# design 1

### Sequential cells colored by netlist name, design 1

Drawn at 3 px/µm. Other sequential cells in the stronger gray, the rest of the logic in the fainter gray.
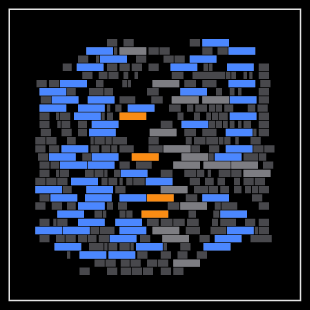
### Metal layers overlaid, design 1

Drawn at 4 px/µm.
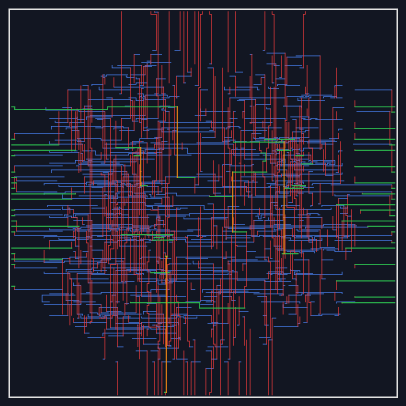
### src/rtl/cla_nonlinear_stage_if.sv
// cla_nonlinear_stage_if
// Purpose: bundles the operand input handshake and the product-term output
//   handshake of cla_nonlinear_stage into one interface.
// Signals:
//   in_valid/in_ready        operand beat handshake (upstream side)
//   a, b, c_in               operands and carry in
//   out_valid/out_ready      product-term beat handshake (downstream side)
//   a_q, b_q, c_in_q         operands aligned with n
//   n                        NNL algebraic-normal-form carry product terms
// Modports:
//   master  the side that drives operands and consumes results
//   slave   the stage itself
interface cla_nonlinear_stage_if #(
  parameter int NBIT = 4,
  parameter int NNL  = 56
);
  logic            in_valid;
  logic            in_ready;
  logic [NBIT-1:0] a;
  logic [NBIT-1:0] b;
  logic            c_in;
  logic            out_valid;
  logic            out_ready;
  logic [NBIT-1:0] a_q;
  logic [NBIT-1:0] b_q;
  logic            c_in_q;
  logic [NNL-1:0]  n;

  modport master (
    output in_valid, a, b, c_in, out_ready,
    input  in_ready, out_valid, a_q, b_q, c_in_q, n
  );

  modport slave (
    input  in_valid, a, b, c_in, out_ready,
    output in_ready, out_valid, a_q, b_q, c_in_q, n
  );
endinterface

### src/rtl/cla_nonlinear_stage.sv
// cla_nonlinear_stage
// Purpose: nonlinear (AND-product) half of a decomposed 4-bit carry-lookahead
//   adder. Expands every carry c1..c4 into its algebraic-normal-form monomials
//   so the downstream linear_part only has to XOR. Two-register valid/ready
//   pipeline (S1 = operands, S2 = product terms + aligned operands) with
//   per-stage bubble collapsing.
// Ports:
//   clk        rising-edge clock
//   rst        asynchronous active-high reset
//   bus        cla_nonlinear_stage_if.slave (operand in, terms out)
//   chk_err_o  sticky self-check error, present only with CLA_NL_CHECK_EN
// Parameters: NBIT must be 4, NNL must be 56 (2^(NBIT+2) - 4 - NBIT).
// Optional feature macro: CLA_NL_CHECK_EN -- ripple-carry cross-check of the
//   XOR of each product-term group on every S2 load.
module cla_nonlinear_stage #(
  parameter int NBIT = 4,
  parameter int NNL  = 56
) (
  input  logic                   clk,
  input  logic                   rst,
  cla_nonlinear_stage_if.slave   bus
`ifdef CLA_NL_CHECK_EN
  ,
  output logic                   chk_err_o
`endif
);

  // Stage 1 registers
  logic            v1_q;
  logic [NBIT-1:0] s1_a_q;
  logic [NBIT-1:0] s1_b_q;
  logic            s1_c_q;

  // Stage 2 registers
  logic            v2_q;
  logic [NNL-1:0]  n_q;
  logic [NBIT-1:0] a_q;
  logic [NBIT-1:0] b_q;
  logic            c_in_q;

  logic            s2_load;
  logic            s1_load;
  logic [NNL-1:0]  n_d;

  // A stage may load whenever it is empty or its contents move on this edge,
  // so bubbles collapse without waiting for out_ready.
  assign s2_load = !v2_q || bus.out_ready;
  assign s1_load = !v1_q || s2_load;

  // Product-term expansion. Group k holds the monomials of carry c(k+1):
  //   [a_k*b_k, a_k*(group k-1 terms...), b_k*(group k-1 terms...)]
  // with group -1 being the single term c_in. Group k has 2^(k+2)-1 terms and
  // starts at n[2^(k+2) - k - 4], i.e. 0, 3, 10, 25.
  genvar gi;
  generate
    for (gi = 0; gi < NBIT; gi++) begin : g_grp
      localparam int TP   = (1 << (gi + 1)) - 1;  // terms in the previous carry
      localparam int BASE = (1 << (gi + 2)) - gi - 4;

      logic [TP-1:0]   prev;
      logic [2*TP:0]   grp;

      if (gi == 0) begin : g_first
        assign prev = s1_c_q;
      end else begin : g_rest
        assign prev = g_grp[gi-1].grp;
      end

      assign grp = {{TP{s1_b_q[gi]}} & prev,
                    {TP{s1_a_q[gi]}} & prev,
                    s1_a_q[gi] & s1_b_q[gi]};
      assign n_d[BASE +: 2*TP+1] = grp;
    end
  endgenerate

`ifdef CLA_NL_CHECK_EN
  // Independent ripple-carry reference for c1..c4, compared with the XOR of
  // each expanded group.
  logic [NBIT:0]   rc;
  logic [NBIT-1:0] grp_x;
  logic            chk_mismatch;
  logic            chk_err_q;

  assign rc[0] = s1_c_q;
  generate
    for (gi = 0; gi < NBIT; gi++) begin : g_chk
      assign rc[gi+1]  = (s1_a_q[gi] & s1_b_q[gi]) | (s1_a_q[gi] & rc[gi]) |
                         (s1_b_q[gi] & rc[gi]);
      assign grp_x[gi] = ^g_grp[gi].grp;
    end
  endgenerate
  assign chk_mismatch = |(rc[NBIT:1] ^ grp_x);
  assign chk_err_o    = chk_err_q;
`endif

  always_ff @(posedge clk or posedge rst) begin
    if (rst) begin
      v1_q   <= 1'b0;
      s1_a_q <= '0;
      s1_b_q <= '0;
      s1_c_q <= 1'b0;
      v2_q   <= 1'b0;
      n_q    <= '0;
      a_q    <= '0;
      b_q    <= '0;
      c_in_q <= 1'b0;
`ifdef CLA_NL_CHECK_EN
      chk_err_q <= 1'b0;
`endif
    end else begin
      if (s1_load) begin
        v1_q <= bus.in_valid;
        // Data only moves on a real transfer; an empty slot keeps old data.
        if (bus.in_valid) begin
          s1_a_q <= bus.a;
          s1_b_q <= bus.b;
          s1_c_q <= bus.c_in;
        end
      end
      if (s2_load) begin
        v2_q <= v1_q;
        if (v1_q) begin
          n_q    <= n_d;
          a_q    <= s1_a_q;
          b_q    <= s1_b_q;
          c_in_q <= s1_c_q;
        end
      end
`ifdef CLA_NL_CHECK_EN
      if (s2_load && v1_q && chk_mismatch) begin
        chk_err_q <= 1'b1;
      end
`endif
    end
  end

  assign bus.in_ready  = s1_load;
  assign bus.out_valid = v2_q;
  assign bus.n         = n_q;
  assign bus.a_q       = a_q;
  assign bus.b_q       = b_q;
  assign bus.c_in_q    = c_in_q;

endmodule

### src/flat_wrapper.sv
// flat-port wrapper written by rule: the top's interface ports become plain ports
module cla_nonlinear_stage_flat 
#(
  parameter int NBIT = 4,
  parameter int NNL  = 56
)
  (clk, rst, bus_in_valid, bus_a, bus_b, bus_c_in, bus_out_ready, bus_in_ready, bus_out_valid, bus_a_q, bus_b_q, bus_c_in_q, bus_n);
  cla_nonlinear_stage_if #(.NBIT(NBIT), .NNL(NNL)) bus_i ();
  input  logic clk;
  input  logic rst;
  input wire logic [$bits(bus_i.in_valid)-1:0] bus_in_valid;
  input wire logic [$bits(bus_i.a)-1:0] bus_a;
  input wire logic [$bits(bus_i.b)-1:0] bus_b;
  input wire logic [$bits(bus_i.c_in)-1:0] bus_c_in;
  input wire logic [$bits(bus_i.out_ready)-1:0] bus_out_ready;
  output wire logic [$bits(bus_i.in_ready)-1:0] bus_in_ready;
  output wire logic [$bits(bus_i.out_valid)-1:0] bus_out_valid;
  output wire logic [$bits(bus_i.a_q)-1:0] bus_a_q;
  output wire logic [$bits(bus_i.b_q)-1:0] bus_b_q;
  output wire logic [$bits(bus_i.c_in_q)-1:0] bus_c_in_q;
  output wire logic [$bits(bus_i.n)-1:0] bus_n;
  assign bus_i.in_valid = bus_in_valid;
  assign bus_i.a = bus_a;
  assign bus_i.b = bus_b;
  assign bus_i.c_in = bus_c_in;
  assign bus_i.out_ready = bus_out_ready;
  assign bus_in_ready = bus_i.in_ready;
  assign bus_out_valid = bus_i.out_valid;
  assign bus_a_q = bus_i.a_q;
  assign bus_b_q = bus_i.b_q;
  assign bus_c_in_q = bus_i.c_in_q;
  assign bus_n = bus_i.n;
  cla_nonlinear_stage #(.NBIT(NBIT), .NNL(NNL)) u_core (.clk(clk), .rst(rst), .bus(bus_i));
endmodule
### config.mk
export PLATFORM = sky130hd
export DESIGN_NAME = cla_nonlinear_stage_flat
export DESIGN_NICKNAME = d
export VERILOG_FILES = /design/src/rtl/cla_nonlinear_stage_if.sv /design/src/rtl/cla_nonlinear_stage.sv /design/src/flat_wrapper.sv
export SDC_FILE = /design/constraint.sdc
export NUM_CORES = 1
export LEC_CHECK = 0
export CAP_MARGIN = 30
export CORE_MARGIN = 8
export CORE_UTILIZATION = 47
export CTS_CLUSTER_DIAMETER = 80
export DETAILED_ROUTE_END_ITERATION = 10
export HOLD_SLACK_MARGIN = 0.08
export PLACE_DENSITY = 0.89
export SYNTH_ARGS = -nofsm -noshare
export SYNTH_HDL_FRONTEND = slang
export SYNTH_SLANG_ARGS = --single-unit
### constraint.sdc
create_clock -name clk -period 2.9 [get_ports clk]
set_input_delay 0.58 -clock clk [delete_from_list [all_inputs] [get_ports clk]]
set_output_delay 0.58 -clock clk [all_outputs]
set_load 0.01 [all_outputs]
==> run notes <==
run metrics: DRT iter0 DRCs between 80 and 90, Crit. End Element output port, top-count cell post-synth dfrtp_1, pwr/cell area approximately 670 nW/µm², first-pass detailed-route iteration total 5, Slowest-stage cell, CP clkdlybuf4s50_1, TritonCTS Sinks 76, setup tns final 0 ps, dpl cells ~370, status completed, Pwr top sequential cells, met3 WL 460 µm, Placer Congestion between 0.7 and 0.8, Largest delay share family, worst path buffers and inverters, total CTS buffers 9, Routed WL around 7600 µm, met1 usage 0.206, Post-Place Worst Slack 526 ps, Hold Path Origin u_core.bus.n[31], Main synth FF type dfrtp_1, unrepaired setup endpoints after global routing no, core area around 6300 µm², CTS tree done, via/cell ratio 5.58
## Picture notes: 'Sequential cells colored by netlist name' of design 1
- u_core.bus.n: blue (sequential cells 56)
- u_core.bus.a_q: orange (sequential cells 4; where middle)
- not colored: 16
end-of-flow core utilization: 0.645
P_seq: 1.32 mW
sequential share of cell area: 0.467
Reg area: 1900 µm²

## Picture notes: 'Metal layers overlaid' of design 1
- M4: orange (wire length 104 µm)
- M2: red (wire length 3700 µm)
- M1: blue (wire length 3290 µm)
- M3: green (wire length 461 µm)

[placed cells by master, fill, tap and decap left out, drive strengths merged]
cell type	instances
o2bb2ai	24
clkdlybuf4s50	79
inv	24
and3	8
buf	2
mux2i	12
nand4	15
clkbuf	10
nand3	2
o21ai	9
mux2	25
a21boi	4
clkinvlp	3
a31o	4
nand2	6
nand3b	1
and2	2
bufinv	1
nand2b	3
dfrtp	76
[final cells by class]
cell class / instances / area (µm²)
fillers: 496 / 2240
flip-flops and latches: 76 / 1900
clock buffers: 10 / 138
repair buffers: 81 / 818
inverters: 22 / 82.6
well taps: 77 / 96.3
multi-input cells: 115 / 968
clock inverters: 6 / 70.1
[through the flow]
step / area, µm² / hold slack, ps
floorplan: 3050 / 522
global placement: 3870 / 481
detailed placement: 3870 / 473
CTS: 4080 / 500
global route: 4080 / 523
finish: 4080 / 496
[cells by family (layout without fill, tap and decap cells)]
| logic type | count (synthesis) | count (layout) | share of synthesized area |
|---|---|---|---|
| DFF | 76 | 76 | 0.623 |
| AOI/OAI and AO/OA | 41 | 41 | 0.105 |
| buffers and inverters | 41 | 119 | 0.0602 |
| muxes | 37 | 37 | 0.138 |
| and+or+nand+nor | 37 | 37 | 0.0746 |

# design 2

<file path="src/rtl/waterfall_line_writer.sv">
// Waterfall line writer: averages DECIMATE ADC samples into one 8-bit pixel and
// writes one framebuffer row per frame_start, scrolling the oldest row via row_base.
module waterfall_line_writer #(
  parameter int LINE_W       = 320,
  parameter int LINES        = 240,
  parameter int SAMPLE_WIDTH = 12,
  parameter int DECIMATE     = 4
) (
  input  logic                    clk,
  input  logic                    resetn,
  input  logic                    enable,
  input  logic                    frame_start,
  input  logic                    sample_valid,
  input  logic [SAMPLE_WIDTH-1:0] sample_data,
  output logic [16:0]             ram_addr,
  output logic [7:0]              ram_wdata,
  output logic                    ram_we,
  output logic [7:0]              row_base,
  output logic                    line_done,
  output logic                    overrun
);

  localparam int ACC_W = SAMPLE_WIDTH + $clog2(DECIMATE);
  localparam int CNT_W = (DECIMATE > 1) ? $clog2(DECIMATE) : 1;
  localparam int COL_W = $clog2(LINE_W);

  typedef enum logic [1:0] {IDLE, CAPTURE, FINISH} state_t;

  state_t             state;
  logic [ACC_W-1:0]   acc;
  logic [ACC_W-1:0]   acc_sum;
  logic [CNT_W-1:0]   cnt;
  logic [COL_W-1:0]   column;
  logic [7:0]         write_row;
  logic [7:0]         next_row;
  logic [16:0]        row_off;
  logic [16:0]        pix_addr;
  logic               last_pixel;

  // The default geometry uses shift-and-add so no multiplier is needed for row*320.
  generate
    if (LINE_W == 320) begin : g_shift_mul
      assign row_off = ({9'd0, write_row} << 8) + ({9'd0, write_row} << 6);
    end else begin : g_generic_mul
      assign row_off = 17'({9'd0, write_row} * 17'(LINE_W));
    end
  endgenerate

  assign pix_addr = row_off + 17'(column);
  assign acc_sum  = acc + ACC_W'(sample_data);
  assign next_row = (write_row == 8'(LINES - 1)) ? 8'd0 : write_row + 8'd1;

  // last_pixel marks the cycle the final write is on the bus, so FINISH never drives ram_we.
  always_ff @(posedge clk) begin
    if (!resetn) begin
      state      <= IDLE;
      acc        <= '0;
      cnt        <= '0;
      column     <= '0;
      write_row  <= '0;
      last_pixel <= 1'b0;
      ram_addr   <= '0;
      ram_wdata  <= '0;
      ram_we     <= 1'b0;
      row_base   <= '0;
      line_done  <= 1'b0;
      overrun    <= 1'b0;
    end else begin
      ram_we    <= 1'b0;
      line_done <= 1'b0;
      case (state)
        IDLE: begin
          if (frame_start && enable) begin
            state      <= CAPTURE;
            column     <= '0;
            acc        <= '0;
            cnt        <= '0;
            last_pixel <= 1'b0;
          end
        end
        CAPTURE: begin
          if (frame_start) overrun <= 1'b1;
          if (last_pixel) begin
            state      <= FINISH;
            last_pixel <= 1'b0;
            line_done  <= 1'b1;
            write_row  <= next_row;
            row_base   <= next_row;
          end else if (sample_valid) begin
            if (cnt == CNT_W'(DECIMATE - 1)) begin
              ram_we    <= 1'b1;
              ram_wdata <= acc_sum[ACC_W-1 -: 8];
              ram_addr  <= pix_addr;
              acc       <= '0;
              cnt       <= '0;
              if (column == COL_W'(LINE_W - 1)) last_pixel <= 1'b1;
              else                              column     <= column + COL_W'(1);
            end else begin
              acc <= acc_sum;
              cnt <= cnt + CNT_W'(1);
            end
          end
        end
        FINISH: begin
          if (frame_start) overrun <= 1'b1;
          state <= IDLE;
        end
        default: state <= IDLE;
      endcase
    end
  end

endmodule

</file>
<file path="config.mk">
export PLATFORM = sky130hd
export DESIGN_NAME = waterfall_line_writer
export DESIGN_NICKNAME = d
export VERILOG_FILES = /design/src/rtl/waterfall_line_writer.sv
export SDC_FILE = /design/constraint.sdc
export NUM_CORES = 1
export LEC_CHECK = 0
export CAP_MARGIN = 20
export CORE_MARGIN = 3
export CORE_UTILIZATION = 45
export CTS_CLUSTER_DIAMETER = 100
export CTS_CLUSTER_SIZE = 20
export DETAILED_ROUTE_END_ITERATION = 7
export PLACE_DENSITY = 0.68
export SETUP_SLACK_MARGIN = 0.1
export SYNTH_ARGS = -nofsm -noshare
export SYNTH_HDL_FRONTEND = slang
export SYNTH_SLANG_ARGS = --single-unit
</file>
<file path="constraint.sdc">
create_clock -name clk -period 3.4 [get_ports clk]
set_input_delay 0.51 -clock clk [delete_from_list [all_inputs] [get_ports clk]]
set_output_delay 0.51 -clock clk [all_outputs]
set_load 0.01 [all_outputs]
</file>
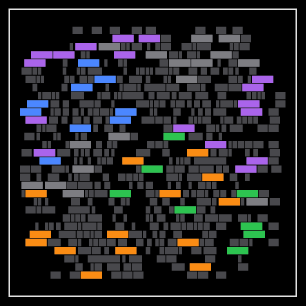
*Sequential cells colored by netlist name, design 2*
Drawn at 3 px/µm. Other sequential cells in the stronger gray, the rest of the logic in the fainter gray.
- ram_wdata: green (sequential cells 8)
- column: blue (sequential cells 9)
- ram_addr: purple (sequential cells 17)
- acc: orange (sequential cells 14)
- not colored: 16

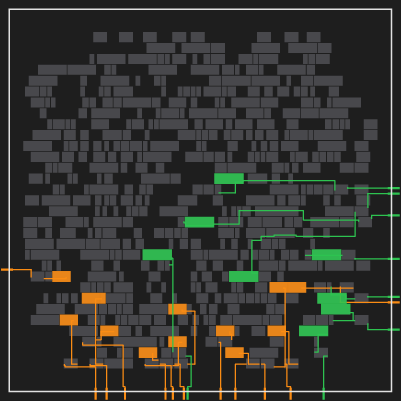
*Wires at chosen ports, followed through buffers, design 2*
Drawn at 4 px/µm.
- ram_wdata: green (bits 8; direction output; edge 6 right, 2 bottom; end cells 8; wire 254 µm)
- sample_data: orange (bits 12; direction input; edge 10 bottom, 1 left, 1 right; end cells 13; wire 268 µm)
I/O Buffers: 52
Ports: 53

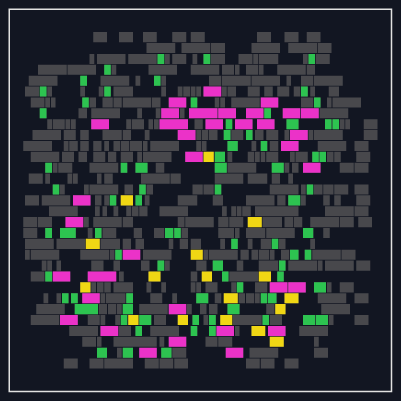
*Gate-type map, design 2*
Drawn at 4 px/µm.
- aoi and oai cells: green (cells 78; most used a21oi_1)
- non-inverting ao/oa cells: yellow (cells 17; most used a21o_1)
- fa/ha/maj cells: magenta (cells 35; most used ha_1)

==> run notes <==
run metrics: FF+latch count 64, Power Internal around 1.3 mW, final hold slack 453 ps, P_seq 0.774 mW, Routed WL per cell 13.6 µm, via/cell ratio roughly 5.4, met2 global-route usage 0.296, Post-CTS Setup Bufs 0, detailed placer's ending HPWL between 5000 and 6000 µm, critical path buffer and inverter count 1, Post-CTS Resized 0, Post-CTS Hold Buffers 0, Post-synth ARST share 0, end-of-flow core utilization 0.587, Flop pwr share 0.439, register share after synthesis 0.358, Clock Latency Late Sink 340 ps, Setup violations, final 0, number of enable flip-flop cells 0, Synth Area per Inst ~8.4 µm², status completed, Fillers 700, Max Cap Violations 0, hold path cells 2, Inverters 15
[flip-flops by register name, indices dropped and copies added, names as in the netlist]
name,cells
column,9
acc,14
ram_we,1
line_done,1
state,2
write_row,8
cnt,2
ram_addr,17
ram_wdata,8
last_pixel,1
overrun,1
[kinds of logic after synthesis]
logic type | synth area share
flip-flops | 0.358
adder cells (fa/ha/maj) | 0.129
XOR/XNOR | 0.0636
AND/OR/NAND/NOR | 0.230
buffers and inverters | 0.0402
multiplexers | 0.00594
AND-OR/OR-AND | 0.174
[worst reg2reg max path, cell delays in order (launching register included)]
cell and delay (ps):
dfxtp_1 460, inv_1 100, fa_1 530, fa_1 450, nor2b_1 160, o21ai_0 120
a21oi_1 210, o41ai_1 120, or4_1 400, nand3_1 70
[how the worst max path moves through the flow]
stage / from / to / slack (ps) / cells after the start
CTS: write_row[0] / ram_addr[15] / 700 / 9
floorplan: write_row[0] / ram_addr[15] / 920 / 9
global placement: sample_data[0] / ram_wdata[6] / 560 / 10
finish: write_row[0] / ram_addr[15] / 710 / 9
global route: write_row[0] / ram_addr[16] / 540 / 10
detailed placement: sample_data[0] / ram_wdata[6] / 450 / 10

# design 3

### Wires at chosen ports, followed through buffers, design 3

Drawn at 1 px/µm.
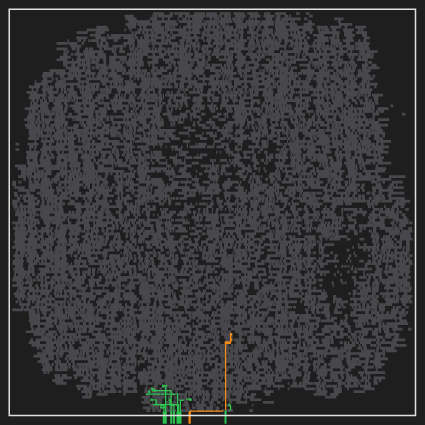
### Metal layers overlaid, design 3

Drawn at 1 px/µm.
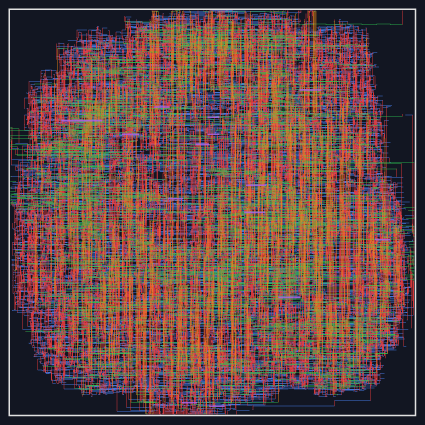
### The clock network, design 3

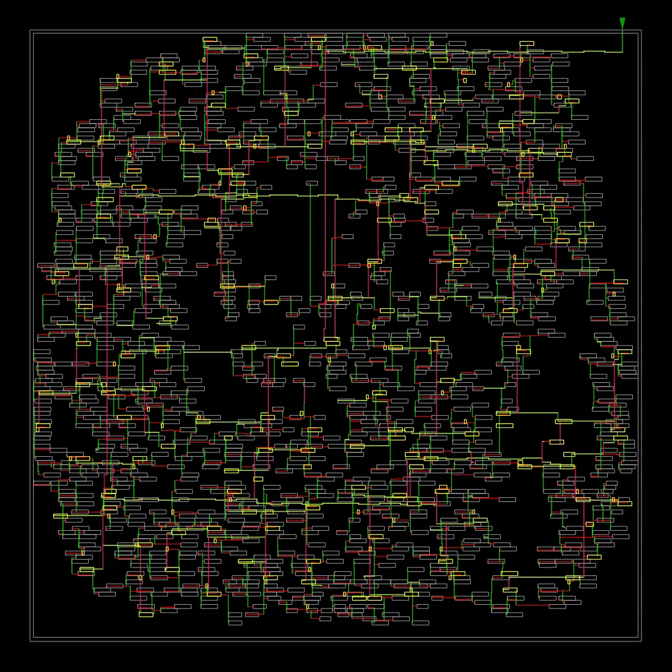
`src/rtl/cam_ap_array_pkg.sv`:
```
// Shared types for the associative-processor CAM array: op codes, tag
// combine modes, FSM states and the clog2 helper used to size row indices.
package cam_ap_pkg;

  typedef enum logic [2:0] {
    OP_WRITE        = 3'd0,
    OP_READ         = 3'd1,
    OP_COMPARE      = 3'd2,
    OP_WRITE_TAGGED = 3'd3,
    OP_TAG_CLEAR    = 3'd4,
    OP_TAG_NEXT     = 3'd5,
    OP_TAG_SET_ALL  = 3'd6,
    OP_RESERVED     = 3'd7
  } cam_op_e;

  typedef enum logic [1:0] {
    MODE_SET    = 2'd0,
    MODE_AND    = 2'd1,
    MODE_OR     = 2'd2,
    MODE_ANDNOT = 2'd3
  } tag_mode_e;

  typedef enum logic [1:0] {
    ST_IDLE = 2'd0,
    ST_EXEC = 2'd1,
    ST_STAT = 2'd2
  } cam_state_e;

  function automatic int clog2(input int value);
    int result;
    int rem;
    result = 0;
    rem = value - 1;
    while (rem > 0) begin
      result = result + 1;
      rem = rem >> 1;
    end
    return result;
  endfunction

endpackage

```
`src/rtl/cam_ap_array_if.sv`:
```
// Command/response port of the CAM array; the requester uses master, the
// array uses slave.
interface cam_ap_if #(
  parameter int WORD_SIZE = 8,
  parameter int ADDR_BITS = 7
);
  logic                 cmd_valid;
  logic                 cmd_ready;
  logic [2:0]           cmd_op;
  logic [ADDR_BITS-1:0] cmd_addr;
  logic [WORD_SIZE-1:0] cmd_data;
  logic [WORD_SIZE-1:0] cmd_key;
  logic [WORD_SIZE-1:0] cmd_mask;
  logic [1:0]           cmd_tag_mode;
  logic                 rsp_valid;
  logic [WORD_SIZE-1:0] rsp_data;
  logic [ADDR_BITS-1:0] rsp_addr;
  logic                 rsp_err;

  modport master (
    output cmd_valid, cmd_op, cmd_addr, cmd_data, cmd_key, cmd_mask, cmd_tag_mode,
    input  cmd_ready, rsp_valid, rsp_data, rsp_addr, rsp_err
  );

  modport slave (
    input  cmd_valid, cmd_op, cmd_addr, cmd_data, cmd_key, cmd_mask, cmd_tag_mode,
    output cmd_ready, rsp_valid, rsp_data, rsp_addr, rsp_err
  );
endinterface

```
`src/rtl/cam_ap_array_tag_stat.sv`:
```
// Combinational tag summary: any-set flag, lowest set index and popcount.
// The parent registers these outputs once the tag register has settled.
module cam_tag_stat #(
  parameter int CELL_QUANT = 128,
  parameter int ADDR_BITS  = 7
) (
  input  logic [CELL_QUANT-1:0] tags,
  output logic                  any_set,
  output logic [ADDR_BITS-1:0]  first_idx,
  output logic [ADDR_BITS:0]    count
);

  always_comb begin
    any_set   = |tags;
    first_idx = '0;
    count     = '0;
    // Descending scan so the lowest set index is the last one written.
    for (int i = CELL_QUANT - 1; i >= 0; i--) begin
      if (tags[i]) first_idx = ADDR_BITS'(i);
    end
    for (int i = 0; i < CELL_QUANT; i++) begin
      count = count + {{ADDR_BITS{1'b0}}, tags[i]};
    end
  end

endmodule

```
`src/rtl/cam_ap_array.sv`:
```
// Associative-processor CAM array: addressed read/write, masked parallel compare
// into tags, tagged masked write and tag iteration. CAM_DUAL_KEY_EN adds a second key/mask for odd rows.
module cam_ap_array
  import cam_ap_pkg::*;
#(
  parameter int   WORD_SIZE  = 8,
  parameter int   CELL_QUANT = 128,
  localparam int  ADDR_BITS  = clog2(CELL_QUANT)
) (
  input  logic                  clock,
  input  logic                  rst,
  cam_ap_if.slave               bus,
`ifdef CAM_DUAL_KEY_EN
  input  logic                  direction,
  input  logic [WORD_SIZE-1:0]  key_h,
  input  logic [WORD_SIZE-1:0]  mask_h,
`endif
  output logic [CELL_QUANT-1:0] tags,
  output logic                  tag_any,
  output logic [ADDR_BITS-1:0]  tag_first,
  output logic [ADDR_BITS:0]    tag_count
);

  cam_state_e           state_reg;
  cam_op_e              op_reg;
  tag_mode_e            mode_reg;
  logic [ADDR_BITS-1:0] addr_reg;
  logic [WORD_SIZE-1:0] data_reg, key_reg, mask_reg;
`ifdef CAM_DUAL_KEY_EN
  logic                 dir_reg;
  logic [WORD_SIZE-1:0] key_h_reg, mask_h_reg;
`endif

  // Rows live in flops: every row is read in parallel by compare.
  logic [WORD_SIZE-1:0] mem_reg [CELL_QUANT];
  logic [WORD_SIZE-1:0] wt_row  [CELL_QUANT];
  logic [CELL_QUANT-1:0] tags_reg, match;

  logic                 tag_any_reg, stat_any;
  logic [ADDR_BITS-1:0] tag_first_reg, stat_first;
  logic [ADDR_BITS:0]   tag_count_reg, stat_count;

  logic                 rsp_valid_reg, rsp_err_reg;
  logic [WORD_SIZE-1:0] rsp_data_reg;
  logic [ADDR_BITS-1:0] rsp_addr_reg;

  genvar gi;
  generate
    for (gi = 0; gi < CELL_QUANT; gi++) begin : g_row
      logic [WORD_SIZE-1:0] key_sel, mask_sel;
`ifdef CAM_DUAL_KEY_EN
      if (gi % 2 == 1) begin : g_odd
        assign key_sel  = dir_reg ? key_h_reg  : key_reg;
        assign mask_sel = dir_reg ? mask_h_reg : mask_reg;
      end else begin : g_even
        assign key_sel  = key_reg;
        assign mask_sel = mask_reg;
      end
`else
      assign key_sel  = key_reg;
      assign mask_sel = mask_reg;
`endif
      assign match[gi]  = ((mem_reg[gi] ^ key_sel) & mask_sel) == '0;
      assign wt_row[gi] = (mem_reg[gi] & ~mask_sel) | (data_reg & mask_sel);
    end
  endgenerate

  cam_tag_stat #(
    .CELL_QUANT (CELL_QUANT),
    .ADDR_BITS  (ADDR_BITS)
  ) u_tag_stat (
    .tags      (tags_reg),
    .any_set   (stat_any),
    .first_idx (stat_first),
    .count     (stat_count)
  );

  always_ff @(posedge clock) begin
    if (!rst) begin
      state_reg     <= ST_IDLE;
      op_reg        <= OP_WRITE;
      mode_reg      <= MODE_SET;
      addr_reg      <= '0;
      data_reg      <= '0;
      key_reg       <= '0;
      mask_reg      <= '0;
`ifdef CAM_DUAL_KEY_EN
      dir_reg       <= 1'b0;
      key_h_reg     <= '0;
      mask_h_reg    <= '0;
`endif
      tags_reg      <= '0;
      tag_any_reg   <= 1'b0;
      tag_first_reg <= '0;
      tag_count_reg <= '0;
      rsp_valid_reg <= 1'b0;
      rsp_err_reg   <= 1'b0;
      rsp_data_reg  <= '0;
      rsp_addr_reg  <= '0;
      for (int i = 0; i < CELL_QUANT; i++) mem_reg[i] <= '0;
    end else begin
      rsp_valid_reg <= 1'b0;
      case (state_reg)
        ST_IDLE: begin
          if (bus.cmd_valid) begin
            op_reg    <= cam_op_e'(bus.cmd_op);
            mode_reg  <= tag_mode_e'(bus.cmd_tag_mode);
            addr_reg  <= bus.cmd_addr;
            data_reg  <= bus.cmd_data;
            key_reg   <= bus.cmd_key;
            mask_reg  <= bus.cmd_mask;
`ifdef CAM_DUAL_KEY_EN
            dir_reg    <= direction;
            key_h_reg  <= key_h;
            mask_h_reg <= mask_h;
`endif
            state_reg <= ST_EXEC;
          end
        end
        ST_EXEC: begin
          state_reg     <= ST_IDLE;
          rsp_valid_reg <= 1'b1;
          rsp_err_reg   <= 1'b0;
          case (op_reg)
            OP_WRITE: mem_reg[addr_reg] <= data_reg;
            OP_READ: begin
              rsp_data_reg <= mem_reg[addr_reg];
              rsp_addr_reg <= addr_reg;
            end
            OP_WRITE_TAGGED: begin
              for (int i = 0; i < CELL_QUANT; i++) begin
                if (tags_reg[i]) mem_reg[i] <= wt_row[i];
              end
            end
            OP_COMPARE, OP_TAG_CLEAR, OP_TAG_NEXT, OP_TAG_SET_ALL: begin
              // Tag ops respond from STAT, after the status registers refresh.
              state_reg     <= ST_STAT;
              rsp_valid_reg <= 1'b0;
              if (op_reg == OP_COMPARE) begin
                case (mode_reg)
                  MODE_SET: tags_reg <= match;
                  MODE_AND: tags_reg <= tags_reg & match;
                  MODE_OR:  tags_reg <= tags_reg | match;
                  default:  tags_reg <= tags_reg & ~match;
                endcase
              end else if (op_reg == OP_TAG_CLEAR) begin
                tags_reg <= '0;
              end else if (op_reg == OP_TAG_SET_ALL) begin
                tags_reg <= '1;
              end else if (tag_any_reg) begin
                tags_reg[tag_first_reg] <= 1'b0;
              end
            end
            default: rsp_err_reg <= 1'b1;
          endcase
        end
        ST_STAT: begin
          state_reg     <= ST_IDLE;
          rsp_valid_reg <= 1'b1;
          rsp_err_reg   <= 1'b0;
          tag_any_reg   <= stat_any;
          tag_first_reg <= stat_first;
          tag_count_reg <= stat_count;
          // tag_first_reg still names the row TAG_NEXT just consumed.
          if (op_reg == OP_TAG_NEXT) begin
            if (tag_any_reg) begin
              rsp_addr_reg <= tag_first_reg;
              rsp_data_reg <= mem_reg[tag_first_reg];
            end else begin
              rsp_err_reg  <= 1'b1;
              rsp_addr_reg <= '0;
              rsp_data_reg <= '0;
            end
          end
        end
        default: state_reg <= ST_IDLE;
      endcase
    end
  end

  assign bus.cmd_ready = (state_reg == ST_IDLE);
  assign bus.rsp_valid = rsp_valid_reg;
  assign bus.rsp_data  = rsp_data_reg;
  assign bus.rsp_addr  = rsp_addr_reg;
  assign bus.rsp_err   = rsp_err_reg;
  assign tags          = tags_reg;
  assign tag_any       = tag_any_reg;
  assign tag_first     = tag_first_reg;
  assign tag_count     = tag_count_reg;

endmodule

```
`src/flat_wrapper.sv`:
```
// flat-port wrapper written by rule: the top's interface ports become plain ports
module cam_ap_array_flat import cam_ap_pkg::*;
#(
  parameter int   WORD_SIZE  = 8,
  parameter int   CELL_QUANT = 128,
  localparam int  ADDR_BITS  = clog2(CELL_QUANT)
)
  (clock, rst, tags, tag_any, tag_first, tag_count, bus_cmd_valid, bus_cmd_op, bus_cmd_addr, bus_cmd_data, bus_cmd_key, bus_cmd_mask, bus_cmd_tag_mode, bus_cmd_ready, bus_rsp_valid, bus_rsp_data, bus_rsp_addr, bus_rsp_err);
  cam_ap_if #(.WORD_SIZE(WORD_SIZE), .ADDR_BITS((4))) bus_i ();
  input  logic clock;
  input  logic rst;
  output logic [CELL_QUANT-1:0] tags;
  output logic tag_any;
  output logic [ADDR_BITS-1:0] tag_first;
  output logic [ADDR_BITS:0] tag_count;
  input wire logic [$bits(bus_i.cmd_valid)-1:0] bus_cmd_valid;
  input wire logic [$bits(bus_i.cmd_op)-1:0] bus_cmd_op;
  input wire logic [$bits(bus_i.cmd_addr)-1:0] bus_cmd_addr;
  input wire logic [$bits(bus_i.cmd_data)-1:0] bus_cmd_data;
  input wire logic [$bits(bus_i.cmd_key)-1:0] bus_cmd_key;
  input wire logic [$bits(bus_i.cmd_mask)-1:0] bus_cmd_mask;
  input wire logic [$bits(bus_i.cmd_tag_mode)-1:0] bus_cmd_tag_mode;
  output wire logic [$bits(bus_i.cmd_ready)-1:0] bus_cmd_ready;
  output wire logic [$bits(bus_i.rsp_valid)-1:0] bus_rsp_valid;
  output wire logic [$bits(bus_i.rsp_data)-1:0] bus_rsp_data;
  output wire logic [$bits(bus_i.rsp_addr)-1:0] bus_rsp_addr;
  output wire logic [$bits(bus_i.rsp_err)-1:0] bus_rsp_err;
  assign bus_i.cmd_valid = bus_cmd_valid;
  assign bus_i.cmd_op = bus_cmd_op;
  assign bus_i.cmd_addr = bus_cmd_addr;
  assign bus_i.cmd_data = bus_cmd_data;
  assign bus_i.cmd_key = bus_cmd_key;
  assign bus_i.cmd_mask = bus_cmd_mask;
  assign bus_i.cmd_tag_mode = bus_cmd_tag_mode;
  assign bus_cmd_ready = bus_i.cmd_ready;
  assign bus_rsp_valid = bus_i.rsp_valid;
  assign bus_rsp_data = bus_i.rsp_data;
  assign bus_rsp_addr = bus_i.rsp_addr;
  assign bus_rsp_err = bus_i.rsp_err;
  cam_ap_array #(.WORD_SIZE(WORD_SIZE), .CELL_QUANT(CELL_QUANT)) u_core (.clock(clock), .rst(rst), .bus(bus_i), .tags(tags), .tag_any(tag_any), .tag_first(tag_first), .tag_count(tag_count));
endmodule
```
`config.mk`:
```
export PLATFORM = sky130hd
export DESIGN_NAME = cam_ap_array_flat
export DESIGN_NICKNAME = d
export VERILOG_FILES = /design/src/rtl/cam_ap_array_pkg.sv /design/src/rtl/cam_ap_array_if.sv /design/src/rtl/cam_ap_array_tag_stat.sv /design/src/rtl/cam_ap_array.sv /design/src/flat_wrapper.sv
export SDC_FILE = /design/constraint.sdc
export NUM_CORES = 2
export LEC_CHECK = 0
export CORE_MARGIN = 2
export CORE_UTILIZATION = 55
export CTS_CLUSTER_SIZE = 12
export DETAILED_ROUTE_END_ITERATION = 16
export PLACE_DENSITY = 0.76
export SLEW_MARGIN = 5
export SYNTH_ARGS = -nofsm -noshare
export SYNTH_HDL_FRONTEND = slang
export SYNTH_HIERARCHICAL = 1
export SYNTH_SLANG_ARGS = --single-unit
```
`constraint.sdc`:
```
create_clock -name clock -period 7.6 [get_ports clock]
set_input_delay 1.52 -clock clock [delete_from_list [all_inputs] [get_ports clock]]
set_output_delay 1.52 -clock clock [all_outputs]
set_load 0.01 [all_outputs]
```
==> run notes <==
run metrics: Synth Instances between 8000 and 9000, buffering overhead 0.0425, part of the cycle the worst path needs 0.966, CTS H-tree lvls 4, FF+latch count approximately 1200, Post-Place Worst Slack 221 ps, TritonCTS Sinks between 1000 and 1500, status completed, Reg area roughly 35000 µm², sequential share of cell area 0.363, CLK BUF between 200 and 250, Slowest-stage cell, CP fa_1, IR Drop Worst-Case VDD 0.226 mV, Comb area share 0.512, hold path cells 1, setup tns final 0 ps, total placed instance area 91700 µm², worst min-delay path class flop to flop, Worst setup SP type flop, syn nets about 9000, post-synth top area cell edfxtp_1, Tap Count about 2100, initial antenna violation count 23
## Picture notes: 'Wires at chosen ports, followed through buffers' of design 3
- bus_cmd_valid: orange (bits 1; direction input; edge bottom; end cells 4; wire 118 µm)
- bus_cmd_mask: green (bits 8; direction input; edge bottom; end cells 8; wire 252 µm)
Ports: 195
I/O Buffers: 194

## Picture notes: 'Metal layers overlaid' of design 3
- M3: green (wire length 49.4 mm)
- M2: red (wire length 147 mm)
- M1: blue (wire length 120 mm)
- M4: orange (wire length 33.9 mm)
- M5: purple (wire length 235 µm)
via count: 75800
Routed WL: 351000 µm
Routed WL per cell: 32.9 µm
Total GRT Usage: 0.418

## Picture notes: 'The clock network' of design 3
clock skew: 48.3 ps
Clock Latency Late Sink: 840 ps
total CTS buffers: 143

[report_power, final]
group / switching (mW) / internal [mW]
Combinational: 1.91 / 1.10
Clock: 3.05 / 3.92
Sequential: 0.439 / 7.63
Total: 5.39 / 12.7
[cell usage in the layout (no fill, tap or decap), drive strengths merged, types with 84 or more instances in the layout]
cell / instances
o21ai: 162
o22ai: 164
a21oi: 705
fa: 115
clkdlybuf4s50: 193
nand3b: 135
xor2: 1024
nand4: 141
nand2: 546
dfxtp: 204
clkbuf: 206
buf: 242
a21boi: 661
mux2i: 314
inv: 214
mux4: 222
nand2b: 916
a22oi: 576
nor2: 84
nand3: 177
edfxtp: 1024
xnor2: 132
[routing by layer]
metal	vias to the layer above	GRT usage
met5	-	0
met4	28	0.327
met2	6316	0.606
met3	1572	0.124
li1	31200	-
met1	36700	0.521
[cell families (layout without fill, tap and decap cells)]
group	Yosys count	after routing	share of synthesized area
flops	1228	1228	0.394
mux	536	536	0.0922
compound gates	2427	2427	0.181
buf+inv	1056	902	0.0493
other cells	0	4	0
fa+ha+maj	144	144	0.0302
simple gates	2190	2190	0.138
xor+xnor	1156	1156	0.115

# design 4

--- src/rtl/retro_input_pkg.sv ---
// Shared types and constants for the retro input conditioner: debounce FSM
// states, channel ordering and which channels get hold-to-repeat.
package retro_input_pkg;

  typedef enum logic [1:0] {
    RELEASED,
    PRESS_CHECK,
    PRESSED,
    RELEASE_CHECK
  } deb_state_t;

  localparam int CH_COIN10 = 0;
  localparam int CH_COIN25 = 1;
  localparam int CH_NEXT   = 2;
  localparam int CH_SELECT = 3;

  localparam logic [3:0] REPEAT_EN_DEFAULT = 4'b0100;

endpackage

--- src/rtl/debounce_channel.sv ---
// One input channel: synchroniser, debounce FSM with stability counter and an
// optional hold-to-repeat counter. event_o is decoded from flops only.
module debounce_channel
  import retro_input_pkg::*;
#(
  parameter int DEBOUNCE_CYCLES = 1_000_000,
  parameter int REPEAT_DELAY    = 50_000_000,
  parameter int REPEAT_PERIOD   = 20_000_000,
  parameter int SYNC_STAGES     = 2,
  parameter bit REPEAT_EN       = 1'b0
) (
  input  logic clk,
  input  logic reset,
  input  logic raw_i,
  output logic event_o,
  output logic level_o
);

  localparam int CNT_W = $clog2(DEBOUNCE_CYCLES + 1);
  localparam logic [CNT_W-1:0] CNT_LAST = CNT_W'(DEBOUNCE_CYCLES - 1);

  logic [SYNC_STAGES-1:0] sync_q;
  logic                   synced;
  deb_state_t             state_q, state_d;
  logic [CNT_W-1:0]       cnt_q, cnt_d;
  logic                   level_q;
  logic                   press_evt;
  logic                   rep_evt;

  assign synced = sync_q[SYNC_STAGES-1];

  always_ff @(posedge clk) begin
    if (reset) begin
      sync_q  <= '0;
      state_q <= RELEASED;
      cnt_q   <= '0;
      level_q <= 1'b0;
    end else begin
      sync_q  <= {sync_q[SYNC_STAGES-2:0], raw_i};
      state_q <= state_d;
      cnt_q   <= cnt_d;
      level_q <= (state_d == PRESSED) || (state_d == RELEASE_CHECK);
    end
  end

  // The counter stops at CNT_LAST because the FSM leaves the check state there.
  always_comb begin
    state_d   = state_q;
    cnt_d     = cnt_q;
    press_evt = 1'b0;
    case (state_q)
      RELEASED: begin
        if (synced) begin
          state_d = PRESS_CHECK;
          cnt_d   = '0;
        end
      end
      PRESS_CHECK: begin
        if (!synced) begin
          state_d = RELEASED;
        end else if (cnt_q == CNT_LAST) begin
          state_d   = PRESSED;
          press_evt = 1'b1;
        end else begin
          cnt_d = cnt_q + 1'b1;
        end
      end
      PRESSED: begin
        if (!synced) begin
          state_d = RELEASE_CHECK;
          cnt_d   = '0;
        end
      end
      RELEASE_CHECK: begin
        if (synced) begin
          state_d = PRESSED;
        end else if (cnt_q == CNT_LAST) begin
          state_d = RELEASED;
        end else begin
          cnt_d = cnt_q + 1'b1;
        end
      end
      default: state_d = RELEASED;
    endcase
  end

  generate
    if (REPEAT_EN) begin : g_repeat
      localparam int REP_W = $clog2(REPEAT_DELAY + 1);
      localparam logic [REP_W-1:0] REP_LAST   = REP_W'(REPEAT_DELAY - 1);
      localparam logic [REP_W-1:0] REP_RELOAD = REP_W'(REPEAT_DELAY - REPEAT_PERIOD);

      logic [REP_W-1:0] rep_q, rep_d;

      // Reloading to DELAY-PERIOD after each repeat spaces later pulses by PERIOD.
      always_comb begin
        rep_d   = '0;
        rep_evt = 1'b0;
        if (state_q == PRESSED && synced) begin
          if (rep_q == REP_LAST) begin
            rep_evt = 1'b1;
            rep_d   = REP_RELOAD;
          end else begin
            rep_d = rep_q + 1'b1;
          end
        end
      end

      always_ff @(posedge clk) begin
        if (reset) begin
          rep_q <= '0;
        end else begin
          rep_q <= rep_d;
        end
      end
    end else begin : g_no_repeat
      assign rep_evt = 1'b0;
    end
  endgenerate

  assign event_o = press_evt | rep_evt;
  assign level_o = level_q;

endmodule

--- src/rtl/retro_input_conditioner.sv ---
// Four debounced input channels feeding registered event pulses; coin events
// landing together are serialised, coin_25 first.
module retro_input_conditioner
  import retro_input_pkg::*;
#(
  parameter int         DEBOUNCE_CYCLES = 1_000_000,
  parameter int         REPEAT_DELAY    = 50_000_000,
  parameter int         REPEAT_PERIOD   = 20_000_000,
  parameter int         SYNC_STAGES     = 2,
  parameter logic [3:0] REPEAT_EN       = REPEAT_EN_DEFAULT
) (
  input  logic       clk,
  input  logic       reset,
  input  logic       coin_10_raw,
  input  logic       coin_25_raw,
  input  logic       next_item_raw,
  input  logic       select_raw,
  output logic       coin_10,
  output logic       coin_25,
  output logic       next_item,
  output logic       select,
  output logic [3:0] level
);

  logic [3:0] raw_vec;
  logic [3:0] evt;
  logic [3:0] lvl_vec;

  assign raw_vec = {select_raw, next_item_raw, coin_25_raw, coin_10_raw};

  generate
    for (genvar gi = 0; gi < 4; gi++) begin : g_ch
      debounce_channel #(
        .DEBOUNCE_CYCLES(DEBOUNCE_CYCLES),
        .REPEAT_DELAY   (REPEAT_DELAY),
        .REPEAT_PERIOD  (REPEAT_PERIOD),
        .SYNC_STAGES    (SYNC_STAGES),
        .REPEAT_EN      (REPEAT_EN[gi])
      ) u_ch (
        .clk    (clk),
        .reset  (reset),
        .raw_i  (raw_vec[gi]),
        .event_o(evt[gi]),
        .level_o(lvl_vec[gi])
      );
    end
  endgenerate

  logic coin_10_q, coin_10_d;
  logic coin_25_q, coin_25_d;
  logic next_q, next_d;
  logic select_q, select_d;
  logic pend_q, pend_d;
  logic c10_want;

  // A coin_10 colliding with coin_25 waits one cycle in pend_q.
  always_comb begin
    c10_want  = evt[CH_COIN10] | pend_q;
    coin_25_d = evt[CH_COIN25];
    coin_10_d = c10_want & ~evt[CH_COIN25];
    pend_d    = c10_want & evt[CH_COIN25];
    next_d    = evt[CH_NEXT];
    select_d  = evt[CH_SELECT];
  end

  always_ff @(posedge clk) begin
    if (reset) begin
      coin_10_q <= 1'b0;
      coin_25_q <= 1'b0;
      next_q    <= 1'b0;
      select_q  <= 1'b0;
      pend_q    <= 1'b0;
    end else begin
      coin_10_q <= coin_10_d;
      coin_25_q <= coin_25_d;
      next_q    <= next_d;
      select_q  <= select_d;
      pend_q    <= pend_d;
    end
  end

  assign coin_10   = coin_10_q;
  assign coin_25   = coin_25_q;
  assign next_item = next_q;
  assign select    = select_q;
  assign level     = lvl_vec;

endmodule

--- config.mk ---
export PLATFORM = sky130hd
export DESIGN_NAME = retro_input_conditioner
export DESIGN_NICKNAME = d
export VERILOG_FILES = /design/src/rtl/retro_input_pkg.sv /design/src/rtl/debounce_channel.sv /design/src/rtl/retro_input_conditioner.sv
export SDC_FILE = /design/constraint.sdc
export NUM_CORES = 1
export LEC_CHECK = 0
export ABC_AREA = 1
export CORE_ASPECT_RATIO = 1.1
export CORE_MARGIN = 2
export CORE_UTILIZATION = 25
export CTS_BUF_LIST = sky130_fd_sc_hd__clkbuf_16
export DETAILED_ROUTE_END_ITERATION = 6
export GPL_ROUTABILITY_DRIVEN = 1
export PLACE_DENSITY = 0.37
export SLEW_MARGIN = 20
export SYNTH_ARGS = -nofsm -noshare
export SYNTH_HDL_FRONTEND = slang
export SYNTH_SLANG_ARGS = --single-unit
--- constraint.sdc ---
create_clock -name clk -period 1.6 [get_ports clk]
set_input_delay 0.32 -clock clk [delete_from_list [all_inputs] [get_ports clk]]
set_output_delay 0.32 -clock clk [all_outputs]
set_load 0.03 [all_outputs]
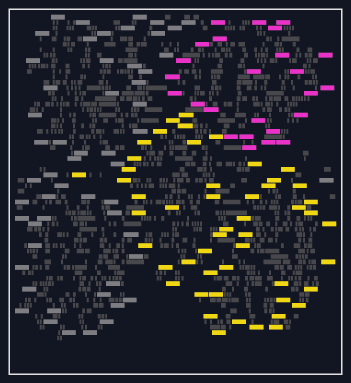
*Flops by top-level scope, design 4*
Drawn at 2 px/µm. Other sequential cells in the stronger gray, the rest of the logic in the fainter gray.
- g_ch[2]: yellow (sequential cells 51)
- g_ch[1]: magenta (sequential cells 25)
Die Size: 30100 µm²
end-of-flow core utilization: 0.330
fin cells: 1610

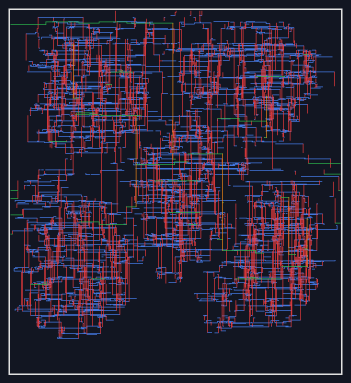
*Metal layers overlaid, design 4*
Drawn at 2 px/µm.
- M4: orange (wire length 261 µm)
- M1: blue (wire length 9600 µm)
- M2: red (wire length 9480 µm)
- M3: green (wire length 440 µm)
Routed WL per cell: 12.3 µm
via count: 7006
Total GRT Usage: 0.137
Routed WL: 19800 µm

## layout make-up
type / count / area share
Clock inverter: 14 / 0.0175
Tap cell: 368 / 0.0491
Sequential cell: 131 / 0.281
Timing Repair Buffer: 130 / 0.113
Inverter: 148 / 0.0597
Clock buffer: 17 / 0.0453
Multi-Input combinational cell: 802 / 0.434
## power by group through the flow
stage | Clock (mW) | Sequential (mW) | Combinational (mW)
2_1_floorplan | 0 | 3.36 | 0.132
3_3_place_gp | 0 | 3.36 | 0.248
3_5_place_dp | 0 | 3.36 | 0.246
4_1_cts | 4.17 | 3.29 | 0.248
5_1_grt | 4.26 | 3.29 | 0.275
6_report | 3.99 | 3.29 | 0.248
## final timing paths
path | slack, ps | start | cells after the start | end
hold / removal | 360 | reset | 4 | g_ch[2].u_ch.cnt_q[18]
setup / recovery | 80 | g_ch[1].u_ch.cnt_q[1] | 8 | g_ch[1].u_ch.cnt_q[4]
setup reg to reg | 80 | g_ch[1].u_ch.cnt_q[1] | 8 | g_ch[1].u_ch.cnt_q[4]
hold reg to reg | 400 | g_ch[1].u_ch.sync_q[0] | 2 | g_ch[1].u_ch.sync_q[1]
==> run notes <==
run metrics: yosys simple share 0.423, setup tns final 0 ps, post-route minimum period roughly 1500 ps, part of the cycle the worst path needs 0.947, Post-synth top cells nand2_1 (257), nor2_1 (225), inv_1 (139), dfxtp_1 (131), nand3_1 (94), status completed, total CTS buffers 17, power share of the clock group 0.530, Main synth FF type dfxtp_1, Top logic family simple AND/OR/NAND/NOR gates, Top cells by area dfxtp_1 (37%), nand2_1 (13%), nor2_1 (12%), inv_1 (7.3%), nand3_1 (6.6%), Max Cap Violations 0, Design Power around 7.5 mW, Final Hold Vio Count 0, crit path kind flop to flop

# design 5

### Sequential cells colored by netlist name, design 5

Drawn at 2 px/µm. Other sequential cells in the stronger gray, the rest of the logic in the fainter gray.
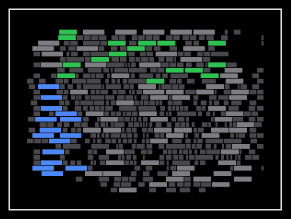
### Metal layers overlaid, design 5

Drawn at 3 px/µm.
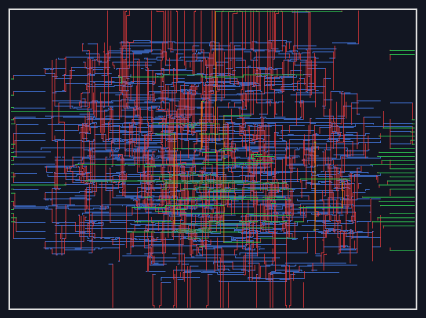
### Wires at chosen ports, followed through buffers, design 5

Drawn at 3 px/µm.
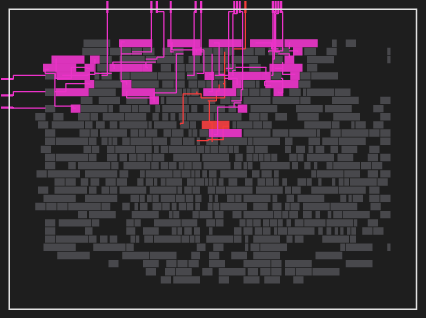
### src/rtl/fetch_stage.sv
// Instruction-fetch stage: owns the PC, fetches over a req/ack handshake and
// drives the IF/ID register, honouring decode stalls and jump redirects.
module fetch_stage #(
  parameter logic [15:0] RESET_PC  = 16'h0000,
  parameter logic [15:0] BUBBLE_IR = 16'h0000
) (
  input  logic        clk,
  input  logic        reset,
  input  logic        stall,
  input  logic        jump,
  input  logic [15:0] new_pc,
  output logic        imem_req,
  output logic [15:0] imem_addr,
  input  logic        imem_ack,
  input  logic [15:0] imem_data,
  output logic [15:0] pc_out,
  output logic [15:0] ir_out,
  output logic [15:0] PCP2,
  output logic        valid_out
);

  typedef enum logic [1:0] {IDLE, FETCH, HOLD} state_t;

  state_t      state;
  logic [15:0] pc;
  logic [15:0] buf_ir;
  logic [15:0] redir_pc;
  logic        redir_pend;
  logic [15:0] jump_pc;
  logic [15:0] pc_inc;

  assign jump_pc   = {new_pc[15:1], 1'b0};
  assign pc_inc    = pc + 16'd2;
  assign imem_addr = pc;

  // NOTE: all state below uses non-blocking assignments so every branch sees
  // the pre-edge values of pc, state and redir_pend, whatever the order.
  always_ff @(posedge clk or negedge reset) begin
    if (!reset) begin
      state      <= IDLE;
      imem_req   <= 1'b0;
      pc         <= RESET_PC;
      pc_out     <= 16'h0000;
      ir_out     <= BUBBLE_IR;
      PCP2       <= 16'h0000;
      valid_out  <= 1'b0;
      redir_pend <= 1'b0;
    end else begin
      case (state)
        IDLE: begin
          state    <= FETCH;
          imem_req <= 1'b1;
        end
        FETCH: begin
          if (imem_ack) begin
            if (jump || redir_pend) begin
              // The returning word belongs to the abandoned path.
              pc         <= jump ? jump_pc : redir_pc;
              redir_pend <= 1'b0;
              valid_out  <= 1'b0;
              ir_out     <= BUBBLE_IR;
            end else if (!stall) begin
              pc_out    <= pc;
              ir_out    <= imem_data;
              PCP2      <= pc_inc;
              valid_out <= 1'b1;
              pc        <= pc_inc;
            end else begin
              state    <= HOLD;
              imem_req <= 1'b0;
            end
          end else if (jump) begin
            // Request address must stay stable, so the target is parked.
            redir_pend <= 1'b1;
            valid_out  <= 1'b0;
            ir_out     <= BUBBLE_IR;
          end else if (!stall) begin
            valid_out <= 1'b0;
            ir_out    <= BUBBLE_IR;
          end
        end
        HOLD: begin
          if (jump) begin
            pc        <= jump_pc;
            valid_out <= 1'b0;
            ir_out    <= BUBBLE_IR;
            state     <= FETCH;
            imem_req  <= 1'b1;
          end else if (!stall) begin
            pc_out    <= pc;
            ir_out    <= buf_ir;
            PCP2      <= pc_inc;
            valid_out <= 1'b1;
            pc        <= pc_inc;
            state     <= FETCH;
            imem_req  <= 1'b1;
          end
        end
        default: begin
          state    <= IDLE;
          imem_req <= 1'b0;
        end
      endcase
    end
  end

  // NOTE: buf_ir and redir_pc carry no reset; they are only read while
  // qualified by HOLD or redir_pend, both of which reset clears.
  always_ff @(posedge clk) begin
    if (state == FETCH && imem_ack && !jump && !redir_pend && stall)
      buf_ir <= imem_data;
    if (state == FETCH && !imem_ack && jump)
      redir_pc <= jump_pc;
  end

endmodule

### config.mk
export PLATFORM = sky130hd
export DESIGN_NAME = fetch_stage
export DESIGN_NICKNAME = d
export VERILOG_FILES = /design/src/rtl/fetch_stage.sv
export SDC_FILE = /design/constraint.sdc
export NUM_CORES = 1
export LEC_CHECK = 0
export CORE_ASPECT_RATIO = 0.7
export CORE_MARGIN = 8
export CORE_UTILIZATION = 45
export DETAILED_ROUTE_END_ITERATION = 6
export MAX_ROUTING_LAYER = met4
export PLACE_DENSITY = 0.8
export SLEW_MARGIN = 15
export SYNTH_ARGS = -nofsm -noshare
export SYNTH_HDL_FRONTEND = slang
export SYNTH_SLANG_ARGS = --single-unit
### constraint.sdc
create_clock -name clk -period 2 [get_ports clk]
set_clock_uncertainty 0.1 [all_clocks]
set_input_delay 0.2 -clock clk [delete_from_list [all_inputs] [get_ports clk]]
set_output_delay 0.2 -clock clk [all_outputs]
set_load 0.005 [all_outputs]
==> run notes <==
run metrics: Init Core Util 0.463, fin worst setup slack approximately 2.5 ps, P_leak roughly 2.7 nW, Setup violations, final 0, final hold slack around 240 ps, status completed, CTS max path bufs 2, met1 usage 0.286, Die H between 90 and 100 µm, total CTS buffers 9, Synth mux share 0.0874, Final nets between 500 and 600, Top Layout Cells clkdlybuf4s50_1 (97), dfrtp_1 (65), buf_4 (57), Synth Instances 370, initial antenna violation count 0, metal2 WL around 6100 µm, Clock Latency Late Sink between 300 and 400 ps, Comb area share 0.284, cells in synth_stat.txt ~370
## Picture notes: 'Sequential cells colored by netlist name' of design 5
- redir_pc: blue (sequential cells 15)
- ir_out: green (sequential cells 16)
- not colored: 65
Reg area: 2560 µm²
end-of-flow core utilization: 0.694
sequential share of cell area: 0.380

## Picture notes: 'Metal layers overlaid' of design 5
- M1: blue (wire length 6350 µm)
- M3: green (wire length 1110 µm)
- M2: red (wire length 6090 µm)
- M4: orange (wire length 172 µm)
via count: 3768
Total GRT Usage: 0.206

## Picture notes: 'Wires at chosen ports, followed through buffers' of design 5
- imem_req: red (bits 1; direction output; edge top; end cells 1; wire 98.1 µm)
- imem_data: magenta (bits 16; direction input; edge 13 top, 3 left; end cells 32; wire 624 µm)
I/O Buffers: 98
Ports: 103

## logic make-up (layout without fill, tap and decap cells)
group	count (synthesis)	count (layout)
AOI/OAI and AO/OA	97	97
xor gates and xnor gates	12	12
adders and majority gates	4	4
buffers and inverters	41	199
DFF	96	96
muxes	35	35
other	1	3
and+or+nand+nor	84	84
## cells in the mapped netlist (5+ instances only)
library cell | n | area [µm²]
xnor2_1 | 8 | 70.1
clkbuf_1 | 21 | 78.8
a22oi_1 | 9 | 67.6
nor2_1 | 24 | 90.1
edfxtp_1 | 31 | 931
buf_2 | 5 | 25.0
nand3_1 | 10 | 50.1
nand4_1 | 5 | 31.3
nand2b_1 | 5 | 31.3
nor4_1 | 7 | 43.8
nand2_1 | 8 | 30.0
inv_1 | 7 | 26.3
dfrtp_1 | 65 | 1630
mux2_2 | 33 | 372
o21ai_0 | 14 | 70.1
a22o_1 | 26 | 228
a21oi_1 | 19 | 95.1
nor3_1 | 6 | 30.0
## power by group
group	total (mW)	switching, mW	internal (mW)
clock	1.67	0.709	0.966
sequential	3.19	0.520	2.66
combinational	4.78	1.96	2.83

# design 6

File: config.mk
export PLATFORM = sky130hd
export DESIGN_NAME = cmd_decoder
export DESIGN_NICKNAME = d
export VERILOG_FILES = /design/src/rtl/cmd_decoder.sv
export SDC_FILE = /design/constraint.sdc
export NUM_CORES = 1
export LEC_CHECK = 0
export CORE_ASPECT_RATIO = 1.25
export CORE_MARGIN = 2
export CORE_UTILIZATION = 52
export CTS_CLUSTER_DIAMETER = 40
export DETAILED_ROUTE_END_ITERATION = 6
export PLACE_DENSITY = 0.83
export SYNTH_ARGS = -nofsm -noshare
export SYNTH_HDL_FRONTEND = slang
export SYNTH_SLANG_ARGS = --single-unit
File: constraint.sdc
create_clock -name clk_system -period 2.5 [get_ports clk_system]
set_clock_uncertainty 0.2 [all_clocks]
set_input_delay 0.5 -clock clk_system [delete_from_list [all_inputs] [get_ports clk_system]]
set_output_delay 0.5 -clock clk_system [all_outputs]
set_load 0.005 [all_outputs]
File: src/rtl/cmd_decoder.sv
// Command decoder: frames the SPI RX byte stream into opcode+payload packets,
// answers PING/STATUS on the TX byte stream and raises sticky error flags.
module cmd_decoder #(
  parameter int MAX_PAYLOAD_BYTES = 18,
  parameter int TIMEOUT_CYCLES    = 4096
) (
  input  logic                           clk_system,
  input  logic                           rstn_system,
  input  logic                           in_valid,
  output logic                           in_ready,
  input  logic [7:0]                     in_data,
  output logic                           pkt_valid,
  input  logic                           pkt_ready,
  output logic [7:0]                     pkt_opcode,
  output logic [8*MAX_PAYLOAD_BYTES-1:0] pkt_payload,
  output logic                           tx_valid,
  input  logic                           tx_ready,
  output logic [7:0]                     tx_data,
  output logic                           cmd_reset,
  output logic [1:0]                     err_flags,
  output logic [1:0]                     dbg_state
);

  // All three streams are valid/ready: a transfer happens on the rising edge
  // where both are high; a raised valid holds with stable data until then, and
  // no ready here depends combinationally on the partner's valid.

  localparam int PW = 8 * MAX_PAYLOAD_BYTES;
  localparam int CW = $clog2(MAX_PAYLOAD_BYTES + 1);
  localparam int TW = $clog2(TIMEOUT_CYCLES + 1);

  localparam logic [7:0] OP_NOP         = 8'h00;
  localparam logic [7:0] OP_RESET       = 8'h01;
  localparam logic [7:0] OP_PING        = 8'h02;
  localparam logic [7:0] OP_STATUS      = 8'h03;
  localparam logic [7:0] OP_TRIANGLE    = 8'h10;
  localparam logic [7:0] OP_BEGIN_FRAME = 8'h20;
  localparam logic [7:0] OP_END_FRAME   = 8'h21;
  localparam logic [7:0] PING_REPLY     = 8'hA5;

  localparam logic [CW-1:0] TRI_LAST = CW'(MAX_PAYLOAD_BYTES - 1);
  localparam logic [TW-1:0] TMO_LAST = TW'(TIMEOUT_CYCLES - 1);

  typedef enum logic [1:0] {
    S_IDLE    = 2'd0,
    S_PAYLOAD = 2'd1,
    S_EMIT    = 2'd2,
    S_REPLY   = 2'd3
  } state_t;

  state_t          state_q, state_d;
  logic [CW-1:0]   byte_cnt_q;
  logic [TW-1:0]   tmo_q;
  logic [7:0]      opcode_q;
  logic [PW-1:0]   payload_q;
  logic [7:0]      tx_data_q;
  logic            cmd_reset_q;
  logic            err_timeout_q;
  logic            err_unknown_q;
  logic            last_byte;
  logic            timeout_hit;

  // in_ready is always 1 in PAYLOAD, so in_valid alone marks an accepted byte.
  assign last_byte   = (state_q == S_PAYLOAD) && in_valid && (byte_cnt_q == TRI_LAST);
  assign timeout_hit = (state_q == S_PAYLOAD) && !in_valid && (tmo_q == TMO_LAST);

  always_ff @(posedge clk_system or negedge rstn_system) begin
    if (!rstn_system) state_q <= S_IDLE;
    else              state_q <= state_d;
  end

  always_comb begin
    state_d   = state_q;
    in_ready  = 1'b0;
    pkt_valid = 1'b0;
    tx_valid  = 1'b0;
    case (state_q)
      S_IDLE: begin
        in_ready = 1'b1;
        if (in_valid) begin
          case (in_data)
            OP_TRIANGLE:                  state_d = S_PAYLOAD;
            OP_BEGIN_FRAME, OP_END_FRAME: state_d = S_EMIT;
            OP_PING, OP_STATUS:           state_d = S_REPLY;
            default:                      state_d = S_IDLE;
          endcase
        end
      end
      S_PAYLOAD: begin
        in_ready = 1'b1;
        if (last_byte)        state_d = S_EMIT;
        else if (timeout_hit) state_d = S_IDLE;
      end
      S_EMIT: begin
        pkt_valid = 1'b1;
        if (pkt_ready) state_d = S_IDLE;
      end
      S_REPLY: begin
        tx_valid = 1'b1;
        if (tx_ready) state_d = S_IDLE;
      end
      default: state_d = S_IDLE;
    endcase
  end

  always_ff @(posedge clk_system or negedge rstn_system) begin
    if (!rstn_system) begin
      byte_cnt_q    <= '0;
      tmo_q         <= '0;
      opcode_q      <= '0;
      payload_q     <= '0;
      tx_data_q     <= '0;
      cmd_reset_q   <= 1'b0;
      err_timeout_q <= 1'b0;
      err_unknown_q <= 1'b0;
    end else begin
      cmd_reset_q <= 1'b0;
      case (state_q)
        S_IDLE: begin
          if (in_valid && in_ready) begin
            // Clearing here keeps bytes an opcode does not carry at zero.
            opcode_q   <= in_data;
            payload_q  <= '0;
            byte_cnt_q <= '0;
            tmo_q      <= '0;
            case (in_data)
              OP_NOP:                                    ;
              OP_RESET:                                  cmd_reset_q <= 1'b1;
              OP_PING:                                   tx_data_q <= PING_REPLY;
              OP_STATUS:                                 tx_data_q <= {6'b0, err_timeout_q, err_unknown_q};
              OP_TRIANGLE, OP_BEGIN_FRAME, OP_END_FRAME: ;
              default:                                   err_unknown_q <= 1'b1;
            endcase
          end
        end
        S_PAYLOAD: begin
          if (in_valid && in_ready) begin
            for (int k = 0; k < MAX_PAYLOAD_BYTES; k++) begin
              if (byte_cnt_q == CW'(k)) payload_q[8*k +: 8] <= in_data;
            end
            byte_cnt_q <= last_byte ? '0 : byte_cnt_q + 1'b1;
            tmo_q      <= '0;
          end else if (timeout_hit) begin
            err_timeout_q <= 1'b1;
            byte_cnt_q    <= '0;
            tmo_q         <= '0;
            payload_q     <= '0;
          end else begin
            tmo_q <= tmo_q + 1'b1;
          end
        end
        S_REPLY: begin
          if (tx_ready) begin
            err_timeout_q <= 1'b0;
            err_unknown_q <= 1'b0;
          end
        end
        default: ;
      endcase
    end
  end

  assign pkt_opcode  = opcode_q;
  assign pkt_payload = payload_q;
  assign tx_data     = tx_data_q;
  assign cmd_reset   = cmd_reset_q;
  assign err_flags   = {err_timeout_q, err_unknown_q};
  assign dbg_state   = state_q;

endmodule

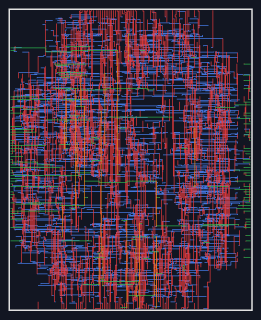
*Metal layers overlaid, design 6*
Drawn at 2 px/µm.
- M4: orange (wire length 634 µm)
- M2: red (wire length 11800 µm)
- M3: green (wire length 989 µm)
- M1: blue (wire length 9640 µm)

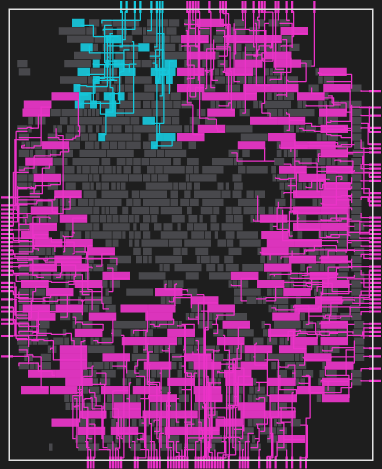
*Wires at chosen ports, followed through buffers, design 6*
Drawn at 3 px/µm.
- in_data: cyan (bits 8; direction input; edge top; end cells 30; wire 537 µm)
- pkt_payload: magenta (bits 144; direction output; edge 48 right, 47 bottom, 29 left, 20 top; end cells 144; wire 5460 µm)

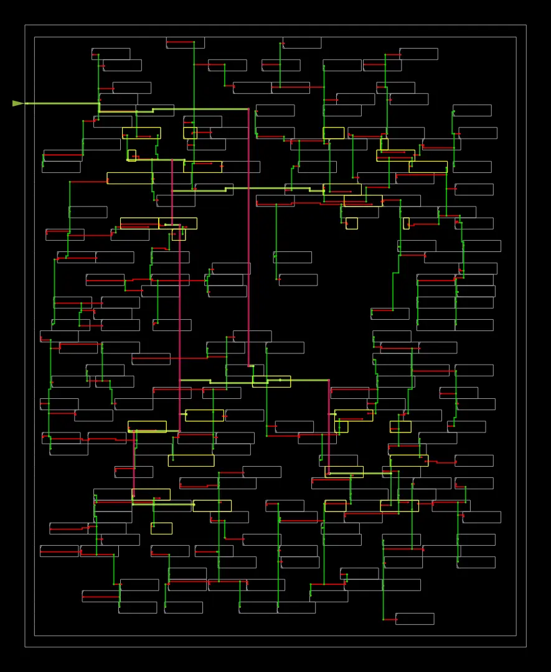
*The clock network, design 6*
FF+latch count: 178
Clock Latency Late Sink: 420 ps
total CTS buffers: 17

==> run notes <==
run metrics: detailed placer's ending HPWL approximately 16000 µm, XOR/XNOR Fraction of Synth Area 0.00297, Synth mux share 0.178, status completed, Combinational Power Share 0.213, Remaining DRCs 0, Ports between 150 and 200, Routed WL approximately 23000 µm, Flop pwr share 0.440, IR Drop Worst-Case VDD between 0.5 and 0.6 mV, Non-Clock Buffer Count between 200 and 250, flop-to-flop setup slack roughly 100 ps, post-route ant nets 0, Comb gate area 3890 µm², MI comb cells slightly below 600, total placed instance area approximately 11000 µm²
-- critical path: stages (launching register included) --
cell and delay, ps:
dfrtp_1 340, buf_4 240, nand2_1 120, inv_1 90, clkdlybuf4s50_1 520
-- synthesized netlist by cell type (3+ instances only) --
library cell	number
a31oi_2	3
a31oi_1	4
ha_1	6
a31o_2	3
buf_8	10
nor2_1	5
a21oi_2	11
buf_4	13
o21ai_0	150
nor2b_1	11
nand2_1	157
and3_1	10
buf_2	20
o21ai_1	3
mux2i_1	147
nand4_1	6
clkbuf_1	27
nand3_1	8
mux2_2	9
dfrtp_1	178
o31ai_1	5
a21oi_1	5
inv_1	10
-- per-stage QoR --
stage	hold slack [ps]	setup slack, ps
detailed placement	187	-74.4
CTS	290	73.0
global placement	192	-30.9
global route	313	2.02
floorplan	4.41	400
finish	289	75.2
-- per-layer routing --
| layer | part of all wire | wire length, µm |
|---|---|---|
| met4 | 0.027 | 634 |
| met5 | 0 | 0 |
| met2 | 0.51 | 11800 |
| met1 | 0.42 | 9640 |
| met3 | 0.043 | 989 |

# design 7

### Wires at chosen ports, followed through buffers, design 7

Drawn at 3 px/µm.
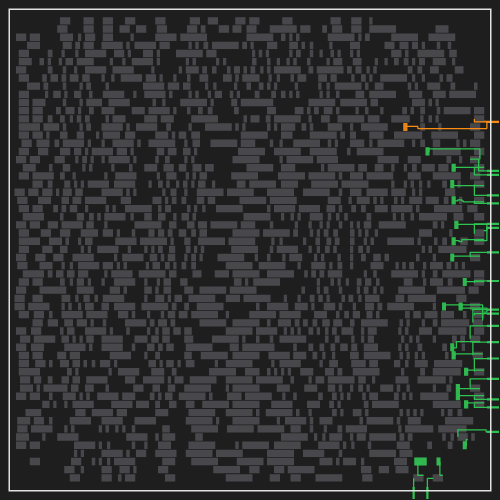
### The clock network, design 7

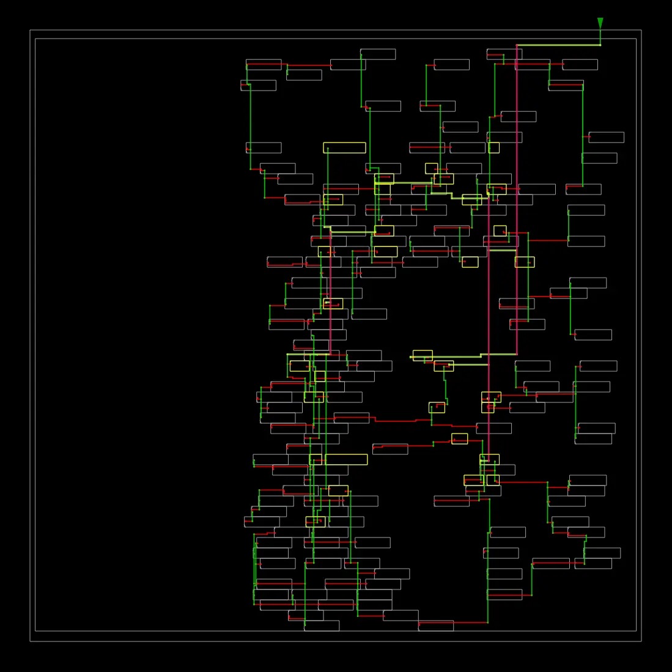
**config.mk**
```make
export PLATFORM = sky130hd
export DESIGN_NAME = beam_power_trigger
export DESIGN_NICKNAME = d
export VERILOG_FILES = /design/src/rtl/pueo_trigger_pkg.sv /design/src/rtl/beam_power_window.sv /design/src/rtl/beam_power_trigger.sv
export SDC_FILE = /design/constraint.sdc
export NUM_CORES = 1
export LEC_CHECK = 0
export ABC_AREA = 1
export CELL_PAD_IN_SITES_DETAIL_PLACEMENT = 1
export CELL_PAD_IN_SITES_GLOBAL_PLACEMENT = 1
export CORE_UTILIZATION = 40
export CTS_BUF_LIST = sky130_fd_sc_hd__clkbuf_4 sky130_fd_sc_hd__clkbuf_8
export CTS_CLUSTER_DIAMETER = 50
export DETAILED_ROUTE_END_ITERATION = 10
export HOLD_SLACK_MARGIN = 0.03
export PLACE_DENSITY_LB_ADDON = 0.1
export SYNTH_ARGS = -nofsm -noshare
export SYNTH_HDL_FRONTEND = slang
export SYNTH_SLANG_ARGS = --single-unit
```
**constraint.sdc**
```tcl
create_clock -name clk_i -period 5.9 [get_ports clk_i]
set_input_delay 1.18 -clock clk_i [delete_from_list [all_inputs] [get_ports clk_i]]
set_output_delay 1.18 -clock clk_i [all_outputs]
set_load 0.05 [all_outputs]
```
**src/rtl/pueo_trigger_pkg.sv**
```systemverilog
// Shared constants and FSM state type for the beam power trigger.
package pueo_trigger_pkg;

    localparam int NSAMP    = 8;
    localparam int SQBITS   = 14;
    localparam int NWIN_DEF = 4;
    localparam int POWBITS  = SQBITS + $clog2(NSAMP) + $clog2(NWIN_DEF);
    localparam int CNTBITS  = 16;

    typedef enum logic [1:0] {
        ST_ARMED   = 2'd0,
        ST_FIRE    = 2'd1,
        ST_HOLDOFF = 2'd2
    } trig_state_e;

endpackage

```
**src/rtl/beam_power_window.sv**
```systemverilog
// Two-stage beam power: per-clock sample sum, then a running NWIN-clock window sum.
module beam_power_window #(
    parameter int  NSAMP   = pueo_trigger_pkg::NSAMP,
    parameter int  SQBITS  = pueo_trigger_pkg::SQBITS,
    parameter int  NWIN    = pueo_trigger_pkg::NWIN_DEF,
    localparam int SUMBITS = SQBITS + $clog2(NSAMP),
    localparam int POWBITS = SUMBITS + $clog2(NWIN)
) (
    input  logic                    clk_i,
    input  logic                    rst_i,
    input  logic [NSAMP*SQBITS-1:0] sq_i,
    output logic [POWBITS-1:0]      power_o
);

    logic [SUMBITS-1:0] w_clk_sum;
    logic [SUMBITS-1:0] r_clk_sum;
    logic [SUMBITS-1:0] r_dly [NWIN];
    logic [POWBITS-1:0] r_power;

    always_comb begin
        w_clk_sum = '0;
        for (int j = 0; j < NSAMP; j++) begin
            w_clk_sum = w_clk_sum + SUMBITS'(sq_i[SQBITS*j +: SQBITS]);
        end
    end

    // r_dly[NWIN-1] is the clock sum leaving the window; the running sum stays
    // exact because its true value always fits in POWBITS.
    always_ff @(posedge clk_i or posedge rst_i) begin
        if (rst_i) begin
            r_clk_sum <= '0;
            r_power   <= '0;
            for (int k = 0; k < NWIN; k++) begin
                r_dly[k] <= '0;
            end
        end else begin
            r_clk_sum <= w_clk_sum;
            r_dly[0]  <= r_clk_sum;
            for (int k = 1; k < NWIN; k++) begin
                r_dly[k] <= r_dly[k-1];
            end
            r_power <= r_power + POWBITS'(r_clk_sum) - POWBITS'(r_dly[NWIN-1]);
        end
    end

    assign power_o = r_power;

endmodule

```
**src/rtl/beam_power_trigger.sv**
```systemverilog
// Beam power threshold trigger: window power, one-clock trigger pulse with
// holdoff, runtime threshold handshake and a saturating trigger counter.
module beam_power_trigger #(
    parameter int  NSAMP        = pueo_trigger_pkg::NSAMP,
    parameter int  SQBITS       = pueo_trigger_pkg::SQBITS,
    parameter int  NWIN         = pueo_trigger_pkg::NWIN_DEF,
    parameter int  HOLDOFF_CLKS = 16,
    localparam int POWBITS      = SQBITS + $clog2(NSAMP) + $clog2(NWIN)
) (
    input  logic                          clk_i,
    input  logic                          rst_i,
    input  logic [NSAMP*SQBITS-1:0]       sq_i,
    input  logic [POWBITS-1:0]            thresh_i,
    input  logic                          thresh_valid_i,
    output logic                          thresh_ready_o,
    input  logic                          mask_i,
    input  logic                          cnt_clr_i,
    output logic [POWBITS-1:0]            power_o,
    output logic                          trig_o,
    output logic [15:0]                   trig_count_o,
    output pueo_trigger_pkg::trig_state_e state_o
);

    import pueo_trigger_pkg::*;

    localparam int HOCNTBITS = (HOLDOFF_CLKS < 2) ? 1 : $clog2(HOLDOFF_CLKS + 1);
    localparam logic [HOCNTBITS-1:0] HOLDOFF_LOAD = HOCNTBITS'(HOLDOFF_CLKS);
    localparam logic [HOCNTBITS-1:0] HO_ONE       = HOCNTBITS'(1);

    trig_state_e          r_state;
    trig_state_e          w_state_nxt;
    logic [HOCNTBITS-1:0] r_ho_cnt;
    logic [HOCNTBITS-1:0] w_ho_cnt_nxt;
    logic [POWBITS-1:0]   r_thresh;
    logic [POWBITS-1:0]   w_power;
    logic [15:0]          r_trig_count;
    logic                 w_fire_entry;
    logic                 w_thresh_accept;

    beam_power_window #(
        .NSAMP  (NSAMP),
        .SQBITS (SQBITS),
        .NWIN   (NWIN)
    ) u_window (
        .clk_i   (clk_i),
        .rst_i   (rst_i),
        .sq_i    (sq_i),
        .power_o (w_power)
    );

    always_ff @(posedge clk_i or posedge rst_i) begin
        if (rst_i) begin
            r_state  <= ST_ARMED;
            r_ho_cnt <= '0;
        end else begin
            r_state  <= w_state_nxt;
            r_ho_cnt <= w_ho_cnt_nxt;
        end
    end

    // Mask only gates leaving ARMED; FIRE and HOLDOFF always run to completion.
    always_comb begin
        w_state_nxt  = r_state;
        w_ho_cnt_nxt = r_ho_cnt;
        w_fire_entry = 1'b0;
        case (r_state)
            ST_ARMED: begin
                if ((w_power > r_thresh) && !mask_i) begin
                    w_state_nxt  = ST_FIRE;
                    w_fire_entry = 1'b1;
                end
            end
            ST_FIRE: begin
                w_state_nxt  = ST_HOLDOFF;
                w_ho_cnt_nxt = HOLDOFF_LOAD;
            end
            ST_HOLDOFF: begin
                if (r_ho_cnt <= HO_ONE) begin
                    w_state_nxt  = ST_ARMED;
                    w_ho_cnt_nxt = '0;
                end else begin
                    w_ho_cnt_nxt = r_ho_cnt - HO_ONE;
                end
            end
            default: begin
                w_state_nxt  = ST_ARMED;
                w_ho_cnt_nxt = '0;
            end
        endcase
    end

    // Threshold handshake: a word transfers on a clock edge where both
    // thresh_valid_i and thresh_ready_o are high; the offer may be held or
    // dropped freely otherwise. Ready is low only during the FIRE clock.
    assign w_thresh_accept = thresh_valid_i && thresh_ready_o;

    // All-ones after reset so nothing can exceed it until software writes one.
    always_ff @(posedge clk_i or posedge rst_i) begin
        if (rst_i) begin
            r_thresh <= '1;
        end else if (w_thresh_accept) begin
            r_thresh <= thresh_i;
        end
    end

    always_ff @(posedge clk_i or posedge rst_i) begin
        if (rst_i) begin
            r_trig_count <= '0;
        end else if (cnt_clr_i) begin
            r_trig_count <= '0;
        end else if (w_fire_entry && (r_trig_count != 16'hFFFF)) begin
            r_trig_count <= r_trig_count + 16'd1;
        end
    end

    assign thresh_ready_o = (r_state != ST_FIRE);
    assign trig_o         = (r_state == ST_FIRE);
    assign power_o        = w_power;
    assign trig_count_o   = r_trig_count;
    assign state_o        = r_state;

endmodule

```
==> run notes <==
run metrics: Post-synth ARST share 1.00, status completed, Top Layout Cells inv_1 (246), nand2_1 (181), clkdlybuf4s50_1 (171), Crit path required time between 6000 and 7000 ps, crit path kind primary input to flop, Remaining DRCs 0, Hold Path End u_window.r_dly[16], yosys simple share 0.149, adder share 0.273, Synth Instances roughly 1100, Hold Path Origin u_window.r_dly[33], Final nets roughly 1700, WP depth 26, first-pass detailed-route iteration total 6, Placer Congestion 0.908, Die H 160 µm, fin cells ~1700, Comb gate area 5510 µm²
## Picture notes: 'Wires at chosen ports, followed through buffers' of design 7
- thresh_i: green (bits 19; direction input; edge 17 right, 2 bottom; end cells 19; wire 331 µm)
- mask_i: orange (bits 1; direction input; edge right; end cells 1; wire 36.3 µm)
I/O Buffers: 174
Ports: 175

## Picture notes: 'The clock network' of design 7
CLK BUF: 17
TritonCTS Sinks: 146

[logic make-up (layout without fill, tap and decap cells)]
family,count (synthesis),after routing
buffers and inverters,260,525
xor gates and xnor gates,48,48
AOI/OAI and AO/OA,123,123
adders and majority gates,166,166
DFF,146,146
muxes,1,1
and+or+nand+nor,354,354
[synth_stat cells, drive strengths merged, types with 2 or more instances]
cell	instances
o21a	2
o22ai	2
dfstp	19
a21oi	72
xor2	31
nand4	8
o21bai	2
dfrtp	127
clkbuf	5
xnor2	17
nor3	9
o21ai	26
inv	251
nand2	185
o31ai	3
buf	3
ha	80
nand3	60
fa	86
o2111ai	2
nor2	89
a21o	5
a31oi	3
a21boi	3
[metrics by stage]
| stage | hold WS, ps | setup WS (ps) |
|---|---|---|
| after floorplan | 331 | 112 |
| after global placement | 331 | -542 |
| after detailed placement | 336 | -638 |
| after CTS | 348 | 29.9 |
| after global routing | 360 | -19.5 |
| final | 343 | 160 |
[layout make-up]
type / instances / share of cell area
clock inverter: 15 / 0.0143
tap: 324 / 0.0307
multi-input combinational: 692 / 0.417
sequential: 146 / 0.278
inverter: 252 / 0.0719
clock buffer: 17 / 0.0177
timing repair buffer: 241 / 0.170

# design 8

### Metal layers overlaid, design 8

Drawn at 8 px/µm.
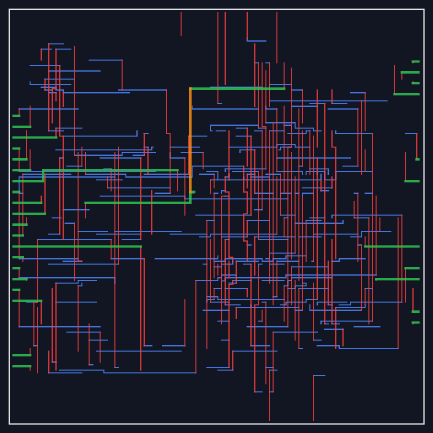
**config.mk**
```make
export PLATFORM = sky130hd
export DESIGN_NAME = matrix_result_reader_flat
export DESIGN_NICKNAME = d
export VERILOG_FILES = /design/src/rtl/matrix_result_reader_if.sv /design/src/rtl/matrix_result_reader.sv /design/src/flat_wrapper.sv
export SDC_FILE = /design/constraint.sdc
export NUM_CORES = 1
export LEC_CHECK = 0
export CORE_UTILIZATION = 37
export DETAILED_ROUTE_END_ITERATION = 10
export MAX_ROUTING_LAYER = met4
export PLACE_DENSITY = 0.84
export REMOVE_ABC_BUFFERS = 1
export SLEW_MARGIN = 20
export SYNTH_ARGS = -nofsm -noshare
export SYNTH_HDL_FRONTEND = slang
export SYNTH_SLANG_ARGS = --single-unit
export TNS_END_PERCENT = 1
```
**constraint.sdc**
```tcl
create_clock -name clk -period 1.4 [get_ports clk]
set_input_delay 0.42 -clock clk [delete_from_list [all_inputs] [get_ports clk]]
set_output_delay 0.42 -clock clk [all_outputs]
set_load 0.05 [all_outputs]
```
**src/rtl/matrix_result_reader_if.sv**
```systemverilog
// Memory read port plus downstream element stream used by matrix_result_reader.
// The reader is the master: it drives the address/control and the stream data.
interface matrix_result_reader_if;
  logic [1:0] matrix_select;
  logic [1:0] row;
  logic [1:0] col;
  logic       write_enable;
  logic [7:0] write_data;
  logic [7:0] read_data;
  logic [7:0] out_data;
  logic       out_valid;
  logic       out_ready;

  modport master (
    output matrix_select, row, col, write_enable, write_data, out_data, out_valid,
    input  read_data, out_ready
  );

  modport slave (
    input  matrix_select, row, col, write_enable, write_data, out_data, out_valid,
    output read_data, out_ready
  );
endinterface

```
**src/rtl/matrix_result_reader.sv**
```systemverilog
// Drains the 4x4 result matrix from Memory row-major and streams each element
// over a valid/ready handshake; busy requests the Memory port mux.
module matrix_result_reader #(
  parameter logic [1:0] RESULT_SEL = 2'd2,
  parameter int         RD_LAT     = 0
) (
  input  logic clk,
  input  logic reset,
  input  logic start,
  output logic busy,
  output logic finished,
  matrix_result_reader_if.master bus
);

  typedef enum logic [1:0] {IDLE, FETCH, WAIT, HOLD} state_t;

  state_t     state, state_nxt;
  logic [3:0] idx, idx_nxt;
  logic [7:0] data_q, data_nxt;
  logic       vld_q, vld_nxt;
  logic       busy_nxt, fin_nxt;

  always_ff @(posedge clk or posedge reset) begin
    if (reset) begin
      state    <= IDLE;
      idx      <= 4'd0;
      data_q   <= 8'h00;
      vld_q    <= 1'b0;
      busy     <= 1'b0;
      finished <= 1'b0;
    end else begin
      state    <= state_nxt;
      idx      <= idx_nxt;
      data_q   <= data_nxt;
      vld_q    <= vld_nxt;
      busy     <= busy_nxt;
      finished <= fin_nxt;
    end
  end

  always_comb begin
    state_nxt = state;
    idx_nxt   = idx;
    data_nxt  = data_q;
    vld_nxt   = vld_q;
    busy_nxt  = busy;
    fin_nxt   = 1'b0;
    case (state)
      IDLE: begin
        if (start) begin
          idx_nxt   = 4'd0;
          busy_nxt  = 1'b1;
          state_nxt = FETCH;
        end
      end
      FETCH: begin
        // With a registered read the address must sit one extra cycle first
        if (RD_LAT == 0) begin
          data_nxt  = bus.read_data;
          vld_nxt   = 1'b1;
          state_nxt = HOLD;
        end else begin
          state_nxt = WAIT;
        end
      end
      WAIT: begin
        data_nxt  = bus.read_data;
        vld_nxt   = 1'b1;
        state_nxt = HOLD;
      end
      HOLD: begin
        if (bus.out_ready) begin
          vld_nxt = 1'b0;
          if (idx == 4'd15) begin
            busy_nxt  = 1'b0;
            fin_nxt   = 1'b1;
            idx_nxt   = 4'd0;
            state_nxt = IDLE;
          end else begin
            idx_nxt   = idx + 4'd1;
            state_nxt = FETCH;
          end
        end
      end
      default: state_nxt = IDLE;
    endcase
  end

  assign bus.matrix_select = RESULT_SEL;
  assign bus.row           = idx[3:2];
  assign bus.col           = idx[1:0];
  assign bus.write_enable  = 1'b0;
  assign bus.write_data    = 8'h00;
  assign bus.out_data      = data_q;
  assign bus.out_valid     = vld_q;

endmodule

```
**src/flat_wrapper.sv**
```systemverilog
// flat-port wrapper written by rule: the top's interface ports become plain ports
module matrix_result_reader_flat 
#(
  parameter logic [1:0] RESULT_SEL = 2'd2,
  parameter int         RD_LAT     = 0
)
  (clk, reset, start, busy, finished, bus_matrix_select, bus_row, bus_col, bus_write_enable, bus_write_data, bus_out_data, bus_out_valid, bus_read_data, bus_out_ready);
  matrix_result_reader_if bus_i ();
  input  logic clk;
  input  logic reset;
  input  logic start;
  output logic busy;
  output logic finished;
  output wire logic [$bits(bus_i.matrix_select)-1:0] bus_matrix_select;
  output wire logic [$bits(bus_i.row)-1:0] bus_row;
  output wire logic [$bits(bus_i.col)-1:0] bus_col;
  output wire logic [$bits(bus_i.write_enable)-1:0] bus_write_enable;
  output wire logic [$bits(bus_i.write_data)-1:0] bus_write_data;
  output wire logic [$bits(bus_i.out_data)-1:0] bus_out_data;
  output wire logic [$bits(bus_i.out_valid)-1:0] bus_out_valid;
  input wire logic [$bits(bus_i.read_data)-1:0] bus_read_data;
  input wire logic [$bits(bus_i.out_ready)-1:0] bus_out_ready;
  assign bus_matrix_select = bus_i.matrix_select;
  assign bus_row = bus_i.row;
  assign bus_col = bus_i.col;
  assign bus_write_enable = bus_i.write_enable;
  assign bus_write_data = bus_i.write_data;
  assign bus_out_data = bus_i.out_data;
  assign bus_out_valid = bus_i.out_valid;
  assign bus_i.read_data = bus_read_data;
  assign bus_i.out_ready = bus_out_ready;
  matrix_result_reader #(.RESULT_SEL(RESULT_SEL), .RD_LAT(RD_LAT)) u_core (.clk(clk), .reset(reset), .start(start), .busy(busy), .finished(finished), .bus(bus_i));
endmodule
```
==> run notes <==
run metrics: Max Clk Rate 654 MHz, Top cells by area dfrtp_1 (47%), mux2_2 (11%), buf_4 (9.1%), ha_1 (6.9%), inv_1 (2.5%), post-route minimum period approximately 1500 ps, met2 global-route usage 0.335, fin worst setup slack -129 ps, worst min-delay path class primary input to async pin, flop-to-flop setup slack -130 ps, failing checks setup timing, Setup violations, final 8, post-synth top area cell dfrtp_1, Main synth FF type dfrtp_1, Total GRT Usage 0.192, post-route ant nets 0, met3 global-route usage 0.0585, tally of unique sky130hd cells used after synthesis 25, Pins Over Slew Limit 0, P_leak 0.699 nW, ANT cells 0, tool warnings 30, I/O Buffers 26, worst r2r dst u_core.busy, status finished with violations, CTS H-tree lvls 1, Routed WL around 2100 µm, first-pass GRT wire length approximately 3500 µm, metal2 WL between 1000 and 1500 µm, Init Core Util 0.401
Notes on 'Metal layers overlaid' of design 8 above:
- M1: blue (wire length 820 µm)
- M2: red (wire length 1130 µm)
- M4: orange (wire length 12.9 µm)
- M3: green (wire length 122 µm)

## power breakdown
group | internal, mW | switching (mW) | total (mW)
Combinational | 1.56 | 1.43 | 2.99
Clock | 0.111 | 0.158 | 0.269
Sequential | 0.704 | 0.225 | 0.929
## what timing repair did
| item | CTS | global route |
|---|---|---|
| pin swaps | 5 | 2 |
| buffers inserted | 4 | 3 |
| gates resized | 23 | 1 |
| endpoints found under the setup margin | 20 | 11 |
| hold endpoints to repair | 0 | 0 |
## flip-flops by register name (all words and copies together) (netlist names)
signal	cells
u_core.bus.out_valid	1
u_core.busy	1
u_core.finished	1
u_core.idx	4
u_core.bus.out_data	8
u_core.state	2
## metrics by stage
step | hold WS, ps | power, mW | util | std cells
5_1_grt | 446 | 4.41 | 0.686 | 154
3_5_place_dp | 546 | 3.52 | 0.616 | 143
4_1_cts | 435 | 4.14 | 0.675 | 151
2_1_floorplan | 346 | 2.28 | - | 76
6_report | 429 | 4.18 | 0.686 | 154
3_3_place_gp | 534 | 3.43 | 0.616 | 143
## critical path: stages, from the launching register on
cell	delay [ps]
dfrtp_2	450
buf_4	150
ha_4	160
inv_4	70
a31oi_4	40
a211oi_2	210
mux2_1	340

# design 9

### Gate-type map, design 9

Drawn at 3 px/µm.
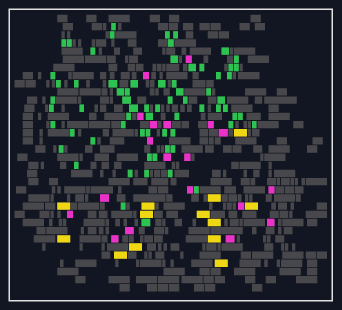
### The clock network, design 9

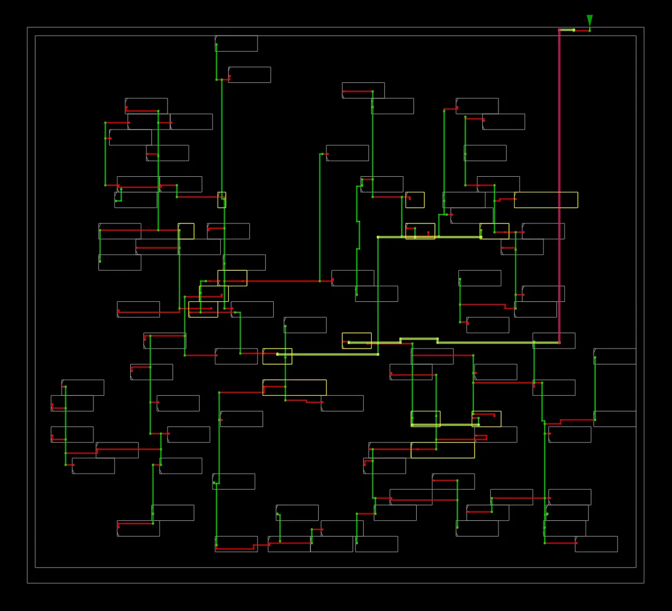
`src/rtl/vtc_pkg.sv`:
```
// Shared definitions for the video timing controller: sync-bus bit positions,
// FSM state encoding and the raster total helper.
package vtc_pkg;

  localparam int SYNC_VS = 26;
  localparam int SYNC_HS = 25;
  localparam int SYNC_DE = 24;

  typedef enum logic {
    IDLE,
    RUN
  } state_t;

  function automatic int raster_total(input int active, input int blank);
    return active + blank;
  endfunction

endpackage

```
`src/rtl/raster_counter.sv`:
```
// Horizontal/vertical raster position counter pair with synchronous clear,
// advance enable and a flag marking the final cycle of the frame.
module raster_counter #(
  parameter int H_TOTAL = 1296,
  parameter int V_TOTAL = 724,
  parameter int HW      = $clog2(H_TOTAL),
  parameter int VW      = $clog2(V_TOTAL)
) (
  input  logic          clk,
  input  logic          rst,
  input  logic          clear,
  input  logic          enable,
  output logic [HW-1:0] h_cnt,
  output logic [VW-1:0] v_cnt,
  output logic          last
);

  localparam logic [HW-1:0] H_MAX = HW'(H_TOTAL - 1);
  localparam logic [VW-1:0] V_MAX = VW'(V_TOTAL - 1);

  logic h_wrap;

  assign h_wrap = (h_cnt == H_MAX);
  assign last   = h_wrap && (v_cnt == V_MAX);

  always_ff @(posedge clk) begin
    if (rst || clear) begin
      h_cnt <= '0;
      v_cnt <= '0;
    end else if (enable) begin
      if (h_wrap) begin
        h_cnt <= '0;
        v_cnt <= (v_cnt == V_MAX) ? '0 : v_cnt + VW'(1);
      end else begin
        h_cnt <= h_cnt + HW'(1);
      end
    end
  end

endmodule

```
`src/rtl/video_timing_ctrl.sv`:
```
// Frame-timing controller: sequences frames with leading horizontal/vertical
// blanking and drives the registered frame-start / line-start / data-enable bus.
module video_timing_ctrl
  import vtc_pkg::*;
#(
  parameter int H_ACTIVE = 1280,
  parameter int V_ACTIVE = 720,
  parameter int H_BLANK  = 16,
  parameter int V_BLANK  = 4,
  parameter int FCNT_W   = 16
) (
  input  logic                        clk,
  input  logic                        rst,
  input  logic                        start,
  input  logic                        stop,
  input  logic [FCNT_W-1:0]           num_frames,
  output logic [26:24]                Synco,
  output logic [$clog2(H_ACTIVE)-1:0] pix_x,
  output logic [$clog2(V_ACTIVE)-1:0] pix_y,
  output logic                        frame_done,
  output logic [FCNT_W-1:0]           frame_cnt,
  output logic                        busy
);

  localparam int H_TOTAL = raster_total(H_ACTIVE, H_BLANK);
  localparam int V_TOTAL = raster_total(V_ACTIVE, V_BLANK);
  localparam int HW      = $clog2(H_TOTAL);
  localparam int VW      = $clog2(V_TOTAL);
  localparam int PXW     = $clog2(H_ACTIVE);
  localparam int PYW     = $clog2(V_ACTIVE);

  state_t            state_q, state_d;
  logic              clear, enable, frame_end;
  logic              stop_pend;
  logic [FCNT_W-1:0] num_frames_q;
  logic [FCNT_W-1:0] frame_cnt_next;
  logic [HW-1:0]     h_cnt;
  logic [VW-1:0]     v_cnt;
  logic              last;
  logic              de;
  logic [HW-1:0]     h_off;
  logic [VW-1:0]     v_off;

  raster_counter #(
    .H_TOTAL (H_TOTAL),
    .V_TOTAL (V_TOTAL),
    .HW      (HW),
    .VW      (VW)
  ) u_raster (
    .clk    (clk),
    .rst    (rst),
    .clear  (clear),
    .enable (enable),
    .h_cnt  (h_cnt),
    .v_cnt  (v_cnt),
    .last   (last)
  );

  assign frame_cnt_next = frame_cnt + FCNT_W'(1);
  assign busy           = (state_q == RUN);

  always_ff @(posedge clk) begin
    if (rst) state_q <= IDLE;
    else     state_q <= state_d;
  end

  // A stop seen on the final cycle itself ends the run at this boundary.
  always_comb begin
    state_d   = state_q;
    clear     = 1'b0;
    enable    = 1'b0;
    frame_end = 1'b0;
    case (state_q)
      IDLE: begin
        if (start) begin
          state_d = RUN;
          clear   = 1'b1;
        end
      end
      RUN: begin
        enable = 1'b1;
        if (last) begin
          frame_end = 1'b1;
          if (stop_pend || stop ||
              ((num_frames_q != '0) && (frame_cnt_next == num_frames_q)))
            state_d = IDLE;
        end
      end
      default: state_d = IDLE;
    endcase
  end

  always_ff @(posedge clk) begin
    if (rst) begin
      num_frames_q <= '0;
      frame_cnt    <= '0;
      stop_pend    <= 1'b0;
    end else if (clear) begin
      num_frames_q <= num_frames;
      frame_cnt    <= '0;
      stop_pend    <= 1'b0;
    end else if (state_q == RUN) begin
      if (frame_end) frame_cnt <= frame_cnt_next;
      if (frame_end && (state_d == IDLE)) stop_pend <= 1'b0;
      else if (stop)                      stop_pend <= 1'b1;
    end
  end

  assign de    = (h_cnt >= HW'(H_BLANK)) && (v_cnt >= VW'(V_BLANK));
  assign h_off = h_cnt - HW'(H_BLANK);
  assign v_off = v_cnt - VW'(V_BLANK);

  // Outputs lag the counters by one cycle, so the last frame drains after busy falls.
  always_ff @(posedge clk) begin
    if (rst || (state_q != RUN)) begin
      Synco      <= 3'b000;
      pix_x      <= '0;
      pix_y      <= '0;
      frame_done <= 1'b0;
    end else begin
      Synco[SYNC_VS] <= (h_cnt == '0) && (v_cnt == '0);
      Synco[SYNC_HS] <= (h_cnt == '0);
      Synco[SYNC_DE] <= de;
      pix_x          <= de ? h_off[PXW-1:0] : '0;
      pix_y          <= de ? v_off[PYW-1:0] : '0;
      frame_done     <= last;
    end
  end

endmodule

```
`config.mk`:
```
export PLATFORM = sky130hd
export DESIGN_NAME = video_timing_ctrl
export DESIGN_NICKNAME = d
export VERILOG_FILES = /design/src/rtl/vtc_pkg.sv /design/src/rtl/raster_counter.sv /design/src/rtl/video_timing_ctrl.sv
export SDC_FILE = /design/constraint.sdc
export NUM_CORES = 1
export LEC_CHECK = 0
export CAP_MARGIN = 20
export CORE_ASPECT_RATIO = 0.9
export CORE_UTILIZATION = 39
export DETAILED_ROUTE_END_ITERATION = 8
export SLEW_MARGIN = 30
export SYNTH_ARGS = -nofsm -noshare
export SYNTH_HDL_FRONTEND = slang
export SYNTH_SLANG_ARGS = --single-unit
```
`constraint.sdc`:
```
create_clock -name clk -period 2.51 [get_ports clk]
set_input_delay 0.3765 -clock clk [delete_from_list [all_inputs] [get_ports clk]]
set_output_delay 0.3765 -clock clk [all_outputs]
set_load 0.005 [all_outputs]
```
==> run notes <==
run metrics: met1 usage 0.266, CP arrival 2400 ps, Cell Area, Synth approximately 4000 µm², total placed instance area between 4000 and 5000 µm², IR Drop Worst-Case VDD about 0.25 mV, Pins Over Slew Limit 0, DRT iter0 DRCs approximately 180, clk root buf clkbuf_8, Post-synth top cells dfxtp_1 (80), nand2_1 (63), nor2_1 (60), xnor2_1 (31), a21oi_1 (30), Main synth FF type dfxtp_1, Slowest-stage cell, CP dfxtp_1, Rel. slew slack 0.611, P_leak 1.77 nW, status completed, Design Power 2.59 mW, hold path cells 2, Max-area cell share 0.412, Largest cell class combinational gates
## Picture notes: 'Gate-type map' of design 9
- aoi and oai cells: green (cells 68; most used a21oi_1)
- and/or cells: magenta (cells 19; most used and3_1; where middle)
- fa/ha/maj cells: yellow (cells 13; most used ha_1)
fin cells: 649
Comb area share: 0.431
Commonest Layout Cell: dfxtp_1

## Picture notes: 'The clock network' of design 9
clock skew: 13.0 ps
Clock Latency Late Sink: 340 ps
FF+latch count: 80
total CTS buffers: 9
P_clk: 1.12 mW

==> logic make-up (layout without fill, tap and decap cells) <==
family	after synthesis	in the layout	synth area share
buffers and inverters	41	100	0.0554
multiplexers	1	1	0.00258
AND/OR/NAND/NOR	209	209	0.273
flip-flops	80	80	0.412
AND-OR/OR-AND	69	69	0.0999
adder cells (fa/ha/maj)	13	13	0.0419
XOR/XNOR	51	51	0.115
==> power groups by stage <==
stage | Combinational [mW] | Clock, mW | Sequential [mW]
after floorplan | 0.0921 | 0 | 1.33
after global placement | 0.152 | 0 | 1.34
after detailed placement | 0.154 | 0 | 1.34
after CTS | 0.155 | 1.15 | 1.31
after global routing | 0.172 | 1.21 | 1.31
final | 0.154 | 1.12 | 1.31
==> worst paths after layout <==
check	from	end	slack [ps]
worst max-delay path	u_raster.v_cnt[2]	frame_cnt[15]	310
worst max register to register	u_raster.v_cnt[2]	frame_cnt[15]	310
worst min-delay path	num_frames_q[14]	num_frames_q[14]	480
worst min register to register	num_frames_q[14]	num_frames_q[14]	480
==> worst min-delay path, stage by stage, from the launching register on <==
cell	delay, ps
dfxtp_1	330
nand2_1	60
a21oi_1	50

# design 10

## src/rtl/rv32i_mc_ctrl.sv

```systemverilog
// Multi-cycle RV32I control FSM: fetch/decode/exec/mem/writeback sequencing with memory timeout.
// Optional SIMPRISC_ILLEGAL_TRAP_EN: illegal opcodes trap instead of executing as a NOP.
module rv32i_mc_ctrl #(
    parameter int TIMEOUT = 255
) (
    input  logic        clk,
    input  logic        rst,
    input  logic        imem_ack,
    input  logic [31:0] imem_rdata,
    input  logic        dmem_ack,
    input  logic        branch_taken,
    output logic        imem_req,
    output logic [31:0] ir,
    output logic        dmem_req,
    output logic        dmem_we,
    output logic        rf_we,
    output logic [1:0]  wb_sel,
    output logic        pc_we,
    output logic [1:0]  pc_sel,
    output logic        halt,
    output logic        bus_err,
    output logic        trap,
    output logic [2:0]  state
);

    typedef enum logic [2:0] {
        S_IDLE   = 3'd0,
        S_FETCH  = 3'd1,
        S_DECODE = 3'd2,
        S_EXEC   = 3'd3,
        S_MEM    = 3'd4,
        S_WB     = 3'd5,
        S_HALT   = 3'd6,
        S_TRAP   = 3'd7
    } state_t;

    localparam logic [7:0] TIMEOUT_C = 8'(TIMEOUT);

    state_t      state_q, state_d;
    logic [31:0] ir_q, ir_d;
    logic [7:0]  cnt_q, cnt_d;
    logic        taken_q, taken_d;
    logic        halt_q, halt_d;
    logic        bus_err_q, bus_err_d;

    logic [6:0] opc;
    logic is_lui, is_auipc, is_jal, is_jalr, is_branch, is_load, is_store;
    logic is_opimm, is_op, is_system, writes_rd;
    logic [7:0] cnt_inc;

    assign opc       = ir_q[6:0];
    assign is_lui    = (opc == 7'b0110111);
    assign is_auipc  = (opc == 7'b0010111);
    assign is_jal    = (opc == 7'b1101111);
    assign is_jalr   = (opc == 7'b1100111);
    assign is_branch = (opc == 7'b1100011);
    assign is_load   = (opc == 7'b0000011);
    assign is_store  = (opc == 7'b0100011);
    assign is_opimm  = (opc == 7'b0010011);
    assign is_op     = (opc == 7'b0110011);
    assign is_system = (opc == 7'b1110011);
    assign writes_rd = is_lui | is_auipc | is_jal | is_jalr | is_load | is_opimm | is_op;
    assign cnt_inc   = cnt_q + 8'd1;

`ifdef SIMPRISC_ILLEGAL_TRAP_EN
    logic is_legal;
    logic trap_q, trap_d;
    assign is_legal = writes_rd | is_branch | is_store | is_system | (opc == 7'b0001111);
    assign trap     = trap_q;
`else
    assign trap = 1'b0;
`endif

    always_comb begin
        state_d   = state_q;
        ir_d      = ir_q;
        cnt_d     = cnt_q;
        taken_d   = taken_q;
        halt_d    = halt_q;
        bus_err_d = bus_err_q;
`ifdef SIMPRISC_ILLEGAL_TRAP_EN
        trap_d    = trap_q;
`endif
        imem_req  = 1'b0;
        dmem_req  = 1'b0;
        dmem_we   = 1'b0;
        rf_we     = 1'b0;
        pc_we     = 1'b0;
        wb_sel    = 2'd0;
        pc_sel    = 2'd0;
        case (state_q)
            S_IDLE: begin
                state_d = S_FETCH;
                cnt_d   = 8'd0;
            end
            S_FETCH: begin
                imem_req = 1'b1;
                if (imem_ack) begin
                    ir_d    = imem_rdata;
                    state_d = S_DECODE;
                end else if (cnt_inc == TIMEOUT_C) begin
                    bus_err_d = 1'b1;
                    halt_d    = 1'b1;
                    state_d   = S_HALT;
                end else begin
                    cnt_d = cnt_inc;
                end
            end
            S_DECODE: begin
                if (is_system) begin
                    halt_d  = 1'b1;
                    state_d = S_HALT;
`ifdef SIMPRISC_ILLEGAL_TRAP_EN
                end else if (!is_legal) begin
                    trap_d  = 1'b1;
                    state_d = S_TRAP;
`endif
                end else begin
                    state_d = S_EXEC;
                end
            end
            S_EXEC: begin
                taken_d = branch_taken;
                if (is_load || is_store) begin
                    cnt_d   = 8'd0;
                    state_d = S_MEM;
                end else begin
                    state_d = S_WB;
                end
            end
            S_MEM: begin
                dmem_req = 1'b1;
                dmem_we  = is_store;
                if (dmem_ack) begin
                    state_d = S_WB;
                end else if (cnt_inc == TIMEOUT_C) begin
                    bus_err_d = 1'b1;
                    halt_d    = 1'b1;
                    state_d   = S_HALT;
                end else begin
                    cnt_d = cnt_inc;
                end
            end
            S_WB: begin
                pc_we = 1'b1;
                rf_we = writes_rd && (ir_q[11:7] != 5'd0);
                if (is_lui)                wb_sel = 2'd3;
                else if (is_jal | is_jalr) wb_sel = 2'd2;
                else if (is_load)          wb_sel = 2'd1;
                if (is_jal || (is_branch && taken_q)) pc_sel = 2'd1;
                else if (is_jalr)                     pc_sel = 2'd2;
                cnt_d   = 8'd0;
                state_d = S_FETCH;
            end
            default: state_d = state_q;  // HALT and TRAP hold until reset
        endcase
    end

    always_ff @(posedge clk) begin
        if (rst) begin
            state_q   <= S_IDLE;
            ir_q      <= 32'd0;
            cnt_q     <= 8'd0;
            taken_q   <= 1'b0;
            halt_q    <= 1'b0;
            bus_err_q <= 1'b0;
        end else begin
            state_q   <= state_d;
            ir_q      <= ir_d;
            cnt_q     <= cnt_d;
            taken_q   <= taken_d;
            halt_q    <= halt_d;
            bus_err_q <= bus_err_d;
        end
    end

`ifdef SIMPRISC_ILLEGAL_TRAP_EN
    always_ff @(posedge clk) begin
        if (rst) trap_q <= 1'b0;
        else     trap_q <= trap_d;
    end
`endif

    assign ir      = ir_q;
    assign halt    = halt_q;
    assign bus_err = bus_err_q;
    assign state   = state_q;

endmodule

```

## config.mk

```make
export PLATFORM = sky130hd
export DESIGN_NAME = rv32i_mc_ctrl
export DESIGN_NICKNAME = d
export VERILOG_FILES = /design/src/rtl/rv32i_mc_ctrl.sv
export SDC_FILE = /design/constraint.sdc
export NUM_CORES = 1
export LEC_CHECK = 0
export ABC_AREA = 1
export CAP_MARGIN = 30
export CORE_ASPECT_RATIO = 2
export CORE_UTILIZATION = 40
export DETAILED_ROUTE_END_ITERATION = 10
export PLACE_DENSITY = 0.75
export REMOVE_ABC_BUFFERS = 1
export SYNTH_ARGS = -nofsm -noshare
export SYNTH_HDL_FRONTEND = slang
export SYNTH_SLANG_ARGS = --single-unit
```

## constraint.sdc

```tcl
create_clock -name clk -period 2.15 [get_ports clk]
set_input_delay 0.215 -clock clk [delete_from_list [all_inputs] [get_ports clk]]
set_output_delay 0.215 -clock clk [all_outputs]
set_load 0.05 [all_outputs]
```

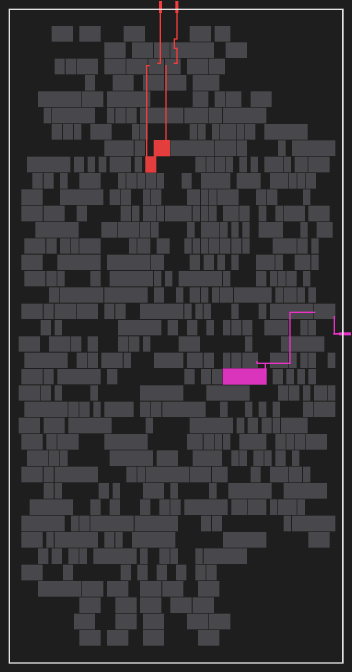
*Wires at chosen ports, followed through buffers, design 10*
Drawn at 6 px/µm.
- pc_sel: red (bits 2; direction output; edge top; end cells 2; wire 48.2 µm)
- bus_err: magenta (bits 1; direction output; edge right; end cells 1; wire 23.8 µm)

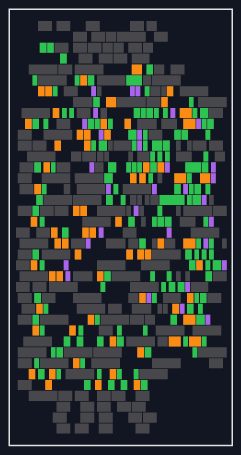
*Gate-type map, design 10*
Drawn at 4 px/µm.
- nand cells: green (cells 132; most used nand2_1)
- inv cells: purple (cells 31; most used inv_1)
- aoi and oai cells: orange (cells 65; most used a21oi_1)
Comb area share: 0.362
Commonest Layout Cell: clkdlybuf4s50_1
fin cells: 467

==> run notes <==
run metrics: status completed, fin worst setup slack between 100 and 150 ps, clock skew approximately 4.7 ps, TritonCTS Sinks 46, Crit. End Element output port, Pins Over Slew Limit 0, hold path cells 2, Routed WL per cell approximately 15 µm, final hold slack 466 ps, GRT Max-Usage Layer met2, Cell Area, Synth 2280 µm², clk root buf clkbuf_8, Crit path required time between 1500 and 2000 ps, met3 WL about 210 µm, cells in synth_stat.txt ~330, Design Power between 2 and 2.5 mW, total placed instance area between 3000 and 4000 µm², Max Cap Violations 0, register share after synthesis 0.404, grt total ovfl 0, metal2 WL approximately 3900 µm, clock slew seen by the registers of the worst setup and hold paths 90 ps, actual slew at the worst max-slew pin ~550 ps, post-route ant nets 0, tally of unique sky130hd cells used after synthesis 30, NetSw just under 1 mW, row count 38, tool warnings 26, vias in the first global route between 2000 and 2500
## area by class of cell
class,instances,share of cell area
Clock buffer,5,0.0210
Clock inverter,3,0.00725
Inverter,31,0.0355
Multi-Input combinational cell,234,0.362
Sequential cell,46,0.281
Tap cell,60,0.0229
Timing Repair Buffer,88,0.270
## worst paths after layout
kind                            startpoint       end  slack, ps
worst max-delay path              state[2]   dmem_we        120
worst min-delay path                ir[20]    ir[20]        470
worst max register to register    cnt_q[1]  cnt_q[2]        380
worst min register to register      ir[20]    ir[20]        470
## cell usage after synthesis
cell      number
a21oi_1       42
a211oi_1       2
buf_4          1
nand3_1       50
nor2_2         1
nand2_4        2
buf_1          1
o21ai_1        9
clkbuf_1      11
o21a_1         1
inv_2          7
ha_1           2
o21ai_0        4
a21oi_2        7
nand2_2        2
o21bai_1       1
nand4_1        6
nor2_1        21
inv_1         22
nor4_1         2
clkinv_1       2
conb_1         1
dfxtp_1       46
nand3b_1       1
buf_2          3
nor2_4         3
nand2_1       70
nor3_2         1
nand3_4        1
nor3_1         5
## worst min-delay path, delay by kind of cell, from the launching register on
kind,cells,cell delay [ps]
AND-OR/OR-AND,1,50
AND/OR/NAND/NOR,1,60
flip-flops,1,320

# design 11

==> config.mk <==
export PLATFORM = sky130hd
export DESIGN_NAME = if_fetch_unit_flat
export DESIGN_NICKNAME = d
export VERILOG_FILES = /design/src/rtl/if_fetch_unit_if.sv /design/src/rtl/if_fetch_unit.sv /design/src/flat_wrapper.sv
export SDC_FILE = /design/constraint.sdc
export NUM_CORES = 1
export LEC_CHECK = 0
export CAP_MARGIN = 20
export CORE_UTILIZATION = 40
export CTS_CLUSTER_DIAMETER = 120
export CTS_CLUSTER_SIZE = 24
export DETAILED_ROUTE_END_ITERATION = 10
export PLACE_DENSITY = 0.88
export SYNTH_ARGS = -nofsm -noshare
export SYNTH_HDL_FRONTEND = slang
export SYNTH_SLANG_ARGS = --single-unit
==> constraint.sdc <==
create_clock -name clk_i -period 2.2 [get_ports clk_i]
set_input_delay 0.44 -clock clk_i [delete_from_list [all_inputs] [get_ports clk_i]]
set_output_delay 0.44 -clock clk_i [all_outputs]
set_load 0.05 [all_outputs]
==> src/rtl/if_fetch_unit_if.sv <==
// Instruction-memory bus between the fetch unit (master) and instruction memory (slave).
// Handshake: imem_req_o offers a fetch at imem_addr_o; the request is accepted in the cycle
// imem_ack_i is high together with imem_req_o. Exactly one imem_rvalid_i pulse carrying
// imem_rdata_i answers each accepted request, at least one cycle after the accept.
interface if_fetch_unit_if;
  logic        imem_req_o;
  logic [31:0] imem_addr_o;
  logic        imem_ack_i;
  logic        imem_rvalid_i;
  logic [31:0] imem_rdata_i;

  modport master (
    output imem_req_o, imem_addr_o,
    input  imem_ack_i, imem_rvalid_i, imem_rdata_i
  );

  modport slave (
    input  imem_req_o, imem_addr_o,
    output imem_ack_i, imem_rvalid_i, imem_rdata_i
  );
endinterface

==> src/rtl/if_fetch_unit.sv <==
// Instruction-fetch front end: fetch PC, single-beat imem requests, (pc, instruction) to IF/ID.
// Optional IFU_ALIGN_CHECK_EN: word-aligns redirect targets and flags misaligned ones in misalign_o.
module if_fetch_unit #(
  parameter logic [31:0] RESET_PC = 32'h0000_0000
) (
  input  logic                   clk_i,
  input  logic                   rst_i,
  input  logic                   stall_i,
  input  logic                   memStall_i,
  input  logic                   redirect_i,
  input  logic [31:0]            redirect_pc_i,
  if_fetch_unit_if.master        imem,
  output logic [31:0]            pc_o,
  output logic [31:0]            instruction_o,
  output logic                   misalign_o,
  output logic [1:0]             dbg_state_o
);

  typedef enum logic [1:0] {S_IDLE, S_REQ, S_WAIT, S_FULL} state_t;

  state_t      r_state;
  state_t      w_state_nx;
  logic [31:0] r_fetch_pc;
  logic [31:0] w_pc_nx;
  logic        r_drop;
  logic        w_drop_nx;
  logic [31:0] r_buf_instr;
  logic        w_capture;
  logic        w_redir_load;
  logic        w_req;
  logic [31:0] w_pc_out;
  logic [31:0] w_ins_out;
  logic [31:0] w_redir_tgt;
  logic        w_hold;
  logic        w_take;
  logic        w_redir;

  assign w_hold  = stall_i | memStall_i;
  assign w_take  = ~w_hold & ~redirect_i;
  // A redirect raised during a hold stays asserted by the hazard unit, so it is simply deferred.
  assign w_redir = redirect_i & ~w_hold;

`ifdef IFU_ALIGN_CHECK_EN
  logic r_misalign;

  assign w_redir_tgt = {redirect_pc_i[31:2], 2'b00};

  always_ff @(posedge clk_i or negedge rst_i) begin
    if (!rst_i) begin
      r_misalign <= 1'b0;
    end else if (w_redir_load && (redirect_pc_i[1:0] != 2'b00)) begin
      r_misalign <= 1'b1;
    end
  end

  assign misalign_o = r_misalign;
`else
  assign w_redir_tgt = redirect_pc_i;
  assign misalign_o  = 1'b0;
`endif

  always_ff @(posedge clk_i or negedge rst_i) begin
    if (!rst_i) begin
      r_state     <= S_IDLE;
      r_fetch_pc  <= RESET_PC;
      r_drop      <= 1'b0;
      r_buf_instr <= 32'h0;
    end else begin
      r_state    <= w_state_nx;
      r_fetch_pc <= w_pc_nx;
      r_drop     <= w_drop_nx;
      if (w_capture) begin
        r_buf_instr <= imem.imem_rdata_i;
      end
    end
  end

  always_comb begin
    w_state_nx   = r_state;
    w_pc_nx      = r_fetch_pc;
    w_drop_nx    = r_drop;
    w_capture    = 1'b0;
    w_redir_load = 1'b0;
    w_req        = 1'b0;
    w_pc_out     = 32'h0;
    w_ins_out    = 32'h0;
    case (r_state)
      S_IDLE: w_state_nx = S_REQ;
      S_REQ: begin
        w_req = 1'b1;
        if (w_redir) begin
          w_pc_nx      = w_redir_tgt;
          w_redir_load = 1'b1;
          // The accepted beat belongs to the old path; its response must be discarded.
          if (imem.imem_ack_i) begin
            w_drop_nx  = 1'b1;
            w_state_nx = S_WAIT;
          end
        end else if (imem.imem_ack_i) begin
          w_state_nx = S_WAIT;
        end
      end
      S_WAIT: begin
        if (imem.imem_rvalid_i) begin
          if (r_drop || w_redir) begin
            w_drop_nx  = 1'b0;
            w_state_nx = S_REQ;
            if (w_redir) begin
              w_pc_nx      = w_redir_tgt;
              w_redir_load = 1'b1;
            end
          end else begin
            w_pc_out  = r_fetch_pc;
            w_ins_out = imem.imem_rdata_i;
            if (w_take) begin
              w_pc_nx    = r_fetch_pc + 32'd4;
              w_state_nx = S_REQ;
            end else begin
              w_capture  = 1'b1;
              w_state_nx = S_FULL;
            end
          end
        end else if (w_redir) begin
          w_pc_nx      = w_redir_tgt;
          w_redir_load = 1'b1;
          w_drop_nx    = 1'b1;
        end
      end
      S_FULL: begin
        if (w_redir) begin
          w_pc_nx      = w_redir_tgt;
          w_redir_load = 1'b1;
          w_state_nx   = S_REQ;
        end else begin
          // fetch_pc only advances on take, so it is still the buffered instruction's PC.
          w_pc_out  = r_fetch_pc;
          w_ins_out = r_buf_instr;
          if (w_take) begin
            w_pc_nx    = r_fetch_pc + 32'd4;
            w_state_nx = S_REQ;
          end
        end
      end
      default: w_state_nx = S_IDLE;
    endcase
  end

  assign imem.imem_req_o  = w_req;
  assign imem.imem_addr_o = r_fetch_pc;
  assign pc_o             = w_pc_out;
  assign instruction_o    = w_ins_out;
  assign dbg_state_o      = r_state;

endmodule

==> src/flat_wrapper.sv <==
// flat-port wrapper written by rule: the top's interface ports become plain ports
module if_fetch_unit_flat 
#(
  parameter logic [31:0] RESET_PC = 32'h0000_0000
)
  (clk_i, rst_i, stall_i, memStall_i, redirect_i, redirect_pc_i, pc_o, instruction_o, misalign_o, dbg_state_o, imem_imem_req_o, imem_imem_addr_o, imem_imem_ack_i, imem_imem_rvalid_i, imem_imem_rdata_i);
  if_fetch_unit_if imem_i ();
  input  logic clk_i;
  input  logic rst_i;
  input  logic stall_i;
  input  logic memStall_i;
  input  logic redirect_i;
  input  logic [31:0] redirect_pc_i;
  output logic [31:0] pc_o;
  output logic [31:0] instruction_o;
  output logic misalign_o;
  output logic [1:0] dbg_state_o;
  output wire logic [$bits(imem_i.imem_req_o)-1:0] imem_imem_req_o;
  output wire logic [$bits(imem_i.imem_addr_o)-1:0] imem_imem_addr_o;
  input wire logic [$bits(imem_i.imem_ack_i)-1:0] imem_imem_ack_i;
  input wire logic [$bits(imem_i.imem_rvalid_i)-1:0] imem_imem_rvalid_i;
  input wire logic [$bits(imem_i.imem_rdata_i)-1:0] imem_imem_rdata_i;
  assign imem_imem_req_o = imem_i.imem_req_o;
  assign imem_imem_addr_o = imem_i.imem_addr_o;
  assign imem_i.imem_ack_i = imem_imem_ack_i;
  assign imem_i.imem_rvalid_i = imem_imem_rvalid_i;
  assign imem_i.imem_rdata_i = imem_imem_rdata_i;
  if_fetch_unit #(.RESET_PC(RESET_PC)) u_core (.clk_i(clk_i), .rst_i(rst_i), .stall_i(stall_i), .memStall_i(memStall_i), .redirect_i(redirect_i), .redirect_pc_i(redirect_pc_i), .imem(imem_i), .pc_o(pc_o), .instruction_o(instruction_o), .misalign_o(misalign_o), .dbg_state_o(dbg_state_o));
endmodule
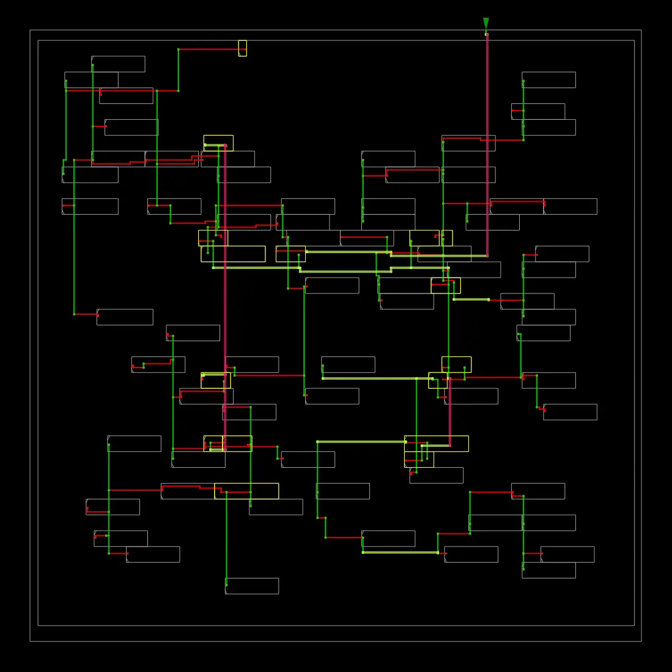
*The clock network, design 11*
total CTS buffers: 9
clock skew: 22.6 ps
TritonCTS Sinks: 67

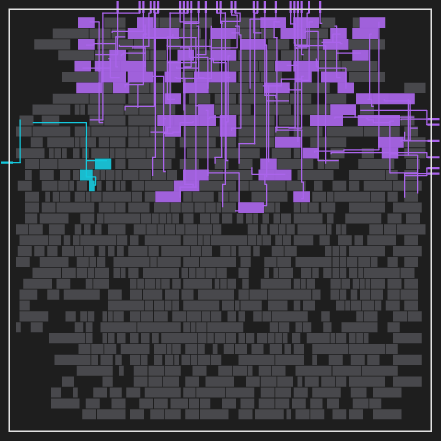
*Wires at chosen ports, followed through buffers, design 11*
Drawn at 4 px/µm.
- imem_imem_rdata_i: purple (bits 32; direction input; edge 26 top, 6 right; end cells 64; wire 1600 µm)
- imem_imem_ack_i: cyan (bits 1; direction input; edge left; end cells 3; wire 49.6 µm)

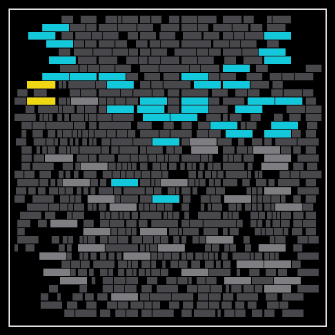
*Sequential cells colored by netlist name, design 11*
Drawn at 3 px/µm. Other sequential cells in the stronger gray, the rest of the logic in the fainter gray.
- u_core.dbg_state_o: yellow (sequential cells 2)
- u_core.r_buf_instr: cyan (sequential cells 32)
- not colored: 33

==> run notes <==
run metrics: status finished with violations, failing checks setup timing, fin worst setup slack -269 ps, CTS tree done, I/O Buffers 169, Crit path required time around 1800 ps, Routed WL per cell ~23 µm, via count ~5200, Remaining DRCs 0, Setup violations, final between 60 and 70, worst r2r dst u_core.imem.imem_addr_o[24], GRT Max-Usage Layer met2, unrepaired setup endpoints after global routing yes, pwr/cell area 1220 nW/µm², Worst setup SP type flop, initial antenna violation count 0, vias in the first global route just over 5000, met2 global-route usage 0.547, Die H 105 µm, Design Power between 9 and 10 mW, grt total ovfl 0, synth-to-layout area growth 87.4%, Final Hold Vio Count 0
[flip-flops by register name (all words and copies together) (netlist names)]
signal and count:
u_core.imem.imem_addr_o 32, u_core.r_buf_instr 32, u_core.dbg_state_o 2, u_core.r_drop 1
[per-stage QoR]
step                      std cells  hold slack (ps)
final                           824             98.8
after global routing            824              150
after CTS                       820              107
after detailed placement        790              486
after global placement          790              473
after floorplan                 458              144
[logic make-up after synthesis]
group,count (synthesis),synth area share
AND-OR/OR-AND,151,0.244
adder cells (fa/ha/maj),6,0.0176
buffers and inverters,42,0.0391
flip-flops,67,0.394
multiplexers,40,0.105
other,1,0.000881
AND/OR/NAND/NOR,151,0.200
[final cells by class]
cell class	instances	area (µm²)	area share
Tap cell	136	170	0.0213
Timing Repair Buffer	245	2960	0.372
Multi-Input combinational cell	350	2880	0.361
Inverter	10	37.5	0.00471
Sequential cell	67	1680	0.211
Clock inverter	6	113	0.0141
Clock buffer	10	128	0.0160
[what timing repair did]
| item | CTS | global route |
|---|---|---|
| endpoints found under the setup margin | 85 | 84 |
| gates cloned | 3 | 3 |
| pin swaps | 6 | 39 |
| buffers inserted | 11 | 2 |
| gates resized | 72 | 54 |


## Gallery

Sequential cells colored by netlist name.
image #1
Drawn at 2 px/µm. Other sequential cells in the stronger gray, the rest of the logic in the fainter gray.
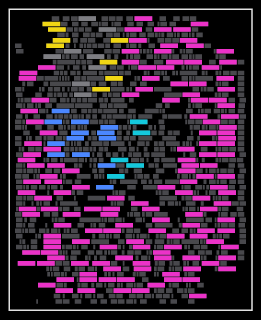
image #2
Drawn at 6 px/µm. Other sequential cells in the stronger gray, the rest of the logic in the fainter gray.
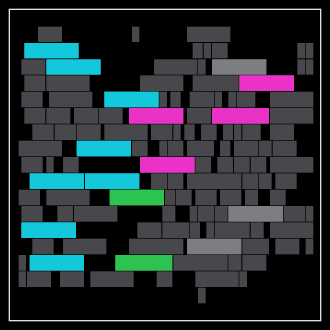
image #3
Drawn at 1 px/µm. Other sequential cells in the stronger gray, the rest of the logic in the fainter gray.
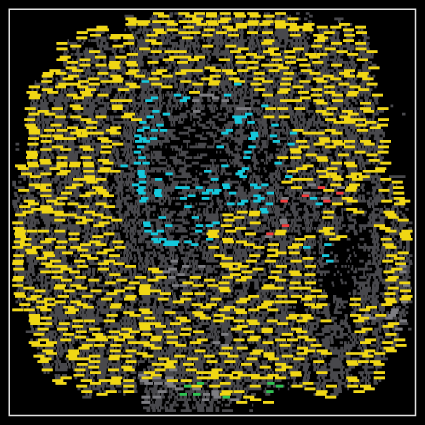
image #4
Drawn at 1.5 px/µm. Other sequential cells in the stronger gray, the rest of the logic in the fainter gray.
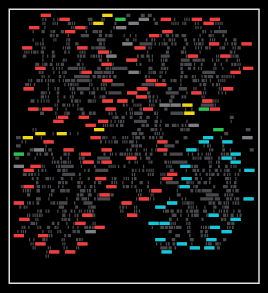
image #5
Drawn at 3 px/µm. Other sequential cells in the stronger gray, the rest of the logic in the fainter gray.
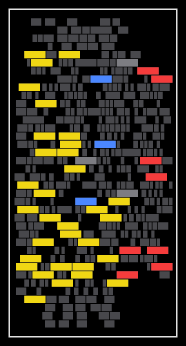
image #6
Drawn at 1.5 px/µm. Other sequential cells in the stronger gray, the rest of the logic in the fainter gray.
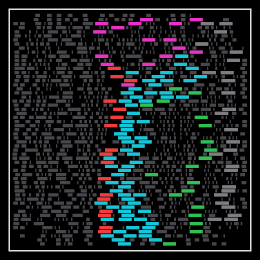
| from | picture |
|---|---|
| design 4 | image #4 |
| design 7 | image #6 |
| design 8 | image #2 |
| design 6 | image #1 |
| design 3 | image #3 |
| design 10 | image #5 |
- fewest cells: image #2
- smallest die: image #2


==> screenshots <==
The clock network.
panel A
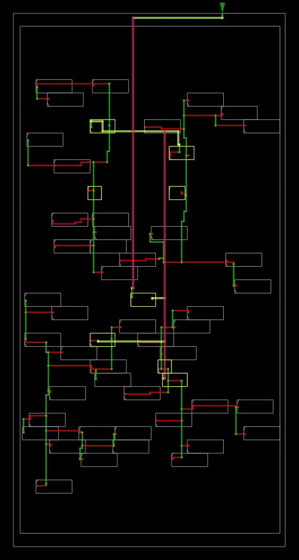
panel B
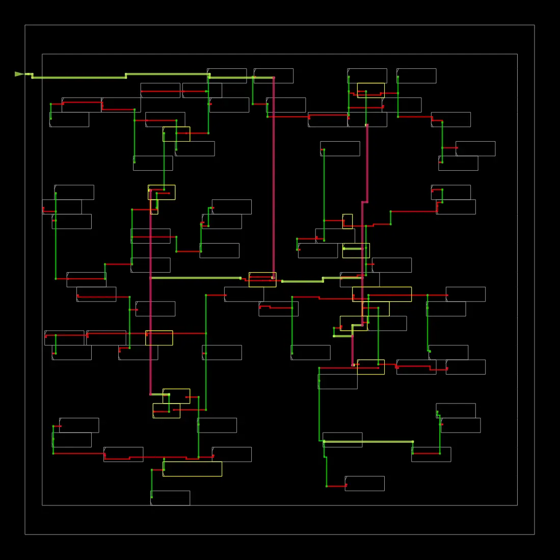
panel C
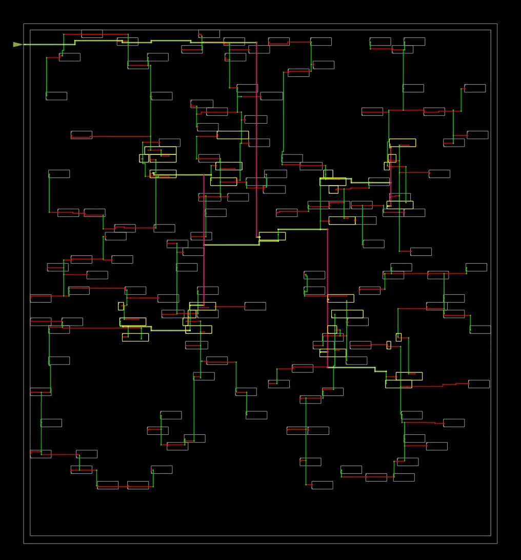
panel D
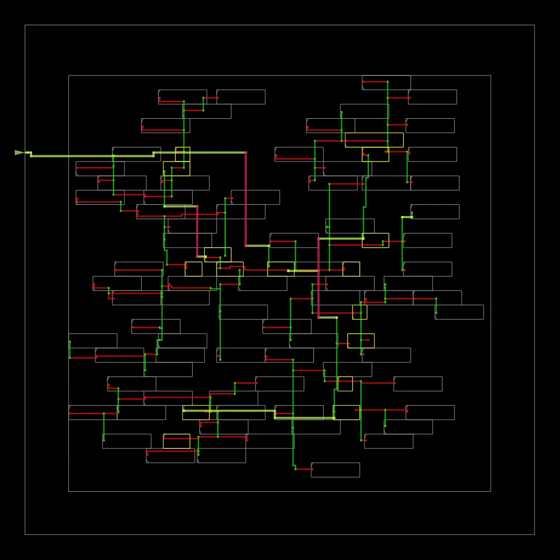
panel E
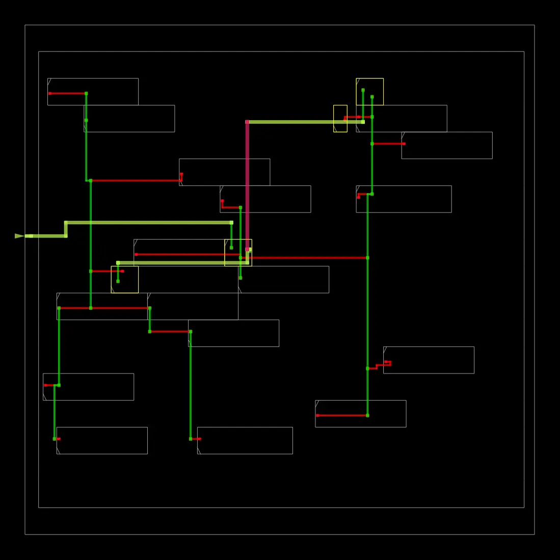
panel F
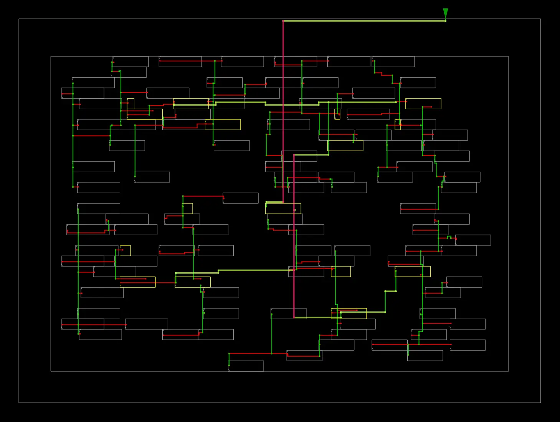
The one with the most sequential cells is panel C.
The one with the fewest sequential cells is panel E.
design 8: panel E
design 10: panel A
design 4: panel C
design 5: panel F
design 2: panel B
design 1: panel D

Power and IR drop assume default switching activity.
